# block 1

==> block_1/layer_met2.png <==
The bar under the picture is 20 um long. Cells faint in the background.
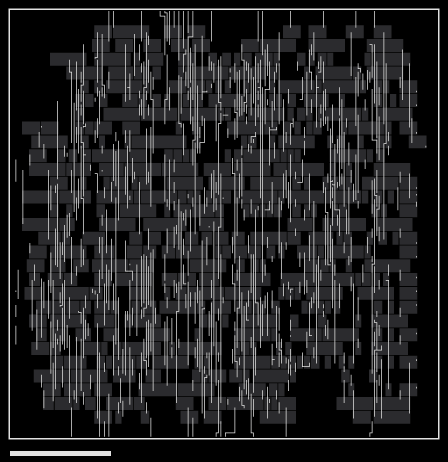

$ cat src/rtl/sbox_compress_ctrl_if.sv
// rtl/sbox_compress_ctrl_if.sv - bit, S-box and output-word signals of the S-box compression sequencer
interface sbox_compress_ctrl_if #(
  parameter int OUT_W  = 32,
  parameter int DROP_W = 8
);
  logic              i_bit_in;
  logic              i_bit_valid;
  logic [4:0]        o_sbox_in;
  logic [3:0]        i_sbox_out;
  logic [OUT_W-1:0]  o_d_out;
  logic              o_d_valid;
  logic              i_d_ready;
  logic [DROP_W-1:0] o_drop_cnt;

  modport master (
    input  i_bit_in, i_bit_valid, i_sbox_out, i_d_ready,
    output o_sbox_in, o_d_out, o_d_valid, o_drop_cnt
  );

  modport slave (
    output i_bit_in, i_bit_valid, i_sbox_out, i_d_ready,
    input  o_sbox_in, o_d_out, o_d_valid, o_drop_cnt
  );
endinterface

$ cat src/rtl/sbox_compress_ctrl.sv
// rtl/sbox_compress_ctrl.sv - 5->4 S-box compression sequencer; optional SBOX_CHAIN_EN feeds the previous result into the next address
module sbox_compress_ctrl #(
  parameter int OUT_W  = 32,
  parameter int DROP_W = 8
) (
  input  logic                 i_clk,
  input  logic                 i_rst,
  sbox_compress_ctrl_if.master bus
);
  localparam int NIB = OUT_W / 4;
  localparam int NW  = (NIB > 1) ? $clog2(NIB) : 1;
  localparam logic [NW-1:0] LAST_NIB = NW'(NIB - 1);

  typedef enum logic [1:0] {S_COLLECT, S_LOOKUP, S_OUTPUT} state_t;

  state_t            r_state, w_state_nxt;
  logic [2:0]        r_b_cnt;
  logic [NW-1:0]     r_n_cnt;
  logic [3:0]        r_sh;
  logic [OUT_W-5:0]  r_pack;
  logic [4:0]        r_sbox_in;
  logic [OUT_W-1:0]  r_d_out;
  logic              r_d_valid;
  logic [DROP_W-1:0] r_drop_cnt;

  logic              w_accept, w_group_done, w_lookup, w_word_done, w_handshake, w_drop;
  logic [4:0]        w_group;
  logic [OUT_W-1:0]  w_pack_nxt;

`ifdef SBOX_CHAIN_EN
  logic [3:0] r_prev;

  // previous S-box result, kept across words, cleared only by reset
  always_ff @(posedge i_clk) begin
    if (i_rst)         r_prev <= '0;
    else if (w_lookup) r_prev <= bus.i_sbox_out;
  end

  assign w_group = {r_sh, bus.i_bit_in} ^ {1'b0, r_prev};
`else
  assign w_group = {r_sh, bus.i_bit_in};
`endif

  assign w_pack_nxt = {r_pack, bus.i_sbox_out};

  // state register
  always_ff @(posedge i_clk) begin
    if (i_rst) r_state <= S_COLLECT;
    else       r_state <= w_state_nxt;
  end

  // next state and per-cycle control strobes
  always_comb begin
    w_state_nxt  = r_state;
    w_accept     = 1'b0;
    w_group_done = 1'b0;
    w_lookup     = 1'b0;
    w_word_done  = 1'b0;
    w_handshake  = 1'b0;
    w_drop       = 1'b0;
    case (r_state)
      S_COLLECT: begin
        w_accept     = bus.i_bit_valid;
        w_group_done = bus.i_bit_valid && (r_b_cnt == 3'd4);
        if (w_group_done) w_state_nxt = S_LOOKUP;
      end
      S_LOOKUP: begin
        // b_cnt is 0 on entry, so a group cannot complete here
        w_accept    = bus.i_bit_valid;
        w_lookup    = 1'b1;
        w_word_done = (r_n_cnt == LAST_NIB);
        w_state_nxt = w_word_done ? S_OUTPUT : S_COLLECT;
      end
      S_OUTPUT: begin
        w_drop      = bus.i_bit_valid;
        w_handshake = r_d_valid && bus.i_d_ready;
        if (w_handshake) w_state_nxt = S_COLLECT;
      end
      default: w_state_nxt = S_COLLECT;
    endcase
  end

  // bit collection, nibble packing, word hand-off and drop counting
  always_ff @(posedge i_clk) begin
    if (i_rst) begin
      r_b_cnt    <= '0;
      r_n_cnt    <= '0;
      r_sh       <= '0;
      r_pack     <= '0;
      r_sbox_in  <= '0;
      r_d_out    <= '0;
      r_d_valid  <= 1'b0;
      r_drop_cnt <= '0;
    end else begin
      if (w_accept) begin
        r_sh <= {r_sh[2:0], bus.i_bit_in};
        if (w_group_done) begin
          r_sbox_in <= w_group;
          r_b_cnt   <= '0;
        end else begin
          r_b_cnt <= r_b_cnt + 3'd1;
        end
      end
      if (w_lookup) begin
        r_pack <= w_pack_nxt[OUT_W-5:0];
        if (w_word_done) begin
          r_n_cnt   <= '0;
          r_d_out   <= w_pack_nxt;
          r_d_valid <= 1'b1;
        end else begin
          r_n_cnt <= r_n_cnt + NW'(1);
        end
      end
      if (w_handshake) r_d_valid <= 1'b0;
      if (w_drop && (r_drop_cnt != {DROP_W{1'b1}})) r_drop_cnt <= r_drop_cnt + DROP_W'(1);
    end
  end

  assign bus.o_sbox_in  = r_sbox_in;
  assign bus.o_d_out    = r_d_out;
  assign bus.o_d_valid  = r_d_valid;
  assign bus.o_drop_cnt = r_drop_cnt;
endmodule
$ cat src/flat_wrapper.sv
// flat-port wrapper written by rule: the top's interface ports become plain ports
module sbox_compress_ctrl_flat 
#(
  parameter int OUT_W  = 32,
  parameter int DROP_W = 8
)
  (i_clk, i_rst, bus_i_bit_in, bus_i_bit_valid, bus_i_sbox_out, bus_i_d_ready, bus_o_sbox_in, bus_o_d_out, bus_o_d_valid, bus_o_drop_cnt);
  sbox_compress_ctrl_if #(.OUT_W(OUT_W), .DROP_W(DROP_W)) bus_i ();
  input  logic i_clk;
  input  logic i_rst;
  input wire logic [$bits(bus_i.i_bit_in)-1:0] bus_i_bit_in;
  input wire logic [$bits(bus_i.i_bit_valid)-1:0] bus_i_bit_valid;
  input wire logic [$bits(bus_i.i_sbox_out)-1:0] bus_i_sbox_out;
  input wire logic [$bits(bus_i.i_d_ready)-1:0] bus_i_d_ready;
  output wire logic [$bits(bus_i.o_sbox_in)-1:0] bus_o_sbox_in;
  output wire logic [$bits(bus_i.o_d_out)-1:0] bus_o_d_out;
  output wire logic [$bits(bus_i.o_d_valid)-1:0] bus_o_d_valid;
  output wire logic [$bits(bus_i.o_drop_cnt)-1:0] bus_o_drop_cnt;
  assign bus_i.i_bit_in = bus_i_bit_in;
  assign bus_i.i_bit_valid = bus_i_bit_valid;
  assign bus_i.i_sbox_out = bus_i_sbox_out;
  assign bus_i.i_d_ready = bus_i_d_ready;
  assign bus_o_sbox_in = bus_i.o_sbox_in;
  assign bus_o_d_out = bus_i.o_d_out;
  assign bus_o_d_valid = bus_i.o_d_valid;
  assign bus_o_drop_cnt = bus_i.o_drop_cnt;
  sbox_compress_ctrl #(.OUT_W(OUT_W), .DROP_W(DROP_W)) u_core (.i_clk(i_clk), .i_rst(i_rst), .bus(bus_i));
endmodule
$ cat config.mk
export PLATFORM = sky130hd
export DESIGN_NAME = sbox_compress_ctrl_flat
export DESIGN_NICKNAME = d
export VERILOG_FILES = /design/src/rtl/sbox_compress_ctrl_if.sv /design/src/rtl/sbox_compress_ctrl.sv /design/src/flat_wrapper.sv
export SDC_FILE = /design/constraint.sdc
export NUM_CORES = 1
export LEC_CHECK = 0
export CORE_MARGIN = 2
export CORE_UTILIZATION = 52
export DETAILED_ROUTE_END_ITERATION = 10
export GPL_TIMING_DRIVEN = 0
export PLACE_DENSITY_LB_ADDON = 0.1
export SLEW_MARGIN = 20
export SYNTH_ARGS = -nofsm -noshare
export SYNTH_HDL_FRONTEND = slang
export SYNTH_SLANG_ARGS = --single-unit
$ cat constraint.sdc
create_clock -name i_clk -period 1.7 [get_ports i_clk]
set_input_delay 0.255 -clock i_clk [delete_from_list [all_inputs] [get_ports i_clk]]
set_output_delay 0.255 -clock i_clk [all_outputs]
set_load 0.005 [all_outputs]
# block 2

--- src/rtl/wave_sequencer.sv ---
// ============================================================================
// Module      : wave_sequencer
// Description : Loadable prescaler plus 4-slot (wave_sel, dwell) sequencer
//               driving the waveform generator's select and step-enable.
// Revision    : 1.0 - initial release
// ============================================================================
`default_nettype none

module wave_sequencer #(
    parameter int DIV_WIDTH   = 24,
    parameter int DWELL_WIDTH = 8
) (
    input  logic                   clk,
    input  logic                   reset,
    input  logic                   cfg_we,
    input  logic [1:0]             cfg_addr,
    input  logic [1:0]             cfg_sel,
    input  logic [DWELL_WIDTH-1:0] cfg_dwell,
    input  logic [1:0]             cfg_last,
    input  logic                   loop_en,
    input  logic [DIV_WIDTH-1:0]   div_load,
    input  logic                   start,
    input  logic                   stop,
    output logic [1:0]             wave_sel,
    output logic                   tick,
    output logic [1:0]             slot,
    output logic                   busy,
    output logic                   done
);

    localparam logic [1:0]             c_IDLE    = 2'd0;
    localparam logic [1:0]             c_RUN     = 2'd1;
    localparam logic [1:0]             c_FINISH  = 2'd2;
    localparam logic [1:0]             c_SEL_OFF = 2'b11;
    localparam logic [DWELL_WIDTH-1:0] c_DWELL_1 = DWELL_WIDTH'(1);

    logic [1:0]             r_state;
    logic [1:0]             r_slot;
    logic [1:0]             r_wave_sel;
    logic [1:0]             r_last;
    logic                   r_loop;
    logic [DIV_WIDTH-1:0]   r_div_load;
    logic [DIV_WIDTH-1:0]   r_div_cnt;
    logic [DWELL_WIDTH-1:0] r_dwell_cnt;
    logic [1:0]             r_tbl_sel   [4];
    logic [DWELL_WIDTH-1:0] r_tbl_dwell [4];

    logic                   w_tick;
    logic [DWELL_WIDTH-1:0] w_cur_dwell;
    logic                   w_dwell_end;
    logic [1:0]             w_next_slot;

    assign w_tick      = (r_state == c_RUN) && (r_div_cnt == r_div_load);
    assign w_cur_dwell = r_tbl_dwell[r_slot];
    // A zero dwell is played as a single tick.
    assign w_dwell_end = (w_cur_dwell == '0) || (r_dwell_cnt == w_cur_dwell - c_DWELL_1);
    assign w_next_slot = r_slot + 2'd1;

    always_ff @(posedge clk or posedge reset) begin
        if (reset) begin
            r_state     <= c_IDLE;
            r_slot      <= 2'd0;
            r_wave_sel  <= c_SEL_OFF;
            r_last      <= 2'd0;
            r_loop      <= 1'b0;
            r_div_load  <= '0;
            r_div_cnt   <= '0;
            r_dwell_cnt <= '0;
            for (int i = 0; i < 4; i++) begin
                r_tbl_sel[i]   <= c_SEL_OFF;
                r_tbl_dwell[i] <= c_DWELL_1;
            end
        end else begin
            case (r_state)
                c_IDLE: begin
                    if (cfg_we) begin
                        r_tbl_sel[cfg_addr]   <= cfg_sel;
                        r_tbl_dwell[cfg_addr] <= cfg_dwell;
                    end
                    if (start && !stop) begin
                        r_state     <= c_RUN;
                        r_last      <= cfg_last;
                        r_loop      <= loop_en;
                        r_div_load  <= div_load;
                        r_slot      <= 2'd0;
                        r_wave_sel  <= r_tbl_sel[0];
                        r_div_cnt   <= '0;
                        r_dwell_cnt <= '0;
                    end
                end
                c_RUN: begin
                    if (stop) begin
                        r_state    <= c_IDLE;
                        r_slot     <= 2'd0;
                        r_wave_sel <= c_SEL_OFF;
                    end else if (w_tick) begin
                        r_div_cnt <= '0;
                        if (w_dwell_end) begin
                            r_dwell_cnt <= '0;
                            if (r_slot < r_last) begin
                                r_slot     <= w_next_slot;
                                r_wave_sel <= r_tbl_sel[w_next_slot];
                            end else if (r_loop) begin
                                r_slot     <= 2'd0;
                                r_wave_sel <= r_tbl_sel[0];
                            end else begin
                                r_state    <= c_FINISH;
                                r_slot     <= 2'd0;
                                r_wave_sel <= c_SEL_OFF;
                            end
                        end else begin
                            r_dwell_cnt <= r_dwell_cnt + c_DWELL_1;
                        end
                    end else begin
                        r_div_cnt <= r_div_cnt + DIV_WIDTH'(1);
                    end
                end
                c_FINISH: r_state <= c_IDLE;
                default:  r_state <= c_IDLE;
            endcase
        end
    end

    assign wave_sel = r_wave_sel;
    assign tick     = w_tick;
    assign slot     = r_slot;
    assign busy     = (r_state == c_RUN);
    assign done     = (r_state == c_FINISH);

endmodule

`default_nettype wire

--- config.mk ---
export PLATFORM = sky130hd
export DESIGN_NAME = wave_sequencer
export DESIGN_NICKNAME = d
export VERILOG_FILES = /design/src/rtl/wave_sequencer.sv
export SDC_FILE = /design/constraint.sdc
export NUM_CORES = 1
export LEC_CHECK = 0
export ABC_AREA = 0
export CAP_MARGIN = 25
export CORE_MARGIN = 5
export CORE_UTILIZATION = 55
export CTS_CLUSTER_DIAMETER = 100
export DETAILED_ROUTE_END_ITERATION = 8
export DONT_BUFFER_PORTS = 1
export PLACE_DENSITY = 0.73
export SYNTH_ARGS = -nofsm -noshare
export SYNTH_HDL_FRONTEND = slang
export SYNTH_SLANG_ARGS = --single-unit
--- constraint.sdc ---
create_clock -name clk -period 4.6 [get_ports clk]
set_input_delay 0.69 -clock clk [delete_from_list [all_inputs] [get_ports clk]]
set_output_delay 0.69 -clock clk [all_outputs]
set_load 0.1 [all_outputs]
# block 3

<file path="src/rtl/seven_seg_digit_driver.sv">
// -----------------------------------------------------------------------------
// seven_seg_digit_driver
//
// Drives a four-digit common-anode seven-segment display from the active-low
// one-hot digit strobe of the scanner. A loaded BCD value is double-buffered
// and only committed at the frame boundary (the edge that samples digit3), so
// a displayed value never tears. Per-frame PWM dimming compares a free-running
// frame counter against the brightness captured at the same boundary.
//
// Ports
//   base_scan_clock  in   clock shared with the scanner
//   RESETn           in   asynchronous reset, active-high
//   scan_in[3:0]     in   active-low one-hot digit enable (1110 = digit0)
//   digits_in[15:0]  in   BCD value, [3:0] = digit0 ... [15:12] = digit3
//   dp_in[3:0]       in   decimal point request per digit, active-high
//   load             in   one-cycle strobe capturing digits_in / dp_in
//   brightness[3:0]  in   duty level, 0 = 1/16 ... 15 = 16/16
//   an_out[3:0]      out  anode drive, active low
//   seg_out[6:0]     out  segments {g,f,e,d,c,b,a}, active low
//   dp_out           out  decimal point, active low
//   frame_start      out  high in the cycle where digit0 is presented
//   pending          out  a loaded value is waiting for the frame boundary
//
// Optional feature: define LEADING_ZERO_BLANK_EN to blank leading zero digits
// (digit0 is never blanked; a set decimal point stops blanking).
// -----------------------------------------------------------------------------
module seven_seg_digit_driver (
  input  logic        base_scan_clock,
  input  logic        RESETn,
  input  logic [3:0]  scan_in,
  input  logic [15:0] digits_in,
  input  logic [3:0]  dp_in,
  input  logic        load,
  input  logic [3:0]  brightness,
  output logic [3:0]  an_out,
  output logic [6:0]  seg_out,
  output logic        dp_out,
  output logic        frame_start,
  output logic        pending
);

  logic [15:0] pend_dig_q, pend_dig_d;
  logic [3:0]  pend_dp_q,  pend_dp_d;
  logic [15:0] disp_dig_q, disp_dig_d;
  logic [3:0]  disp_dp_q,  disp_dp_d;
  logic [3:0]  bright_q,   bright_d;
  logic [3:0]  frame_cnt_q, frame_cnt_d;
  logic        pending_q,  pending_d;

  logic [3:0]  an_q,  an_d;
  logic [6:0]  seg_q, seg_d;
  logic        dp_q,  dp_d;
  logic        fs_q,  fs_d;

  logic        sel_valid;
  logic [1:0]  sel_idx;
  logic [3:0]  sel_val;
  logic        lit;
  logic        blank;
  logic        commit;

  // Active-low glyphs {g,f,e,d,c,b,a}; non-BCD codes show a dash.
  function automatic logic [6:0] bcd_to_seg(input logic [3:0] v);
    logic [6:0] s;
    case (v)
      4'd0:    s = 7'b1000000;
      4'd1:    s = 7'b1111001;
      4'd2:    s = 7'b0100100;
      4'd3:    s = 7'b0110000;
      4'd4:    s = 7'b0011001;
      4'd5:    s = 7'b0010010;
      4'd6:    s = 7'b0000010;
      4'd7:    s = 7'b1111000;
      4'd8:    s = 7'b0000000;
      4'd9:    s = 7'b0010000;
      default: s = 7'b0111111;
    endcase
    return s;
  endfunction

  // Only a strobe with exactly one zero selects a digit.
  always_comb begin
    sel_valid = 1'b1;
    sel_idx   = 2'd0;
    case (scan_in)
      4'b1110: sel_idx = 2'd0;
      4'b1101: sel_idx = 2'd1;
      4'b1011: sel_idx = 2'd2;
      4'b0111: sel_idx = 2'd3;
      default: sel_valid = 1'b0;
    endcase
  end

  assign sel_val = disp_dig_q[{sel_idx, 2'b00} +: 4];
  assign lit     = (frame_cnt_q <= bright_q);
  assign commit  = (scan_in == 4'b0111);

`ifdef LEADING_ZERO_BLANK_EN
  logic z3, z2, z1;
  assign z3 = (disp_dig_q[15:12] == 4'd0) && !disp_dp_q[3];
  assign z2 = (disp_dig_q[11:8]  == 4'd0) && !disp_dp_q[2];
  assign z1 = (disp_dig_q[7:4]   == 4'd0) && !disp_dp_q[1];

  // A digit is blanked only when it and every digit to its left are zero.
  always_comb begin
    blank = 1'b0;
    case (sel_idx)
      2'd3:    blank = z3;
      2'd2:    blank = z3 && z2;
      2'd1:    blank = z3 && z2 && z1;
      default: blank = 1'b0;
    endcase
  end
`else
  assign blank = 1'b0;
`endif

  // Output decode for the digit sampled this edge.
  always_comb begin
    an_d  = 4'hF;
    seg_d = 7'h7F;
    dp_d  = 1'b1;
    fs_d  = (scan_in == 4'b1110);
    if (sel_valid && lit) begin
      an_d = scan_in;
      dp_d = ~disp_dp_q[sel_idx];
      if (!blank) begin
        seg_d = bcd_to_seg(sel_val);
      end
    end
  end

  // Double buffer and frame-boundary commit. A load on the commit edge goes
  // straight to the display buffer, so pending never rises for it.
  always_comb begin
    pend_dig_d  = pend_dig_q;
    pend_dp_d   = pend_dp_q;
    disp_dig_d  = disp_dig_q;
    disp_dp_d   = disp_dp_q;
    bright_d    = bright_q;
    frame_cnt_d = frame_cnt_q;
    pending_d   = pending_q;
    if (load) begin
      pend_dig_d = digits_in;
      pend_dp_d  = dp_in;
    end
    if (commit) begin
      frame_cnt_d = frame_cnt_q + 4'd1;
      bright_d    = brightness;
      pending_d   = 1'b0;
      if (load) begin
        disp_dig_d = digits_in;
        disp_dp_d  = dp_in;
      end else if (pending_q) begin
        disp_dig_d = pend_dig_q;
        disp_dp_d  = pend_dp_q;
      end
    end else if (load) begin
      pending_d = 1'b1;
    end
  end

  always_ff @(posedge base_scan_clock or posedge RESETn) begin
    if (RESETn) begin
      pend_dig_q  <= 16'd0;
      pend_dp_q   <= 4'd0;
      disp_dig_q  <= 16'd0;
      disp_dp_q   <= 4'd0;
      bright_q    <= 4'hF;
      frame_cnt_q <= 4'd0;
      pending_q   <= 1'b0;
      an_q        <= 4'hF;
      seg_q       <= 7'h7F;
      dp_q        <= 1'b1;
      fs_q        <= 1'b0;
    end else begin
      pend_dig_q  <= pend_dig_d;
      pend_dp_q   <= pend_dp_d;
      disp_dig_q  <= disp_dig_d;
      disp_dp_q   <= disp_dp_d;
      bright_q    <= bright_d;
      frame_cnt_q <= frame_cnt_d;
      pending_q   <= pending_d;
      an_q        <= an_d;
      seg_q       <= seg_d;
      dp_q        <= dp_d;
      fs_q        <= fs_d;
    end
  end

  assign an_out      = an_q;
  assign seg_out     = seg_q;
  assign dp_out      = dp_q;
  assign frame_start = fs_q;
  assign pending     = pending_q;

endmodule
</file>
<file path="config.mk">
export PLATFORM = sky130hd
export DESIGN_NAME = seven_seg_digit_driver
export DESIGN_NICKNAME = d
export VERILOG_FILES = /design/src/rtl/seven_seg_digit_driver.sv
export SDC_FILE = /design/constraint.sdc
export NUM_CORES = 1
export LEC_CHECK = 0
export ABC_AREA = 1
export CAP_MARGIN = 15
export CORE_UTILIZATION = 46
export CTS_BUF_LIST = sky130_fd_sc_hd__clkbuf_2
export DETAILED_ROUTE_END_ITERATION = 12
export GPL_TIMING_DRIVEN = 1
export PLACE_DENSITY = 0.7
export SYNTH_ARGS = -nofsm -noshare
export SYNTH_HDL_FRONTEND = slang
export SYNTH_SLANG_ARGS = --single-unit
</file>
<file path="constraint.sdc">
create_clock -name base_scan_clock -period 6.5 [get_ports base_scan_clock]
set_clock_uncertainty 0.15 [all_clocks]
set_input_delay 1.3 -clock base_scan_clock [delete_from_list [all_inputs] [get_ports base_scan_clock]]
set_output_delay 1.3 -clock base_scan_clock [all_outputs]
set_load 0.1 [all_outputs]
</file>
==> block_3/layer_met1.png <==
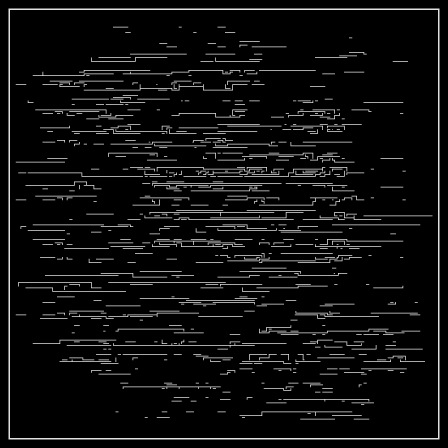
longest straight run: 26.7 um
nets with wire on the layer: 346
share of all routed wire: 48%
GR Util met1: 24.05%
DR vias: 2105
Total Wirelength: 5085 um

==> results_dict.tcl, block 3 <==
# yosys + openroad results
set metrics [dict create \
    lay_top_cells "nand2_1, dfrtp_1, clkdlybuf4s50_1" \
    area_leaders "dfrtp_1, nand2_1, dfstp_2" \
    cts_hold_buf 0 \
    ys_types 28 \
    outcome "complete, no violations" \
    nNonClkBuffers 47 \
    regToRegEndpoint "dp_out$_DFF_PP1_" \
    pin_count 45 \
    overflow 0 \
    post-route-drc-count 0 \
    synthesis.nets 346 \
    cp_slowest_cell "clkdlybuf4s50_1" \
    dp_cells 421 \
    first_global_vias 2047 \
    io_buffer_count 44 \
    final-comb-area_um2 1127 \
    synthesis.area_um2 2866 \
    relSlewSlack_pct 35.05 \
    post_cts_buffers 0 \
    dieArea_um2 6551 \
    ys_sh_xor_pct 0.9166 \
    drive_gt1_share_pct 17.68 \
    clock_path_buffers 2 \
    final_util_pct 58.09 \
    crit_fanout 1 \
    die_width_um 80.94 \
    edf_count 0 \
    diodes 0 \
    antenna_left 0 \
    critical_path_class "register to primary output" \
    cts.sinks 62 \
    cp_top_family "buffers and inverters" \
    yosys.area_share.adder_pct 2.619 \
    dpl.hpwl_um 3660 \
    top_layer "met4" \
    ff_count 62 \
    wl_met1_um 2418 \
    worst_slew_pin_slew_ns 0.9713 \
    leakagePower_nw 1.709 \
    end_kind "primary output" \
    grt_antenna_before_repair 0 \
]
## block 3: power breakdown
group | total [mW] | switching, mW | internal [mW]
clock network | 0.219 | 0.133 | 0.0862
logic | 0.381 | 0.256 | 0.124
registers | 0.511 | 0.0375 | 0.473
total | 1.11 | 0.427 | 0.684
## block 3: worst max-delay path by stage
stage | cells after the start | endpoint | startpoint | slack, ns
2_1_floorplan | 1 | disp_dig_q[0]$_DFFE_PP0P_ | RESETn | 3.54
5_1_grt | 1 | seg_out[3] | seg_out[3]$_DFF_PP1_ | 2.82
4_1_cts | 1 | an_out[0] | an_out[0]$_DFF_PP1_ | 2.85
6_report | 1 | an_out[0] | an_out[0]$_DFF_PP1_ | 2.89
3_3_place_gp | 6 | disp_dp_q[3]$_DFFE_PP0P_ | load | 2.99
3_5_place_dp | 6 | disp_dig_q[12]$_DFFE_PP0P_ | load | 2.95
## block 3: layer usage
metal	up-vias	track usage (%)
li1	1073	-
met1	973	24.05
met2	47	28.91
met3	12	4.944
met4	0	9.643
met5	-	0
## block 3: stage by stage
step	power [mW]	instance area [um2]
after floorplan	0.8072	2867
after CTS	1.123	3460
after global routing	1.181	3460
after global placement	0.8902	3357
final	1.110	3460
after detailed placement	0.9024	3357
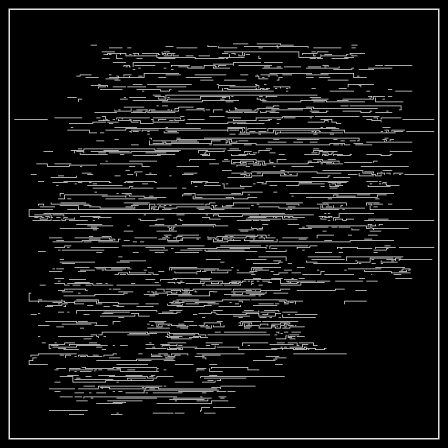
(block_2/layer_met1.png)
longest straight run: 60.7 um
main direction: horizontal
share of all routed wire: 46%
nets with wire on the layer: 521
GR Util met1: 28.88%
Total Wirelength: 11380 um

==> block_2/layer_met2.png <==
The bar under the picture is 20 um long. Cells faint in the background.
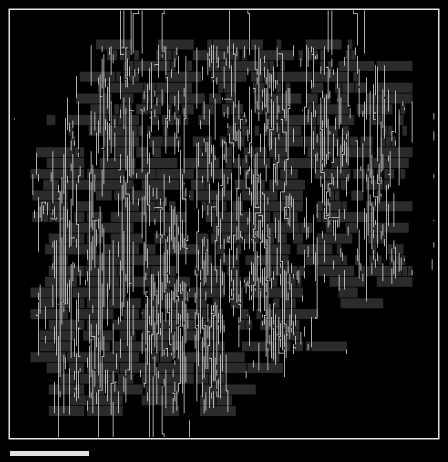
main direction: vertical
share of all routed wire: 45%
longest straight run: 46.9 um
DR vias: 3686
Global Route met2 Usage: 32.15%

==> results_dict.tcl, block 2 <==
# yosys + openroad results
set metrics [dict create \
    outcome "complete, no violations" \
    top_area_share_pct 43.12 \
    comb_share_pct 44.64 \
    lay_top_cells "nand2_1, dfrtp_1, nor2_1" \
    design_area_um2 5664 \
    finalClockPeriodUsage_pct 84.93 \
    timing.fmax_mhz 256.0 \
    critPathLaunchType "register" \
    arrival_ns 4.20 \
    synth.most_common_cell "nand2_1" \
    clock_power_share_pct 24.4 \
    row_count 35 \
    cts.sinks 105 \
    ys_types 51 \
    ys_seq_share_pct 50.08 \
    cpMostUsedCell "nand3_1" \
    yosys.area_share.adder_pct 1.185 \
    pin_count 51 \
    clock_path_buffers 2 \
    ys_area_um2 5281 \
    final_util_pct 61.01 \
    sh_seq_area_pct 46.72 \
    largest_reg_flops 32 \
    leakagePower_nw 2.426 \
    worst_slew_pin_slew_ns 1.108 \
    logic_family "simple AND/OR/NAND/NOR gates" \
    critical_path_required_ns 4.89 \
    antenna_left 0 \
    first_iter_violations 231 \
]
block 2: critical path: cells and delay by family (launching register included):
kind | cells | cell delay, ns
flip-flops | 1 | 0.95
AND/OR/NAND/NOR | 3 | 0.89
adder cells (fa/ha/maj) | 1 | 0.19
buffers and inverters | 1 | 0.13
multiplexers | 1 | 0.67
AND-OR/OR-AND | 3 | 0.80
XOR/XNOR | 1 | 0.18
block 2: path summary, 6_finish.rpt:
kind	slack (ns)	cells after the start	startpoint	end
max	0.69	10	slot[0]$_DFFE_PP0P_	r_dwell_cnt[5]$_DFFE_PP0P_
min	0.32	1	reset	r_div_load[6]$_DFFE_PP0P_
max reg2reg	0.69	10	slot[0]$_DFFE_PP0P_	r_dwell_cnt[5]$_DFFE_PP0P_
min reg2reg	0.50	1	r_tbl_dwell[10]$_DFFE_PP0P_	r_tbl_dwell[10]$_DFFE_PP0P_
max in group asynchronous	3.22	2	reset	slot[0]$_DFFE_PP0P_
min in group clk	0.42	2	div_load[6]	r_div_load[6]$_DFFE_PP0P_
block 2: routing by layer:
metal  wire [um]  part of all wire [%]
met1        5239                    46
met2        5135                    45
met3         835                   7.3
met4         167                   1.5
met5           0                     0
==> block_1/layer_met4.png <==
Cells faint in the background.
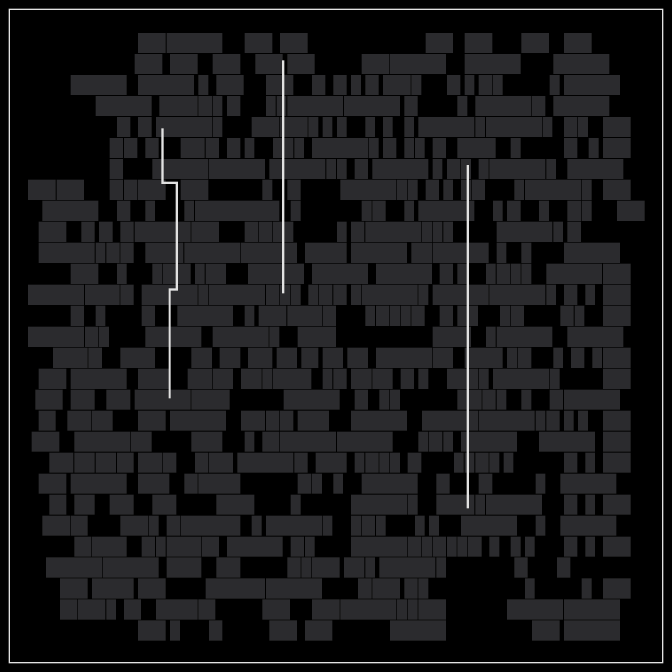
share of all routed wire: 1.6%
nets with wire on the layer: 2
longest straight run: 44.2 um
wire length on this layer: 112 um
DR vias: 2780
Total Wirelength: 6932 um

Notes on block_1/layer_met2.png above:
nets with wire on the layer: 385
main direction: vertical
longest straight run: 38.4 um
share of all routed wire: 49%
wire length on this layer: 3380 um
Global Route met2 Usage: 33.72%

==> results_dict.tcl, block 1 <==
# yosys + openroad results
set metrics [dict create \
    postSynthAreaPerCell_um2 8.580 \
    async_flop_share_pct 0 \
    top_usage_layer "met2" \
    layout_min_cycle_time_ns 1.614 \
    clk-insertion-delay-late_ns 0.36 \
    cp_num_buf_inv 1 \
    place_congestion 0.8325 \
    dr.pass1.iters 4 \
    overflow 0 \
    end_kind "primary output" \
    dpl.hpwl_um 5008 \
    yosys_cells 393 \
    track_usage_pct 20.17 \
    cp.depth 1 \
    ir_drop_mv 0.5091 \
    critical_path_required_ns 1.44 \
    tool_warnings 27 \
    area_delta_synth_final_pct 24.79 \
    timing.critical_path.to "bus_o_drop_cnt[3]" \
    layout.cells.non_filler 539 \
    ff_type "dfxtp_1" \
    finalHoldViolations 0 \
    yosys.area.top_type "dfxtp_1" \
    diodes 0 \
    grt_pass1_wl_um 11700 \
    regToRegEndpoint "u_core.bus.o_drop_cnt[3]$_SDFFE_PP0P_" \
    viasPerCell 5.158 \
    crit_chain "clkdlybuf4s50_1" \
    ys_types 41 \
    finalClockPeriodUsage_pct 94.94 \
    first_global_vias 2612 \
    reg2reg_slack_ns 0.17 \
    critPathLaunchType "register" \
    outcome "complete, no violations" \
]
==> block 1: cell type report <==
type / count / area (um2) / area share, %
multi-input combinational: 277 / 1473 / 35.00
clock inverter: 7 / 80.08 / 1.903
sequential: 86 / 1724 / 40.98
inverter: 4 / 15.01 / 0.3568
tap: 77 / 96.34 / 2.290
clock buffer: 9 / 123.9 / 2.944
timing repair buffer: 53 / 530.5 / 12.61
buffer: 26 / 165.2 / 3.925
==> block 1: what timing repair did <==
action / CTS / global route
hold buffers: 0 / 0
buffers inserted: 0 / 0
resized: 0 / 3
setup endpoints to repair: 0 / 3
==> block 1: state kept, by name (all words and copies together) (netlist names) <==
name and count:
u_core.r_sh 4, u_core.r_n_cnt 3, u_core.r_pack 28, u_core.bus.o_d_out 32, u_core.bus.o_sbox_in 5, u_core.r_state 2
u_core.r_b_cnt 3, u_core.bus.o_drop_cnt 8, u_core.bus.o_d_valid 1
==> block 1: power by group <==
part | internal (mW) | switching, mW
Sequential | 2.02 | 0.00705
Clock | 0.700 | 0.773
Combinational | 0.0415 | 0.0711

# block 4

==> block_4/layer_met1.png <==
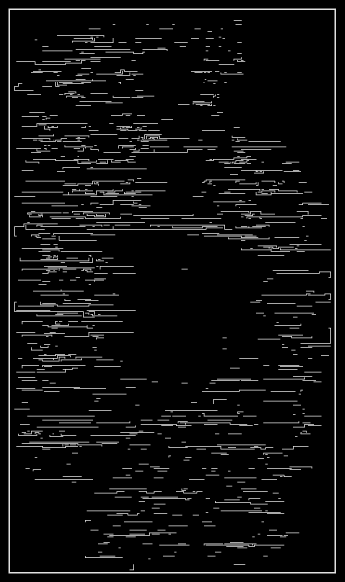

File: src/rtl/memctrl_pkg.sv
// Shared encodings for the semiMIPS MEM-stage controller.
package memctrl_pkg;

   typedef enum logic [1:0] {
      IDLE = 2'd0,
      WAIT = 2'd1,
      ERR  = 2'd2
   } state_t;

   localparam logic [1:0] PC_SEQ = 2'b00;
   localparam logic [1:0] PC_BR  = 2'b01;
   localparam logic [1:0] PC_JMP = 2'b10;

endpackage

File: src/rtl/branch_resolve.sv
// Combinational branch/jump resolution: taken decision, PC-select and redirect (flush) request.
module branch_resolve
   import memctrl_pkg::*;
(
   input  logic       i_en,
   input  logic       i_bbeq,
   input  logic       i_bbne,
   input  logic       i_bblez,
   input  logic       i_bbgtz,
   input  logic       i_jump,
   input  logic       i_zero,
   input  logic       i_negative,
   output logic [1:0] o_pcsrc,
   output logic       o_redirect
);

   logic w_taken;

   assign w_taken = (i_bbeq  & i_zero)
                  | (i_bbne  & ~i_zero)
                  | (i_bblez & (i_zero | i_negative))
                  | (i_bbgtz & ~i_zero & ~i_negative);

   // NOTE: every output gets a default first so no path through the block infers a latch.
   always_comb begin
      o_pcsrc    = PC_SEQ;
      o_redirect = 1'b0;
      if (i_en) begin
         if (i_jump) begin
            o_pcsrc    = PC_JMP;
            o_redirect = 1'b1;
         end else if (w_taken) begin
            o_pcsrc    = PC_BR;
            o_redirect = 1'b1;
         end
      end
   end

endmodule

File: src/rtl/memstage_ctrl.sv
// MEM-stage sequencer: data-memory handshake with pipeline stall, timeout error state,
// branch/jump redirect and a saturating stall-cycle counter.
module memstage_ctrl
   import memctrl_pkg::*;
#(
   parameter int DWIDTH  = 32,
   parameter int TIMEOUT = 16,
   parameter int CWIDTH  = 32
) (
   input  logic              clk,
   input  logic              rst,
   input  logic              exmem_valid,
   input  logic              memrd,
   input  logic              memwr,
   input  logic              bbeq,
   input  logic              bbne,
   input  logic              bblez,
   input  logic              bbgtz,
   input  logic              jump,
   input  logic              zero,
   input  logic              negative,
   output logic              dmem_req,
   output logic              dmem_we,
   input  logic              dmem_ack,
   input  logic [DWIDTH-1:0] dmem_rdata,
   output logic [DWIDTH-1:0] rdata_q,
   output logic              stall,
   output logic [1:0]        pcsrc,
   output logic              flush_ifid,
   output logic              flush_idex,
   output logic              flush_exmem,
   output logic              bus_err,
   output logic [CWIDTH-1:0] stall_cnt
);

   localparam int TW = $clog2(TIMEOUT);

   state_t            r_state;
   state_t            w_state_nxt;
   logic [TW-1:0]     r_wait_cnt;
   logic [TW-1:0]     w_wait_cnt_nxt;
   logic [DWIDTH-1:0] r_rdata_q;
   logic [CWIDTH-1:0] r_stall_cnt;
   logic              w_memop;
   logic              w_load;
   logic              w_req;
   logic              w_stall;
   logic              w_capture;
   logic              w_redirect;

   assign w_memop = exmem_valid & (memrd | memwr);
   assign w_load  = memrd & ~memwr;

   always_comb begin
      w_state_nxt    = r_state;
      w_wait_cnt_nxt = r_wait_cnt;
      w_req          = 1'b0;
      w_stall        = 1'b0;
      w_capture      = 1'b0;
      case (r_state)
         IDLE: begin
            if (w_memop) begin
               w_req = 1'b1;
               if (dmem_ack) begin
                  w_capture = w_load;
               end else begin
                  w_stall        = 1'b1;
                  w_state_nxt    = WAIT;
                  w_wait_cnt_nxt = TW'(1);
               end
            end
         end
         WAIT: begin
            w_req = 1'b1;
            if (dmem_ack) begin
               w_capture   = w_load;
               w_state_nxt = IDLE;
            end else begin
               w_stall = 1'b1;
               // The IDLE request cycle plus WAIT cycles 1..TIMEOUT-1 make TIMEOUT stalled cycles.
               if (r_wait_cnt == TW'(TIMEOUT - 1)) w_state_nxt = ERR;
               else                                w_wait_cnt_nxt = r_wait_cnt + 1'b1;
            end
         end
         ERR:     ;
         default: w_state_nxt = IDLE;
      endcase
   end

   // Reset gates the combinational handshake so an in-flight request drops immediately.
   assign dmem_req = w_req & ~rst;
   assign dmem_we  = dmem_req & memwr;
   assign stall    = w_stall & ~rst;
   assign bus_err  = (r_state == ERR);

   branch_resolve u_branch_resolve (
      .i_en       (exmem_valid & ~stall & ~rst),
      .i_bbeq     (bbeq),
      .i_bbne     (bbne),
      .i_bblez    (bblez),
      .i_bbgtz    (bbgtz),
      .i_jump     (jump),
      .i_zero     (zero),
      .i_negative (negative),
      .o_pcsrc    (pcsrc),
      .o_redirect (w_redirect)
   );

   assign flush_ifid  = w_redirect;
   assign flush_idex  = w_redirect;
   assign flush_exmem = w_redirect;

   // NOTE: sequential state uses non-blocking assignments so every register samples pre-edge values.
   always_ff @(posedge clk or posedge rst) begin
      if (rst) begin
         r_state     <= IDLE;
         r_wait_cnt  <= '0;
         r_rdata_q   <= '0;
         r_stall_cnt <= '0;
      end else begin
         r_state    <= w_state_nxt;
         r_wait_cnt <= w_wait_cnt_nxt;
         if (w_capture) r_rdata_q <= dmem_rdata;
         if (w_stall && (r_stall_cnt != '1)) r_stall_cnt <= r_stall_cnt + 1'b1;
      end
   end

   assign rdata_q   = r_rdata_q;
   assign stall_cnt = r_stall_cnt;

endmodule

File: config.mk
export PLATFORM = sky130hd
export DESIGN_NAME = memstage_ctrl
export DESIGN_NICKNAME = d
export VERILOG_FILES = /design/src/rtl/memctrl_pkg.sv /design/src/rtl/branch_resolve.sv /design/src/rtl/memstage_ctrl.sv
export SDC_FILE = /design/constraint.sdc
export NUM_CORES = 1
export LEC_CHECK = 0
export ABC_CLOCK_PERIOD_IN_PS = 10500
export CAP_MARGIN = 25
export CORE_ASPECT_RATIO = 1.75
export CORE_UTILIZATION = 31
export DETAILED_ROUTE_END_ITERATION = 12
export GPL_TIMING_DRIVEN = 0
export HOLD_SLACK_MARGIN = 0.1
export PLACE_DENSITY_LB_ADDON = 0.3
export SLEW_MARGIN = 20
export SYNTH_ARGS = -nofsm -noshare
export SYNTH_HDL_FRONTEND = slang
export SYNTH_HIERARCHICAL = 1
export SYNTH_SLANG_ARGS = --single-unit
File: constraint.sdc
create_clock -name clk -period 10.5 [get_ports clk]
set_clock_uncertainty 0.05 [all_clocks]
set_input_delay 2.1 -clock clk [delete_from_list [all_inputs] [get_ports clk]]
set_output_delay 2.1 -clock clk [all_outputs]
set_load 0.01 [all_outputs]
# block 5

$ cat src/rtl/cpu_mem_loader_pkg.sv
// rtl/cpu_mem_loader_pkg.sv - shared types and defaults for the CPU memory loader
//
// Purpose: command and FSM state enums, the default frame timeout and the
//          command-byte decode helper used by cpu_mem_loader.
// Ports:   none (package).

package cpu_loader_pkg;

  typedef enum logic [1:0] {
    CMD_NOP   = 2'b00,
    CMD_WRITE = 2'b01,
    CMD_READ  = 2'b10,
    CMD_RUN   = 2'b11
  } cmd_e;

  typedef enum logic [1:0] {
    ST_IDLE      = 2'b00,
    ST_GET_ADDR  = 2'b01,
    ST_GET_DATA  = 2'b10,
    ST_READ_WAIT = 2'b11
  } state_e;

  localparam int unsigned DEFAULT_TIMEOUT = 255;

  // The command lives in the top two bits; the rest of the byte is ignored.
  function automatic cmd_e decode_cmd(input logic [7:0] byte_i);
    return cmd_e'(byte_i[7:6]);
  endfunction

endpackage

$ cat src/rtl/cpu_mem_loader_sync.sv
// rtl/cpu_mem_loader_sync.sv - toggle strobe synchronizer with edge detect
//
// Purpose: brings an asynchronous toggle strobe into the clk domain through two
//          flops, detects any level change with a third flop and emits a
//          one-cycle event while ena is high.
// Ports:
//   clk      in   system clock
//   rst_n    in   asynchronous active-low reset
//   ena      in   events are suppressed while low
//   strobe_i in   asynchronous toggle strobe
//   event_o  out  one-cycle pulse per strobe level change

module toggle_sync_edge (
  input  logic clk,
  input  logic rst_n,
  input  logic ena,
  input  logic strobe_i,
  output logic event_o
);

  logic       sync1_q;
  logic       sync2_q;
  logic       edge_q;
  logic [2:0] arm_q;

  // The synchronizer keeps sampling even while ena is low so that the edge
  // flop always tracks the current strobe level. arm_q holds events off for
  // three cycles after reset or after ena returns, long enough for any level
  // already sitting on the pin to flush through all three flops.
  always_ff @(posedge clk or negedge rst_n) begin
    if (!rst_n) begin
      sync1_q <= 1'b0;
      sync2_q <= 1'b0;
      edge_q  <= 1'b0;
      arm_q   <= 3'b000;
    end else begin
      sync1_q <= strobe_i;
      sync2_q <= sync1_q;
      edge_q  <= sync2_q;
      arm_q   <= ena ? {arm_q[1:0], 1'b1} : 3'b000;
    end
  end

  assign event_o = ena & arm_q[2] & (sync2_q ^ edge_q);

endmodule

$ cat src/rtl/cpu_mem_loader.sv
// rtl/cpu_mem_loader.sv - host byte-frame programming and read-back port for CPU RAM
//
// Purpose: accepts command frames over a toggle-strobed byte bus, writes or
//          reads the CPU RAM while the CPU is held, and releases the CPU on RUN.
// Ports:
//   clk, rst_n   clock, asynchronous active-low reset
//   ena          design selected; low freezes all state and ignores strobes
//   host_data    frame byte from the host
//   host_strobe  asynchronous toggle strobe, one toggle per byte
//   host_ack     toggles once per accepted byte
//   host_rdata   last read-back word
//   host_rvalid  high from read completion until the next processed byte
//   mem_addr     RAM address
//   mem_wdata    RAM write data
//   mem_we       one-cycle write pulse
//   mem_re       one-cycle read pulse
//   mem_rdata    RAM read data, valid the cycle after mem_re
//   cpu_run      high: CPU owns RAM and executes; low: CPU held

module cpu_mem_loader
  import cpu_loader_pkg::*;
#(
  parameter int unsigned ADDR_W  = 4,
  parameter int unsigned DATA_W  = 8,
  parameter int unsigned TIMEOUT = DEFAULT_TIMEOUT
) (
  input  logic              clk,
  input  logic              rst_n,
  input  logic              ena,
  input  logic [7:0]        host_data,
  input  logic              host_strobe,
  output logic              host_ack,
  output logic [7:0]        host_rdata,
  output logic              host_rvalid,
  output logic [ADDR_W-1:0] mem_addr,
  output logic [DATA_W-1:0] mem_wdata,
  output logic              mem_we,
  output logic              mem_re,
  input  logic [DATA_W-1:0] mem_rdata,
  output logic              cpu_run
);

  localparam logic [7:0] TIMEOUT_W = 8'(TIMEOUT);

  logic byte_ev;

  toggle_sync_edge u_sync (
    .clk      (clk),
    .rst_n    (rst_n),
    .ena      (ena),
    .strobe_i (host_strobe),
    .event_o  (byte_ev)
  );

  state_e            state_q, state_d;
  cmd_e              cmd_q, cmd_d;
  logic [ADDR_W-1:0] addr_q, addr_d;
  logic [DATA_W-1:0] wdata_q, wdata_d;
  logic              we_q, we_d;
  logic              run_q, run_d;
  logic              ack_q, ack_d;
  logic [7:0]        rdata_q, rdata_d;
  logic              rvalid_q, rvalid_d;
  logic [7:0]        tmo_q, tmo_d;
  logic              pend_q, pend_d;
  logic [7:0]        pend_data_q, pend_data_d;

  logic              byte_ok;
  logic [7:0]        byte_v;
  logic              rd_now;
  logic [7:0]        tmo_inc;

  always_ff @(posedge clk or negedge rst_n) begin
    if (!rst_n) begin
      state_q     <= ST_IDLE;
      cmd_q       <= CMD_NOP;
      addr_q      <= '0;
      wdata_q     <= '0;
      we_q        <= 1'b0;
      run_q       <= 1'b0;
      ack_q       <= 1'b0;
      rdata_q     <= '0;
      rvalid_q    <= 1'b0;
      tmo_q       <= '0;
      pend_q      <= 1'b0;
      pend_data_q <= '0;
    end else begin
      state_q     <= state_d;
      cmd_q       <= cmd_d;
      addr_q      <= addr_d;
      wdata_q     <= wdata_d;
      we_q        <= we_d;
      run_q       <= run_d;
      ack_q       <= ack_d;
      rdata_q     <= rdata_d;
      rvalid_q    <= rvalid_d;
      tmo_q       <= tmo_d;
      pend_q      <= pend_d;
      pend_data_q <= pend_data_d;
    end
  end

  assign tmo_inc = tmo_q + 8'd1;

  always_comb begin
    state_d     = state_q;
    cmd_d       = cmd_q;
    addr_d      = addr_q;
    wdata_d     = wdata_q;
    we_d        = 1'b0;
    run_d       = run_q;
    ack_d       = ack_q;
    rdata_d     = rdata_q;
    rvalid_d    = rvalid_q;
    tmo_d       = tmo_q;
    pend_d      = pend_q;
    pend_data_d = pend_data_q;
    byte_ok     = 1'b0;
    byte_v      = host_data;
    rd_now      = 1'b0;

    if (ena) begin
      if (byte_ev) begin
        ack_d = ~ack_q;
      end

      // A byte parked during READ_WAIT is consumed first; if a fresh event
      // lands in the same cycle it takes the parked slot instead of being lost.
      if (state_q != ST_READ_WAIT) begin
        byte_ok = pend_q | byte_ev;
        byte_v  = pend_q ? pend_data_q : host_data;
        if (pend_q) begin
          pend_d = byte_ev;
          if (byte_ev) begin
            pend_data_d = host_data;
          end
        end
      end

      if (byte_ok) begin
        rvalid_d = 1'b0;
        tmo_d    = '0;
      end

      case (state_q)
        ST_IDLE: begin
          if (byte_ok) begin
            case (decode_cmd(byte_v))
              CMD_RUN: run_d = 1'b1;
              CMD_WRITE, CMD_READ: begin
                run_d   = 1'b0;
                cmd_d   = decode_cmd(byte_v);
                state_d = ST_GET_ADDR;
              end
              default: ;
            endcase
          end
        end

        ST_GET_ADDR: begin
          if (byte_ok) begin
            addr_d = byte_v[ADDR_W-1:0];
            if (cmd_q == CMD_READ) begin
              rd_now  = 1'b1;
              state_d = ST_READ_WAIT;
            end else begin
              state_d = ST_GET_DATA;
            end
          end else if (tmo_inc == TIMEOUT_W) begin
            tmo_d   = '0;
            state_d = ST_IDLE;
          end else begin
            tmo_d = tmo_inc;
          end
        end

        ST_GET_DATA: begin
          if (byte_ok) begin
            wdata_d = byte_v[DATA_W-1:0];
            we_d    = 1'b1;
            state_d = ST_IDLE;
          end else if (tmo_inc == TIMEOUT_W) begin
            tmo_d   = '0;
            state_d = ST_IDLE;
          end else begin
            tmo_d = tmo_inc;
          end
        end

        ST_READ_WAIT: begin
          rdata_d  = 8'(mem_rdata);
          rvalid_d = 1'b1;
          state_d  = ST_IDLE;
          if (byte_ev) begin
            pend_d      = 1'b1;
            pend_data_d = host_data;
          end
        end

        default: state_d = ST_IDLE;
      endcase
    end
  end

  // The read strobe is issued in the address-event cycle with the address
  // bypassed straight from the byte, so the RAM returns data during
  // READ_WAIT and host_rvalid rises two cycles after the address event.
  assign mem_addr    = rd_now ? byte_v[ADDR_W-1:0] : addr_q;
  assign mem_re      = rd_now;
  assign mem_we      = we_q;
  assign mem_wdata   = wdata_q;
  assign cpu_run     = run_q;
  assign host_ack    = ack_q;
  assign host_rdata  = rdata_q;
  assign host_rvalid = rvalid_q;

endmodule

$ cat config.mk
export PLATFORM = sky130hd
export DESIGN_NAME = cpu_mem_loader
export DESIGN_NICKNAME = d
export VERILOG_FILES = /design/src/rtl/cpu_mem_loader_pkg.sv /design/src/rtl/cpu_mem_loader_sync.sv /design/src/rtl/cpu_mem_loader.sv
export SDC_FILE = /design/constraint.sdc
export NUM_CORES = 1
export LEC_CHECK = 0
export ABC_AREA = 1
export CAP_MARGIN = 20
export CELL_PAD_IN_SITES_DETAIL_PLACEMENT = 1
export CELL_PAD_IN_SITES_GLOBAL_PLACEMENT = 1
export CORE_MARGIN = 4
export CORE_UTILIZATION = 39
export DETAILED_ROUTE_END_ITERATION = 10
export PLACE_DENSITY = 0.82
export SETUP_SLACK_MARGIN = 0.3
export SYNTH_ARGS = -nofsm -noshare
export SYNTH_HDL_FRONTEND = slang
export SYNTH_HIERARCHICAL = 1
export SYNTH_SLANG_ARGS = --single-unit
$ cat constraint.sdc
create_clock -name clk -period 2.65 [get_ports clk]
set_input_delay 0.3975 -clock clk [delete_from_list [all_inputs] [get_ports clk]]
set_output_delay 0.3975 -clock clk [all_outputs]
set_load 0.01 [all_outputs]
# block 6

`src/rtl/floating_point_adder.sv`:
```
// floating_point_adder: fully pipelined IEEE-754 binary32 adder with
// round-to-nearest-ties-to-even. Operands are captured on the edge where
// in_valid is sampled. Stage 1 unpacks, swaps and aligns. Stage 2 adds,
// normalizes, rounds and packs into the result register.
// Configuration macro FPADD_SUBNORMAL_EN: when defined, subnormals are fully
// supported (gradual underflow). When undefined, subnormal inputs and tiny
// results are flushed to signed zero.
module floating_point_adder (
  input  logic        clk,
  input  logic        rst,
  input  logic        in_valid,
  input  logic [31:0] a,
  input  logic [31:0] b,
  output logic [31:0] result,
  output logic        out_valid
);

  localparam logic [31:0] QNAN = 32'h7FC0_0000;

  // Leading-zero count of a 27-bit vector (27 when the vector is zero)
  function automatic logic [4:0] clz27(input logic [26:0] v);
    logic [4:0] n;
    logic       found;
    n     = 5'd27;
    found = 1'b0;
    for (int i = 26; i >= 0; i--) begin
      if (!found && v[i]) begin
        n     = 5'(26 - i);
        found = 1'b1;
      end
    end
    return n;
  endfunction

  // Operand capture registers
  logic        v0_q, v0_d;
  logic [31:0] a_q, a_d, b_q, b_d;
  // Stage 1 registers (aligned operands, special-case result)
  logic        v1_q, v1_d, spec1_q, spec1_d, sign1_q, sign1_d;
  logic        sub1_q, sub1_d, zsign1_q, zsign1_d;
  logic [31:0] sval1_q, sval1_d;
  logic [7:0]  exp1_q, exp1_d;
  logic [26:0] mb1_q, mb1_d, ms1_q, ms1_d;
  // Output registers
  logic [31:0] result_q, result_d;
  logic        out_valid_q, out_valid_d;

  // Stage 1 working signals
  logic [7:0]  ea, eb, eeff_a, eeff_b, e_small, diff;
  logic [23:0] ma, mb, m_big, m_small;
  logic [49:0] wide;
  logic        swap, nan_a, nan_b, inf_a, inf_b;

  // Stage 2 working signals
  logic [27:0] sum;
  logic [26:0] m;
  logic [9:0]  e, en, sh_w, ef;
  logic [4:0]  lz;
  logic        up, tiny;
  logic [24:0] mr;
  logic [22:0] frac;
  logic [31:0] packed_res;

  // Operand capture: sample a/b only when qualified
  always_comb begin
    v0_d = in_valid;
    a_d  = in_valid ? a : a_q;
    b_d  = in_valid ? b : b_q;
  end

  // Stage 1: unpack, classify specials, order by magnitude, align small operand
  always_comb begin
    ea    = a_q[30:23];
    eb    = b_q[30:23];
    nan_a = (ea == 8'hFF) && (a_q[22:0] != 23'd0);
    nan_b = (eb == 8'hFF) && (b_q[22:0] != 23'd0);
    inf_a = (ea == 8'hFF) && (a_q[22:0] == 23'd0);
    inf_b = (eb == 8'hFF) && (b_q[22:0] == 23'd0);
`ifdef FPADD_SUBNORMAL_EN
    eeff_a = (ea == 8'd0) ? 8'd1 : ea;
    eeff_b = (eb == 8'd0) ? 8'd1 : eb;
    ma     = {(ea != 8'd0), a_q[22:0]};
    mb     = {(eb != 8'd0), b_q[22:0]};
`else
    eeff_a = ea;
    eeff_b = eb;
    ma     = (ea == 8'd0) ? 24'd0 : {1'b1, a_q[22:0]};
    mb     = (eb == 8'd0) ? 24'd0 : {1'b1, b_q[22:0]};
`endif
    swap     = {eeff_b, mb} > {eeff_a, ma};
    exp1_d   = swap ? eeff_b : eeff_a;
    e_small  = swap ? eeff_a : eeff_b;
    m_big    = swap ? mb : ma;
    m_small  = swap ? ma : mb;
    sign1_d  = swap ? b_q[31] : a_q[31];
    sub1_d   = a_q[31] ^ b_q[31];
    zsign1_d = a_q[31] & b_q[31];
    diff     = exp1_d - e_small;
    wide     = {m_small, 26'd0} >> diff;
    mb1_d    = {m_big, 3'b000};
    // Shifts of 26 or more leave the small operand only as a sticky bit
    ms1_d    = (diff >= 8'd26) ? {26'd0, |m_small} : {wide[49:24], |wide[23:0]};
    v1_d     = v0_q;
    if (nan_a || nan_b) begin
      spec1_d = 1'b1;
      sval1_d = QNAN;
    end else if (inf_a && inf_b) begin
      spec1_d = 1'b1;
      sval1_d = (a_q[31] != b_q[31]) ? QNAN : {a_q[31], 8'hFF, 23'd0};
    end else if (inf_a) begin
      spec1_d = 1'b1;
      sval1_d = {a_q[31], 8'hFF, 23'd0};
    end else if (inf_b) begin
      spec1_d = 1'b1;
      sval1_d = {b_q[31], 8'hFF, 23'd0};
    end else begin
      spec1_d = 1'b0;
      sval1_d = 32'd0;
    end
  end

  // Stage 2: add/subtract, normalize, round to nearest even, pack
  always_comb begin
    sum  = sub1_q ? ({1'b0, mb1_q} - {1'b0, ms1_q}) : ({1'b0, mb1_q} + {1'b0, ms1_q});
    e    = {2'b00, exp1_q};
    lz   = clz27(sum[26:0]);
    sh_w = 10'd0;
    tiny = 1'b0;
    if (sum[27]) begin
      m  = {sum[27:2], sum[1] | sum[0]};
      en = e + 10'd1;
    end else begin
`ifdef FPADD_SUBNORMAL_EN
      // Never normalize below exponent 1; what remains is a subnormal
      sh_w = ({5'd0, lz} < (e - 10'd1)) ? {5'd0, lz} : (e - 10'd1);
`else
      sh_w = {5'd0, lz};
      tiny = (sh_w >= e);
`endif
      m  = sum[26:0] << sh_w;
      en = e - sh_w;
    end
    up = m[2] & (m[3] | m[1] | m[0]);
    mr = {1'b0, m[26:3]} + {24'd0, up};
    if (mr[24]) begin
      ef   = en + 10'd1;
      frac = mr[23:1];
    end else begin
      ef   = mr[23] ? en : 10'd0;
      frac = mr[22:0];
    end
    if (spec1_q) begin
      packed_res = sval1_q;
    end else if (sum == 28'd0) begin
      packed_res = {zsign1_q, 31'd0};
    end else if (tiny) begin
      packed_res = {sign1_q, 31'd0};
    end else if (ef >= 10'd255) begin
      packed_res = {sign1_q, 8'hFF, 23'd0};
    end else begin
      packed_res = {sign1_q, ef[7:0], frac};
    end
    out_valid_d = v1_q;
    result_d    = v1_q ? packed_res : result_q;
  end

  // Pipeline registers with synchronous reset clearing data and valid bits
  always_ff @(posedge clk) begin
    if (rst) begin
      v0_q        <= 1'b0;
      a_q         <= 32'd0;
      b_q         <= 32'd0;
      v1_q        <= 1'b0;
      spec1_q     <= 1'b0;
      sval1_q     <= 32'd0;
      sign1_q     <= 1'b0;
      sub1_q      <= 1'b0;
      zsign1_q    <= 1'b0;
      exp1_q      <= 8'd0;
      mb1_q       <= 27'd0;
      ms1_q       <= 27'd0;
      result_q    <= 32'd0;
      out_valid_q <= 1'b0;
    end else begin
      v0_q        <= v0_d;
      a_q         <= a_d;
      b_q         <= b_d;
      v1_q        <= v1_d;
      spec1_q     <= spec1_d;
      sval1_q     <= sval1_d;
      sign1_q     <= sign1_d;
      sub1_q      <= sub1_d;
      zsign1_q    <= zsign1_d;
      exp1_q      <= exp1_d;
      mb1_q       <= mb1_d;
      ms1_q       <= ms1_d;
      result_q    <= result_d;
      out_valid_q <= out_valid_d;
    end
  end

  assign result    = result_q;
  assign out_valid = out_valid_q;

endmodule

```
`config.mk`:
```
export PLATFORM = sky130hd
export DESIGN_NAME = floating_point_adder
export DESIGN_NICKNAME = d
export VERILOG_FILES = /design/src/rtl/floating_point_adder.sv
export SDC_FILE = /design/constraint.sdc
export NUM_CORES = 1
export LEC_CHECK = 0
export ABC_AREA = 1
export CORE_MARGIN = 3
export CORE_UTILIZATION = 50
export DETAILED_ROUTE_END_ITERATION = 8
export GPL_TIMING_DRIVEN = 0
export PLACE_DENSITY = 0.69
export SYNTH_ARGS = -nofsm -noshare
export SYNTH_HDL_FRONTEND = slang
export SYNTH_SLANG_ARGS = --single-unit
```
`constraint.sdc`:
```
create_clock -name clk -period 13.9 [get_ports clk]
set_input_delay 2.085 -clock clk [delete_from_list [all_inputs] [get_ports clk]]
set_output_delay 2.085 -clock clk [all_outputs]
set_load 0.03 [all_outputs]
```
# block 7

**src/rtl/alu_pkg.sv**
```systemverilog
// Opcode set and widths shared by the Nibbler sequential ALU and its multiplier.
package alu_pkg;

   localparam int ALU_OP_W = 5;

   typedef enum logic [ALU_OP_W-1:0] {
      OP_PASSA = 5'b00000,
      OP_SHL   = 5'b00010,
      OP_SHR   = 5'b00011,
      OP_SUB   = 5'b00110,
      OP_ADD   = 5'b01001,
      OP_MUL   = 5'b01100,
      OP_NOR   = 5'b10001,
      OP_PASSB = 5'b11010
   } alu_op_t;

   function automatic logic is_zero(input logic [63:0] value);
      return (value == 64'd0);
   endfunction

endpackage

```
**src/rtl/alu_mul_seq.sv**
```systemverilog
// Unsigned shift-add multiplier, one partial product per cycle, N cycles per product.
// Only present when ALU_SEQ_MUL_EN is defined.
`ifdef ALU_SEQ_MUL_EN
module alu_mul_seq #(
   parameter int N = 4
) (
   input  logic           clk,
   input  logic           rst_n,
   input  logic           go,
   input  logic [N-1:0]   a,
   input  logic [N-1:0]   b,
   output logic           busy,
   output logic           fin,
   output logic [2*N-1:0] prod
);

   localparam int CW = $clog2(N + 1);

   logic [N-1:0]  mcand;
   logic [N-1:0]  hi;
   logic [N-1:0]  lo;
   logic [CW-1:0] cnt;
   logic [N:0]    sum;

   assign sum  = lo[0] ? ({1'b0, hi} + {1'b0, mcand}) : {1'b0, hi};
   // fin and prod describe the step taken at the coming edge, so the parent
   // can register the finished product on the same edge busy drops.
   assign fin  = busy && (cnt == CW'(N - 1));
   assign prod = {sum, lo[N-1:1]};

   always_ff @(posedge clk) begin
      if (!rst_n) begin
         busy  <= 1'b0;
         cnt   <= '0;
         mcand <= '0;
         hi    <= '0;
         lo    <= '0;
      end else if (go) begin
         busy  <= 1'b1;
         cnt   <= '0;
         mcand <= a;
         hi    <= '0;
         lo    <= b;
      end else if (busy) begin
         hi  <= sum[N:1];
         lo  <= {sum[0], lo[N-1:1]};
         cnt <= cnt + 1'b1;
         if (fin) busy <= 1'b0;
      end
   end

endmodule
`endif

```
**src/rtl/alu_seq.sv**
```systemverilog
// Nibbler sequential ALU: single-cycle logic/arith/shift ops plus optional
// multi-cycle MUL (enabled by ALU_SEQ_MUL_EN), all outputs registered.
module alu_seq
   import alu_pkg::*;
#(
   parameter int N = 4
) (
   input  logic                clk,
   input  logic                rst_n,
   input  logic                start,
   input  logic [N-1:0]        A,
   input  logic [N-1:0]        B,
   input  logic [ALU_OP_W-1:0] S,
   input  logic                nCin,
   output logic                busy,
   output logic                done,
   output logic [N-1:0]        Result,
   output logic [N-1:0]        Hi,
   output logic                Cout,
   output logic                eq,
   output logic                neg
);

   logic           cin;
   logic           accept;
   logic           single;
   logic           mul_go;
   logic           mul_fin;
   logic [2*N-1:0] mul_prod;
   logic [N-1:0]   res_c;
   logic           cout_c;
   logic [N:0]     sum_c;

   assign cin    = ~nCin;
   assign accept = start && !busy;
   assign single = accept && !mul_go;

`ifdef ALU_SEQ_MUL_EN
   logic mul_busy;

   assign mul_go = accept && (S == OP_MUL);
   assign busy   = mul_busy;

   alu_mul_seq #(.N(N)) u_mul (
      .clk  (clk),
      .rst_n(rst_n),
      .go   (mul_go),
      .a    (A),
      .b    (B),
      .busy (mul_busy),
      .fin  (mul_fin),
      .prod (mul_prod)
   );
`else
   assign mul_go   = 1'b0;
   assign busy     = 1'b0;
   assign mul_fin  = 1'b0;
   assign mul_prod = '0;
`endif

   always_comb begin
      res_c  = '0;
      cout_c = 1'b0;
      sum_c  = '0;
      case (S)
         OP_PASSA: res_c = A;
         OP_PASSB: res_c = B;
         OP_ADD: begin
            sum_c           = {1'b0, A} + {1'b0, B} + {{N{1'b0}}, cin};
            {cout_c, res_c} = sum_c;
         end
         OP_SUB: begin
            sum_c           = {1'b0, A} + {1'b0, ~B} + {{N{1'b0}}, cin};
            {cout_c, res_c} = sum_c;
         end
         OP_NOR: res_c = ~(A | B);
         OP_SHL: begin
            res_c  = {A[N-2:0], cin};
            cout_c = A[N-1];
         end
         OP_SHR: begin
            res_c  = {cin, A[N-1:1]};
            cout_c = A[0];
         end
         default: ;
      endcase
   end

   // Output stage: flags are computed from the value being written, not the old one.
   always_ff @(posedge clk) begin
      if (!rst_n) begin
         Result <= '0;
         Hi     <= '0;
         Cout   <= 1'b0;
         eq     <= 1'b1;
         neg    <= 1'b0;
         done   <= 1'b0;
      end else begin
         done <= 1'b0;
         if (mul_fin) begin
            Result <= mul_prod[N-1:0];
            Hi     <= mul_prod[2*N-1:N];
            Cout   <= |mul_prod[2*N-1:N];
            eq     <= is_zero(64'(mul_prod[N-1:0]));
            neg    <= mul_prod[N-1];
            done   <= 1'b1;
         end else if (single) begin
            Result <= res_c;
            Hi     <= '0;
            Cout   <= cout_c;
            eq     <= is_zero(64'(res_c));
            neg    <= res_c[N-1];
            done   <= 1'b1;
         end
      end
   end

endmodule

```
**config.mk**
```make
export PLATFORM = sky130hd
export DESIGN_NAME = alu_seq
export DESIGN_NICKNAME = d
export VERILOG_FILES = /design/src/rtl/alu_pkg.sv /design/src/rtl/alu_mul_seq.sv /design/src/rtl/alu_seq.sv
export SDC_FILE = /design/constraint.sdc
export NUM_CORES = 1
export LEC_CHECK = 0
export CORE_ASPECT_RATIO = 1.25
export CORE_MARGIN = 3
export CORE_UTILIZATION = 45
export DETAILED_ROUTE_END_ITERATION = 10
export MAX_ROUTING_LAYER = met4
export PLACE_DENSITY = 0.79
export REMOVE_ABC_BUFFERS = 1
export SETUP_SLACK_MARGIN = 0.02
export SYNTH_ARGS = -nofsm -noshare
export SYNTH_HDL_FRONTEND = slang
export SYNTH_HIERARCHICAL = 1
export SYNTH_SLANG_ARGS = --single-unit
```
**constraint.sdc**
```tcl
create_clock -name clk -period 2.8 [get_ports clk]
set_clock_uncertainty 0.1 [all_clocks]
set_input_delay 0.56 -clock clk [delete_from_list [all_inputs] [get_ports clk]]
set_output_delay 0.56 -clock clk [all_outputs]
set_load 0.01 [all_outputs]
```
==> block_5/layer_met3.png <==
The bar under the picture is 20 um long.
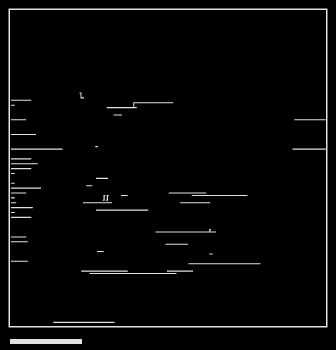
share of all routed wire: 4.0%
nets with wire on the layer: 39
longest straight run: 23.9 um
main direction: horizontal
wire length on this layer: 301 um
Total Wirelength: 7583 um
met3 Usage GRT: 3.481%
DR vias: 2246

==> block_5/detail.png <==
The bar under the picture is 5 um long. Region (12, 56) to (32, 76) um. Cells in grey, sequential cells in the stronger grey; small squares are vias.
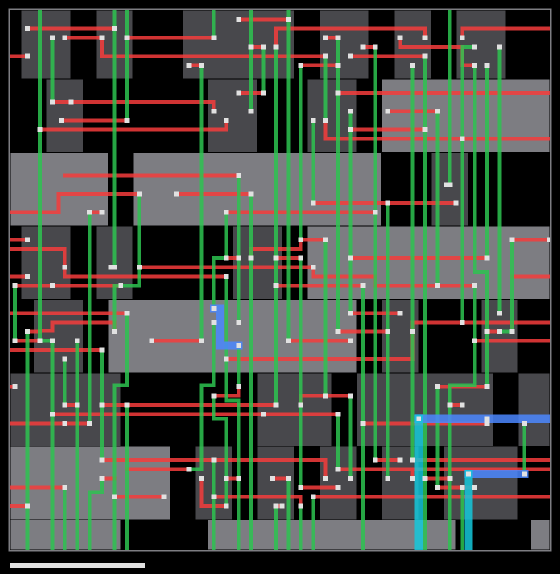
legend:
  green:
    layer: metal 2
  blue:
    layer: metal 3
  red:
    layer: metal 1
  cyan:
    layer: metal 4
netlist names of flops here include: pend_data_q (3), mem_wdata (2)
most frequent: nand2_1 (6), o21ai_0 (5), dfrtp_1 (5)
cells with their middle in the window: 29
sequential cells in the window: 5

==> results_dict.tcl, block 5 <==
# yosys + openroad results
set metrics [dict create \
    numSynthFlops 51 \
    leakagePower_nw 1.642 \
    edf_count 0 \
    cts-buffers-inserted 5 \
    grt_max_degree 22 \
    yosys_cells 292 \
    yosys-top-cells-count "nand2_1, dfrtp_1, inv_1" \
    fill_cells 730 \
    post_cts_buffers 7 \
    layout.cells.non_filler 438 \
    wl_met1_um 3139 \
    crit_start "state_q[1]$_DFFE_PN0P_" \
    row_count 28 \
    regArea_um2 1276 \
    rr_worst_depth 13 \
    critPathLaunchType "register" \
    slew_viol_final 0 \
    cp_num_buf_inv 4 \
    max-cap-violations 0 \
    worst_clock_skew_ns 0.006399 \
    relSlewSlack_pct 72.05 \
    die_width_um 88.06 \
    cts.sinks 51 \
    wire_per_inst_um 17.31 \
    place_ws_ns -0.1981 \
    ff_type "dfrtp_1" \
    area_leaders "dfrtp_1, nand2_1, o21ai_0" \
    outcome "complete, no violations" \
]
block 5: cell families (layout without fill, tap and decap cells):
kind of cell	after synthesis	after routing	synth area share [%]
muxes	6	6	2.703
AOI/OAI and AO/OA	57	57	12.31
and+or+nand+nor	127	127	22.67
xor gates and xnor gates	2	2	1.001
DFF	51	51	51.05
adders and majority gates	7	7	3.503
buffers and inverters	42	113	6.756
block 5: layout make-up:
class	count	area share, %
Timing Repair Buffer	69	18.22
Sequential cell	51	38.23
Clock buffer	6	2.174
Tap cell	75	2.811
Clock inverter	1	0.8996
Inverter	37	4.160
Multi-Input combinational cell	199	33.51
block 5: layout by cell type (no fill, tap or decap), drive strengths merged:
cell           instances
clkinv                 1
nand3b                 1
nand2                 83
inv                   36
clkbuf                 6
and2                   2
o211ai                 2
xnor2                  1
nand3                 11
o21ai                 29
o22ai                  5
clkdlybuf4s50         37
bufinv                 1
xor2                   1
o21a                   2
dfrtp                 51
nor2                  30
ha                     7
buf                   30
dlygate4sd2            2
o21bai                 1
mux2                   6
a21oi                 18
block 5: power by group:
group | switching (mW) | internal [mW]
Clock | 0.245 | 0.277
Sequential | 0.188 | 0.996
Combinational | 0.685 | 0.535
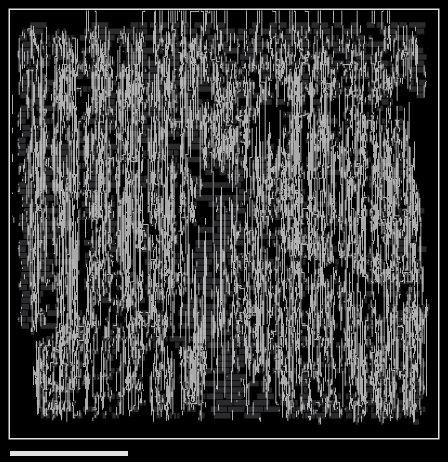
(block_6/layer_met2.png)
The bar under the picture is 50 um long. Cells faint in the background.
wire length on this layer: 26.3 mm
nets with wire on the layer: 2350
longest straight run: 62.6 um
main direction: vertical
share of all routed wire: 45%
Total Wirelength: 58130 um
DR vias: 18170
Global Route met2 Usage: 55.89%

==> results_dict.tcl, block 6 <==
# yosys + openroad results
set metrics [dict create \
    top_usage_layer "met2" \
    edf_count 0 \
    viasPerCell 5.844 \
    tool_warnings 52 \
    place_ws_ns 6.351 \
    grt_antenna_before_repair 0 \
    ys_types 64 \
    track_usage_pct 34.16 \
    grtUsageMet1_pct 45.73 \
    clock_power_share_pct 15.7 \
    design_area_um2 17490 \
    finalHoldViolations 0 \
    yosys_cells 2590 \
    cts_hold_buf 0 \
    arrival_ns 8.21 \
    max-cap-violations 0 \
    fill_cells 3041 \
    antenna_left 0 \
    setup_slack_ns 6.062 \
    pin_count 100 \
    grt_use_met3_pct 4.107 \
    holdPathEnd "out_valid_d$_SDFF_PP0_" \
    rsz0062_at_grt "false" \
    layout.cells.non_filler 3110 \
    lay_top_count "nand2_1" \
    max_stage_delay_ns 0.63 \
    rr_worst_depth 35 \
    diodes 0 \
    fin_nets 2869 \
    logic_gates 1998 \
    fin_setup_tns_ns 0 \
    outcome "complete, no violations" \
    comb_share_pct 59.42 \
    worstHoldStart "v0_q$_SDFF_PP0_" \
    post_cts_buffers 0 \
    ir_drop_mv 0.08860 \
]
block 6: registers in the layout, indices dropped and copies added (netlist names), 3 cells and up:
register	cells
a_q	32
b_q	32
result	32
ms1_q	27
mb1_q	24
exp1_q	8
sval1_q	3
block 6: synthesized netlist by cell type, drive strengths merged, types with 5 or more instances:
| cell type | instances | area, um2 |
|---|---|---|
| a21oi | 212 | 1065 |
| a31oi | 15 | 93.84 |
| buf | 47 | 339.1 |
| clkbuf | 69 | 262.8 |
| clkinv | 5 | 18.77 |
| dfxtp | 164 | 3283 |
| ha | 93 | 1164 |
| inv | 306 | 1149 |
| nand2 | 708 | 2705 |
| nand3 | 299 | 1567 |
| nand3b | 8 | 60.06 |
| nand4 | 55 | 386.6 |
| nor2 | 250 | 1018 |
| nor3 | 24 | 130.1 |
| nor4 | 16 | 100.1 |
| o211ai | 19 | 142.6 |
| o21a | 5 | 37.54 |
| o21ai | 165 | 833.3 |
| o21bai | 16 | 120.1 |
| o22ai | 13 | 100.1 |
| o31ai | 5 | 37.54 |
| or2 | 5 | 31.28 |
| xnor2 | 13 | 113.9 |
| xor2 | 40 | 357.8 |
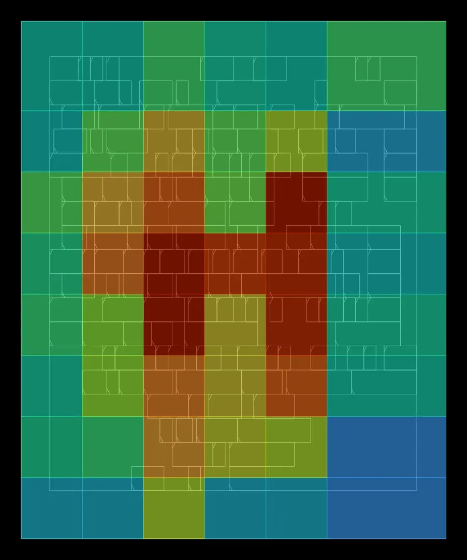
(block_7/congestion.png)
Global Route met2 Usage: 32.70%
GRT Max-Usage Layer: met2
GR Util met1: 23.41%
Core Util, Final: 64.26%
GRT Resource Usage Total: 19.64%

==> results_dict.tcl, block 7 <==
# yosys + openroad results
set metrics [dict create \
    dpl.hpwl_um 2010 \
    power_mw 0.3663 \
    outcome "complete, no violations" \
    regMostFlops "Result" \
    intPower_mw 0.2431 \
    fin_nets 182 \
    wl_met1_um 963 \
    clock_path_buffers 2 \
    max-cap-violations 0 \
    grt_antenna_before_repair 0 \
    yosys.area.top_type "dfxtp_1" \
    top_area_share_pct 14.18 \
    pin_count 30 \
    htree_levels 1 \
    critical_path_class "input pin to register" \
    comb_share_pct 57.25 \
    critPathLaunchType "input pin" \
    area_leaders "dfxtp_1, ha_1, fa_1" \
    root_buffer "clkbuf_4" \
    inverters 14 \
    grt_pass1_wl_um 4008 \
    end_kind "register" \
    max_stage_delay_ns 0.50 \
    p_sw_mw 0.1233 \
    regArea_um2 140.1 \
    cts_hold_buf 0 \
    first_global_vias 942 \
    layout.cells.non_filler 170 \
    clockBufferCount 4 \
    dpl_cell_area_um2 1250 \
    cp_slowest_cell "clkdlybuf4s50_1" \
    met2_length_um 1323 \
    numSynthFlops 7 \
    fin_setup_tns_ns 0 \
    yosys.area_share.adder_pct 20.76 \
    lay_top_count "clkdlybuf4s50_1" \
    worstHoldStart "Result[1]$_SDFFE_PN0P_" \
    finalClockPeriodUsage_pct 94.99 \
    cts.sinks 7 \
    comb_power_share_pct 45.8 \
]
block 7: power groups by stage:
| stage | Sequential, mW | Combinational [mW] | Clock [mW] |
|---|---|---|---|
| 3_3_place_gp | 0.111 | 0.158 | 0 |
| 2_1_floorplan | 0.115 | 0.0769 | 0 |
| 5_1_grt | 0.110 | 0.184 | 0.103 |
| 4_1_cts | 0.109 | 0.165 | 0.0925 |
| 3_5_place_dp | 0.111 | 0.162 | 0 |
| 6_report | 0.109 | 0.168 | 0.0894 |
block 7: worst max-delay path by stage:
stage | from | end | slack [ns] | cells after the start
6_report | nCin | eq$_SDFFE_PN1P_ | 0.14 | 7
5_1_grt | nCin | eq$_SDFFE_PN1P_ | 0.07 | 7
4_1_cts | A[0] | eq$_SDFFE_PN1P_ | 0.03 | 8
3_5_place_dp | A[0] | eq$_SDFFE_PN1P_ | -0.37 | 8
3_3_place_gp | A[0] | eq$_SDFFE_PN1P_ | -0.31 | 8
2_1_floorplan | A[0] | eq$_SDFFE_PN1P_ | 0.37 | 7
block 7: timing repair:
action                     CTS  global route
setup endpoints to repair    4             4
resized                      5             4
pin swaps                    2             1
==> block_4/layer_met2.png <==
The bar under the picture is 20 um long. Cells faint in the background.
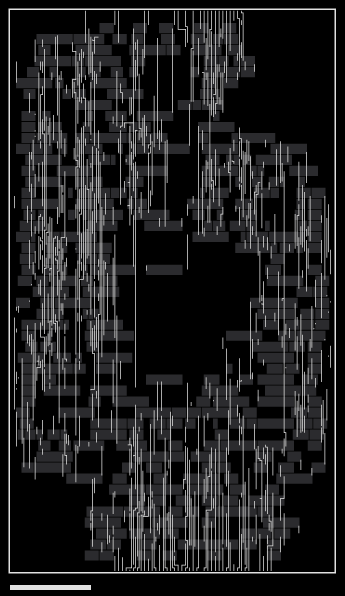
wire length on this layer: 4580 um
main direction: vertical
nets with wire on the layer: 402
share of all routed wire: 56%
longest straight run: 64.6 um
Total Wirelength: 8166 um
Global Route met2 Usage: 28.06%

==> block_4/congestion.png <==
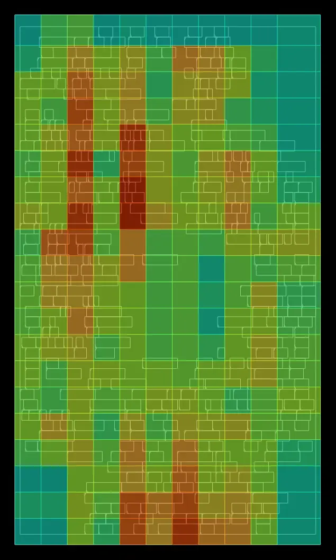
met3 Usage GRT: 4.145%
GRT Resource Usage Total: 15.42%
WL/cell: 15.58 um
GRT Max-Usage Layer: met2

About block_4/layer_met1.png:
wire length on this layer: 3090 um
main direction: horizontal
DR vias: 2547
GR Util met1: 16.61%

==> results_dict.tcl, block 4 <==
# yosys + openroad results
set metrics [dict create \
    clockBufferCount 11 \
    cts_tree "yes" \
    reg2reg_slack_ns 8.48 \
    critical_path_required_ns 8.35 \
    hold_depth 1 \
    edf_count 0 \
    ys_area_um2 3331 \
    rsz0062_at_grt "false" \
    outcome "complete, no violations" \
    logic_gates 179 \
    sw_frac_of_total_pct 26.89 \
    timing.critical_path.to "flush_idex" \
    synthesis.nets 310 \
    setup_viol 0 \
    cts.sinks 70 \
    syn-instance-count 263 \
    root_buffer "clkbuf_16" \
    clock_path_buffers 2 \
    end_kind "primary output" \
    area_leaders "dfrtp_1, mux2_2, xnor2_1" \
    clk_share_pct 5.575 \
    crit_chain "clkdlybuf4s50_1, o21a_4, o21ai_2, and3_1, inv_1, a221oi_2, buf_4, clkdlybuf4s50_1" \
    layout_min_cycle_time_ns 6.614 \
    first_global_vias 2579 \
    clk-insertion-delay-late_ns 0.33 \
    dieArea_um2 11180 \
    core_area_um2 10360 \
    r2r_start "stall_cnt[15]$_DFFE_PP0P_" \
    die_width_um 80.36 \
    fin_nets 439 \
    clock_power_share_pct 33.0 \
    numSynthFlops 70 \
    fin_setup_tns_ns 0 \
    postSynthAreaPerCell_um2 12.66 \
    cp_num_buf_inv 4 \
    first_iter_violations 61 \
    wl_met1_um 3085 \
    crit_fanout 4 \
    worst_slew_pin_slew_ns 0.7720 \
    diodes 0 \
    arrival_ns 4.46 \
]
-- block 4: cells in the final DEF (no fill, tap or decap), types with 3 or more instances in the layout --
| master | count |
|---|---|
| and2_1 | 4 |
| and3_1 | 7 |
| buf_2 | 3 |
| buf_4 | 5 |
| clkbuf_16 | 9 |
| clkdlybuf4s50_1 | 117 |
| dfrtp_1 | 70 |
| inv_1 | 5 |
| mux2_2 | 32 |
| mux2i_1 | 3 |
| nand2_1 | 14 |
| nand3_1 | 15 |
| nand4_1 | 16 |
| nor2_1 | 9 |
| nor3_1 | 3 |
| nor4_1 | 4 |
| o21ai_0 | 4 |
| xnor2_1 | 26 |
| xor2_1 | 4 |
-- block 4: state kept, by name, indices dropped and copies added (netlist names) --
signal / cells
rdata_q: 32
r_wait_cnt: 4
stall_cnt: 32
r_state: 2
-- block 4: kinds of logic (layout without fill, tap and decap cells) --
family | after synthesis | in the layout | share of synthesized area [%]
AND/OR/NAND/NOR | 95 | 95 | 18.97
XOR/XNOR | 30 | 30 | 7.889
AND-OR/OR-AND | 16 | 16 | 5.372
adder cells (fa/ha/maj) | 2 | 2 | 0.7512
flip-flops | 70 | 70 | 52.59
multiplexers | 36 | 36 | 12.17
buffers and inverters | 14 | 148 | 2.254


==> gallery <==
Metal 2.
picture 1
The bar under the picture is 20 um long. Cells faint in the background.
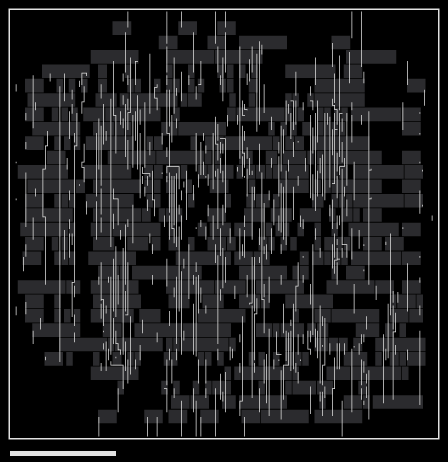
picture 2
The bar under the picture is 20 um long. Cells faint in the background.
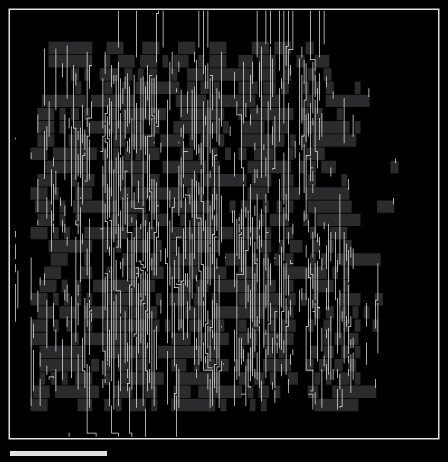
picture 3
The bar under the picture is 10 um long. Cells faint in the background.
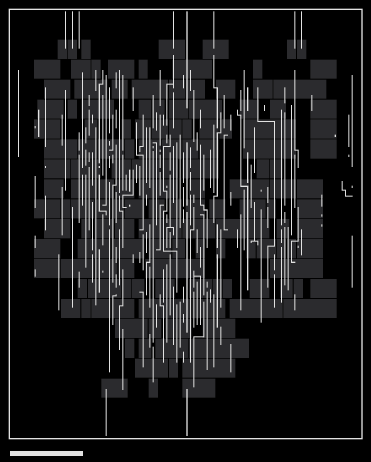
Of these, largest die: picture 2
Of these, smallest die: picture 3
block 5: picture 2
block 3: picture 1
block 7: picture 3


==> screenshots <==
Metal 3.
panel A
The bar under the picture is 20 um long.
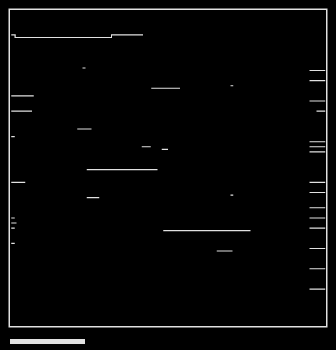
panel B
The bar under the picture is 50 um long.
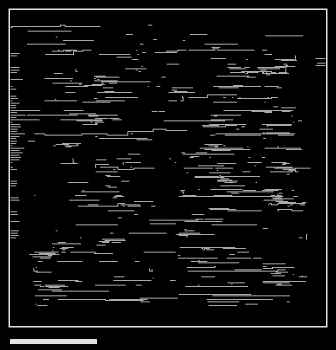
panel C
The bar under the picture is 10 um long.
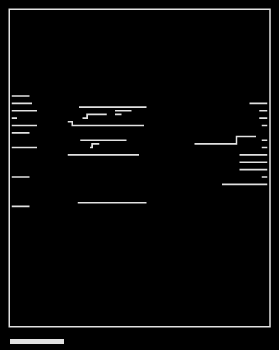
panel D
The bar under the picture is 20 um long.
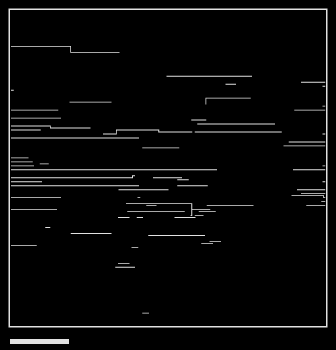
Panel C is block 7.
Panel B is block 6.
Panel A is block 1.
Panel D is block 2.
The one with the largest die is panel B.

Key to panel B:
longest straight run: 54.1 um
nets with wire on the layer: 349
share of all routed wire: 7.1%
wire length on this layer: 4120 um
main direction: horizontal

Power figures rest on the tool's default switching activity, not on a simulated workload.
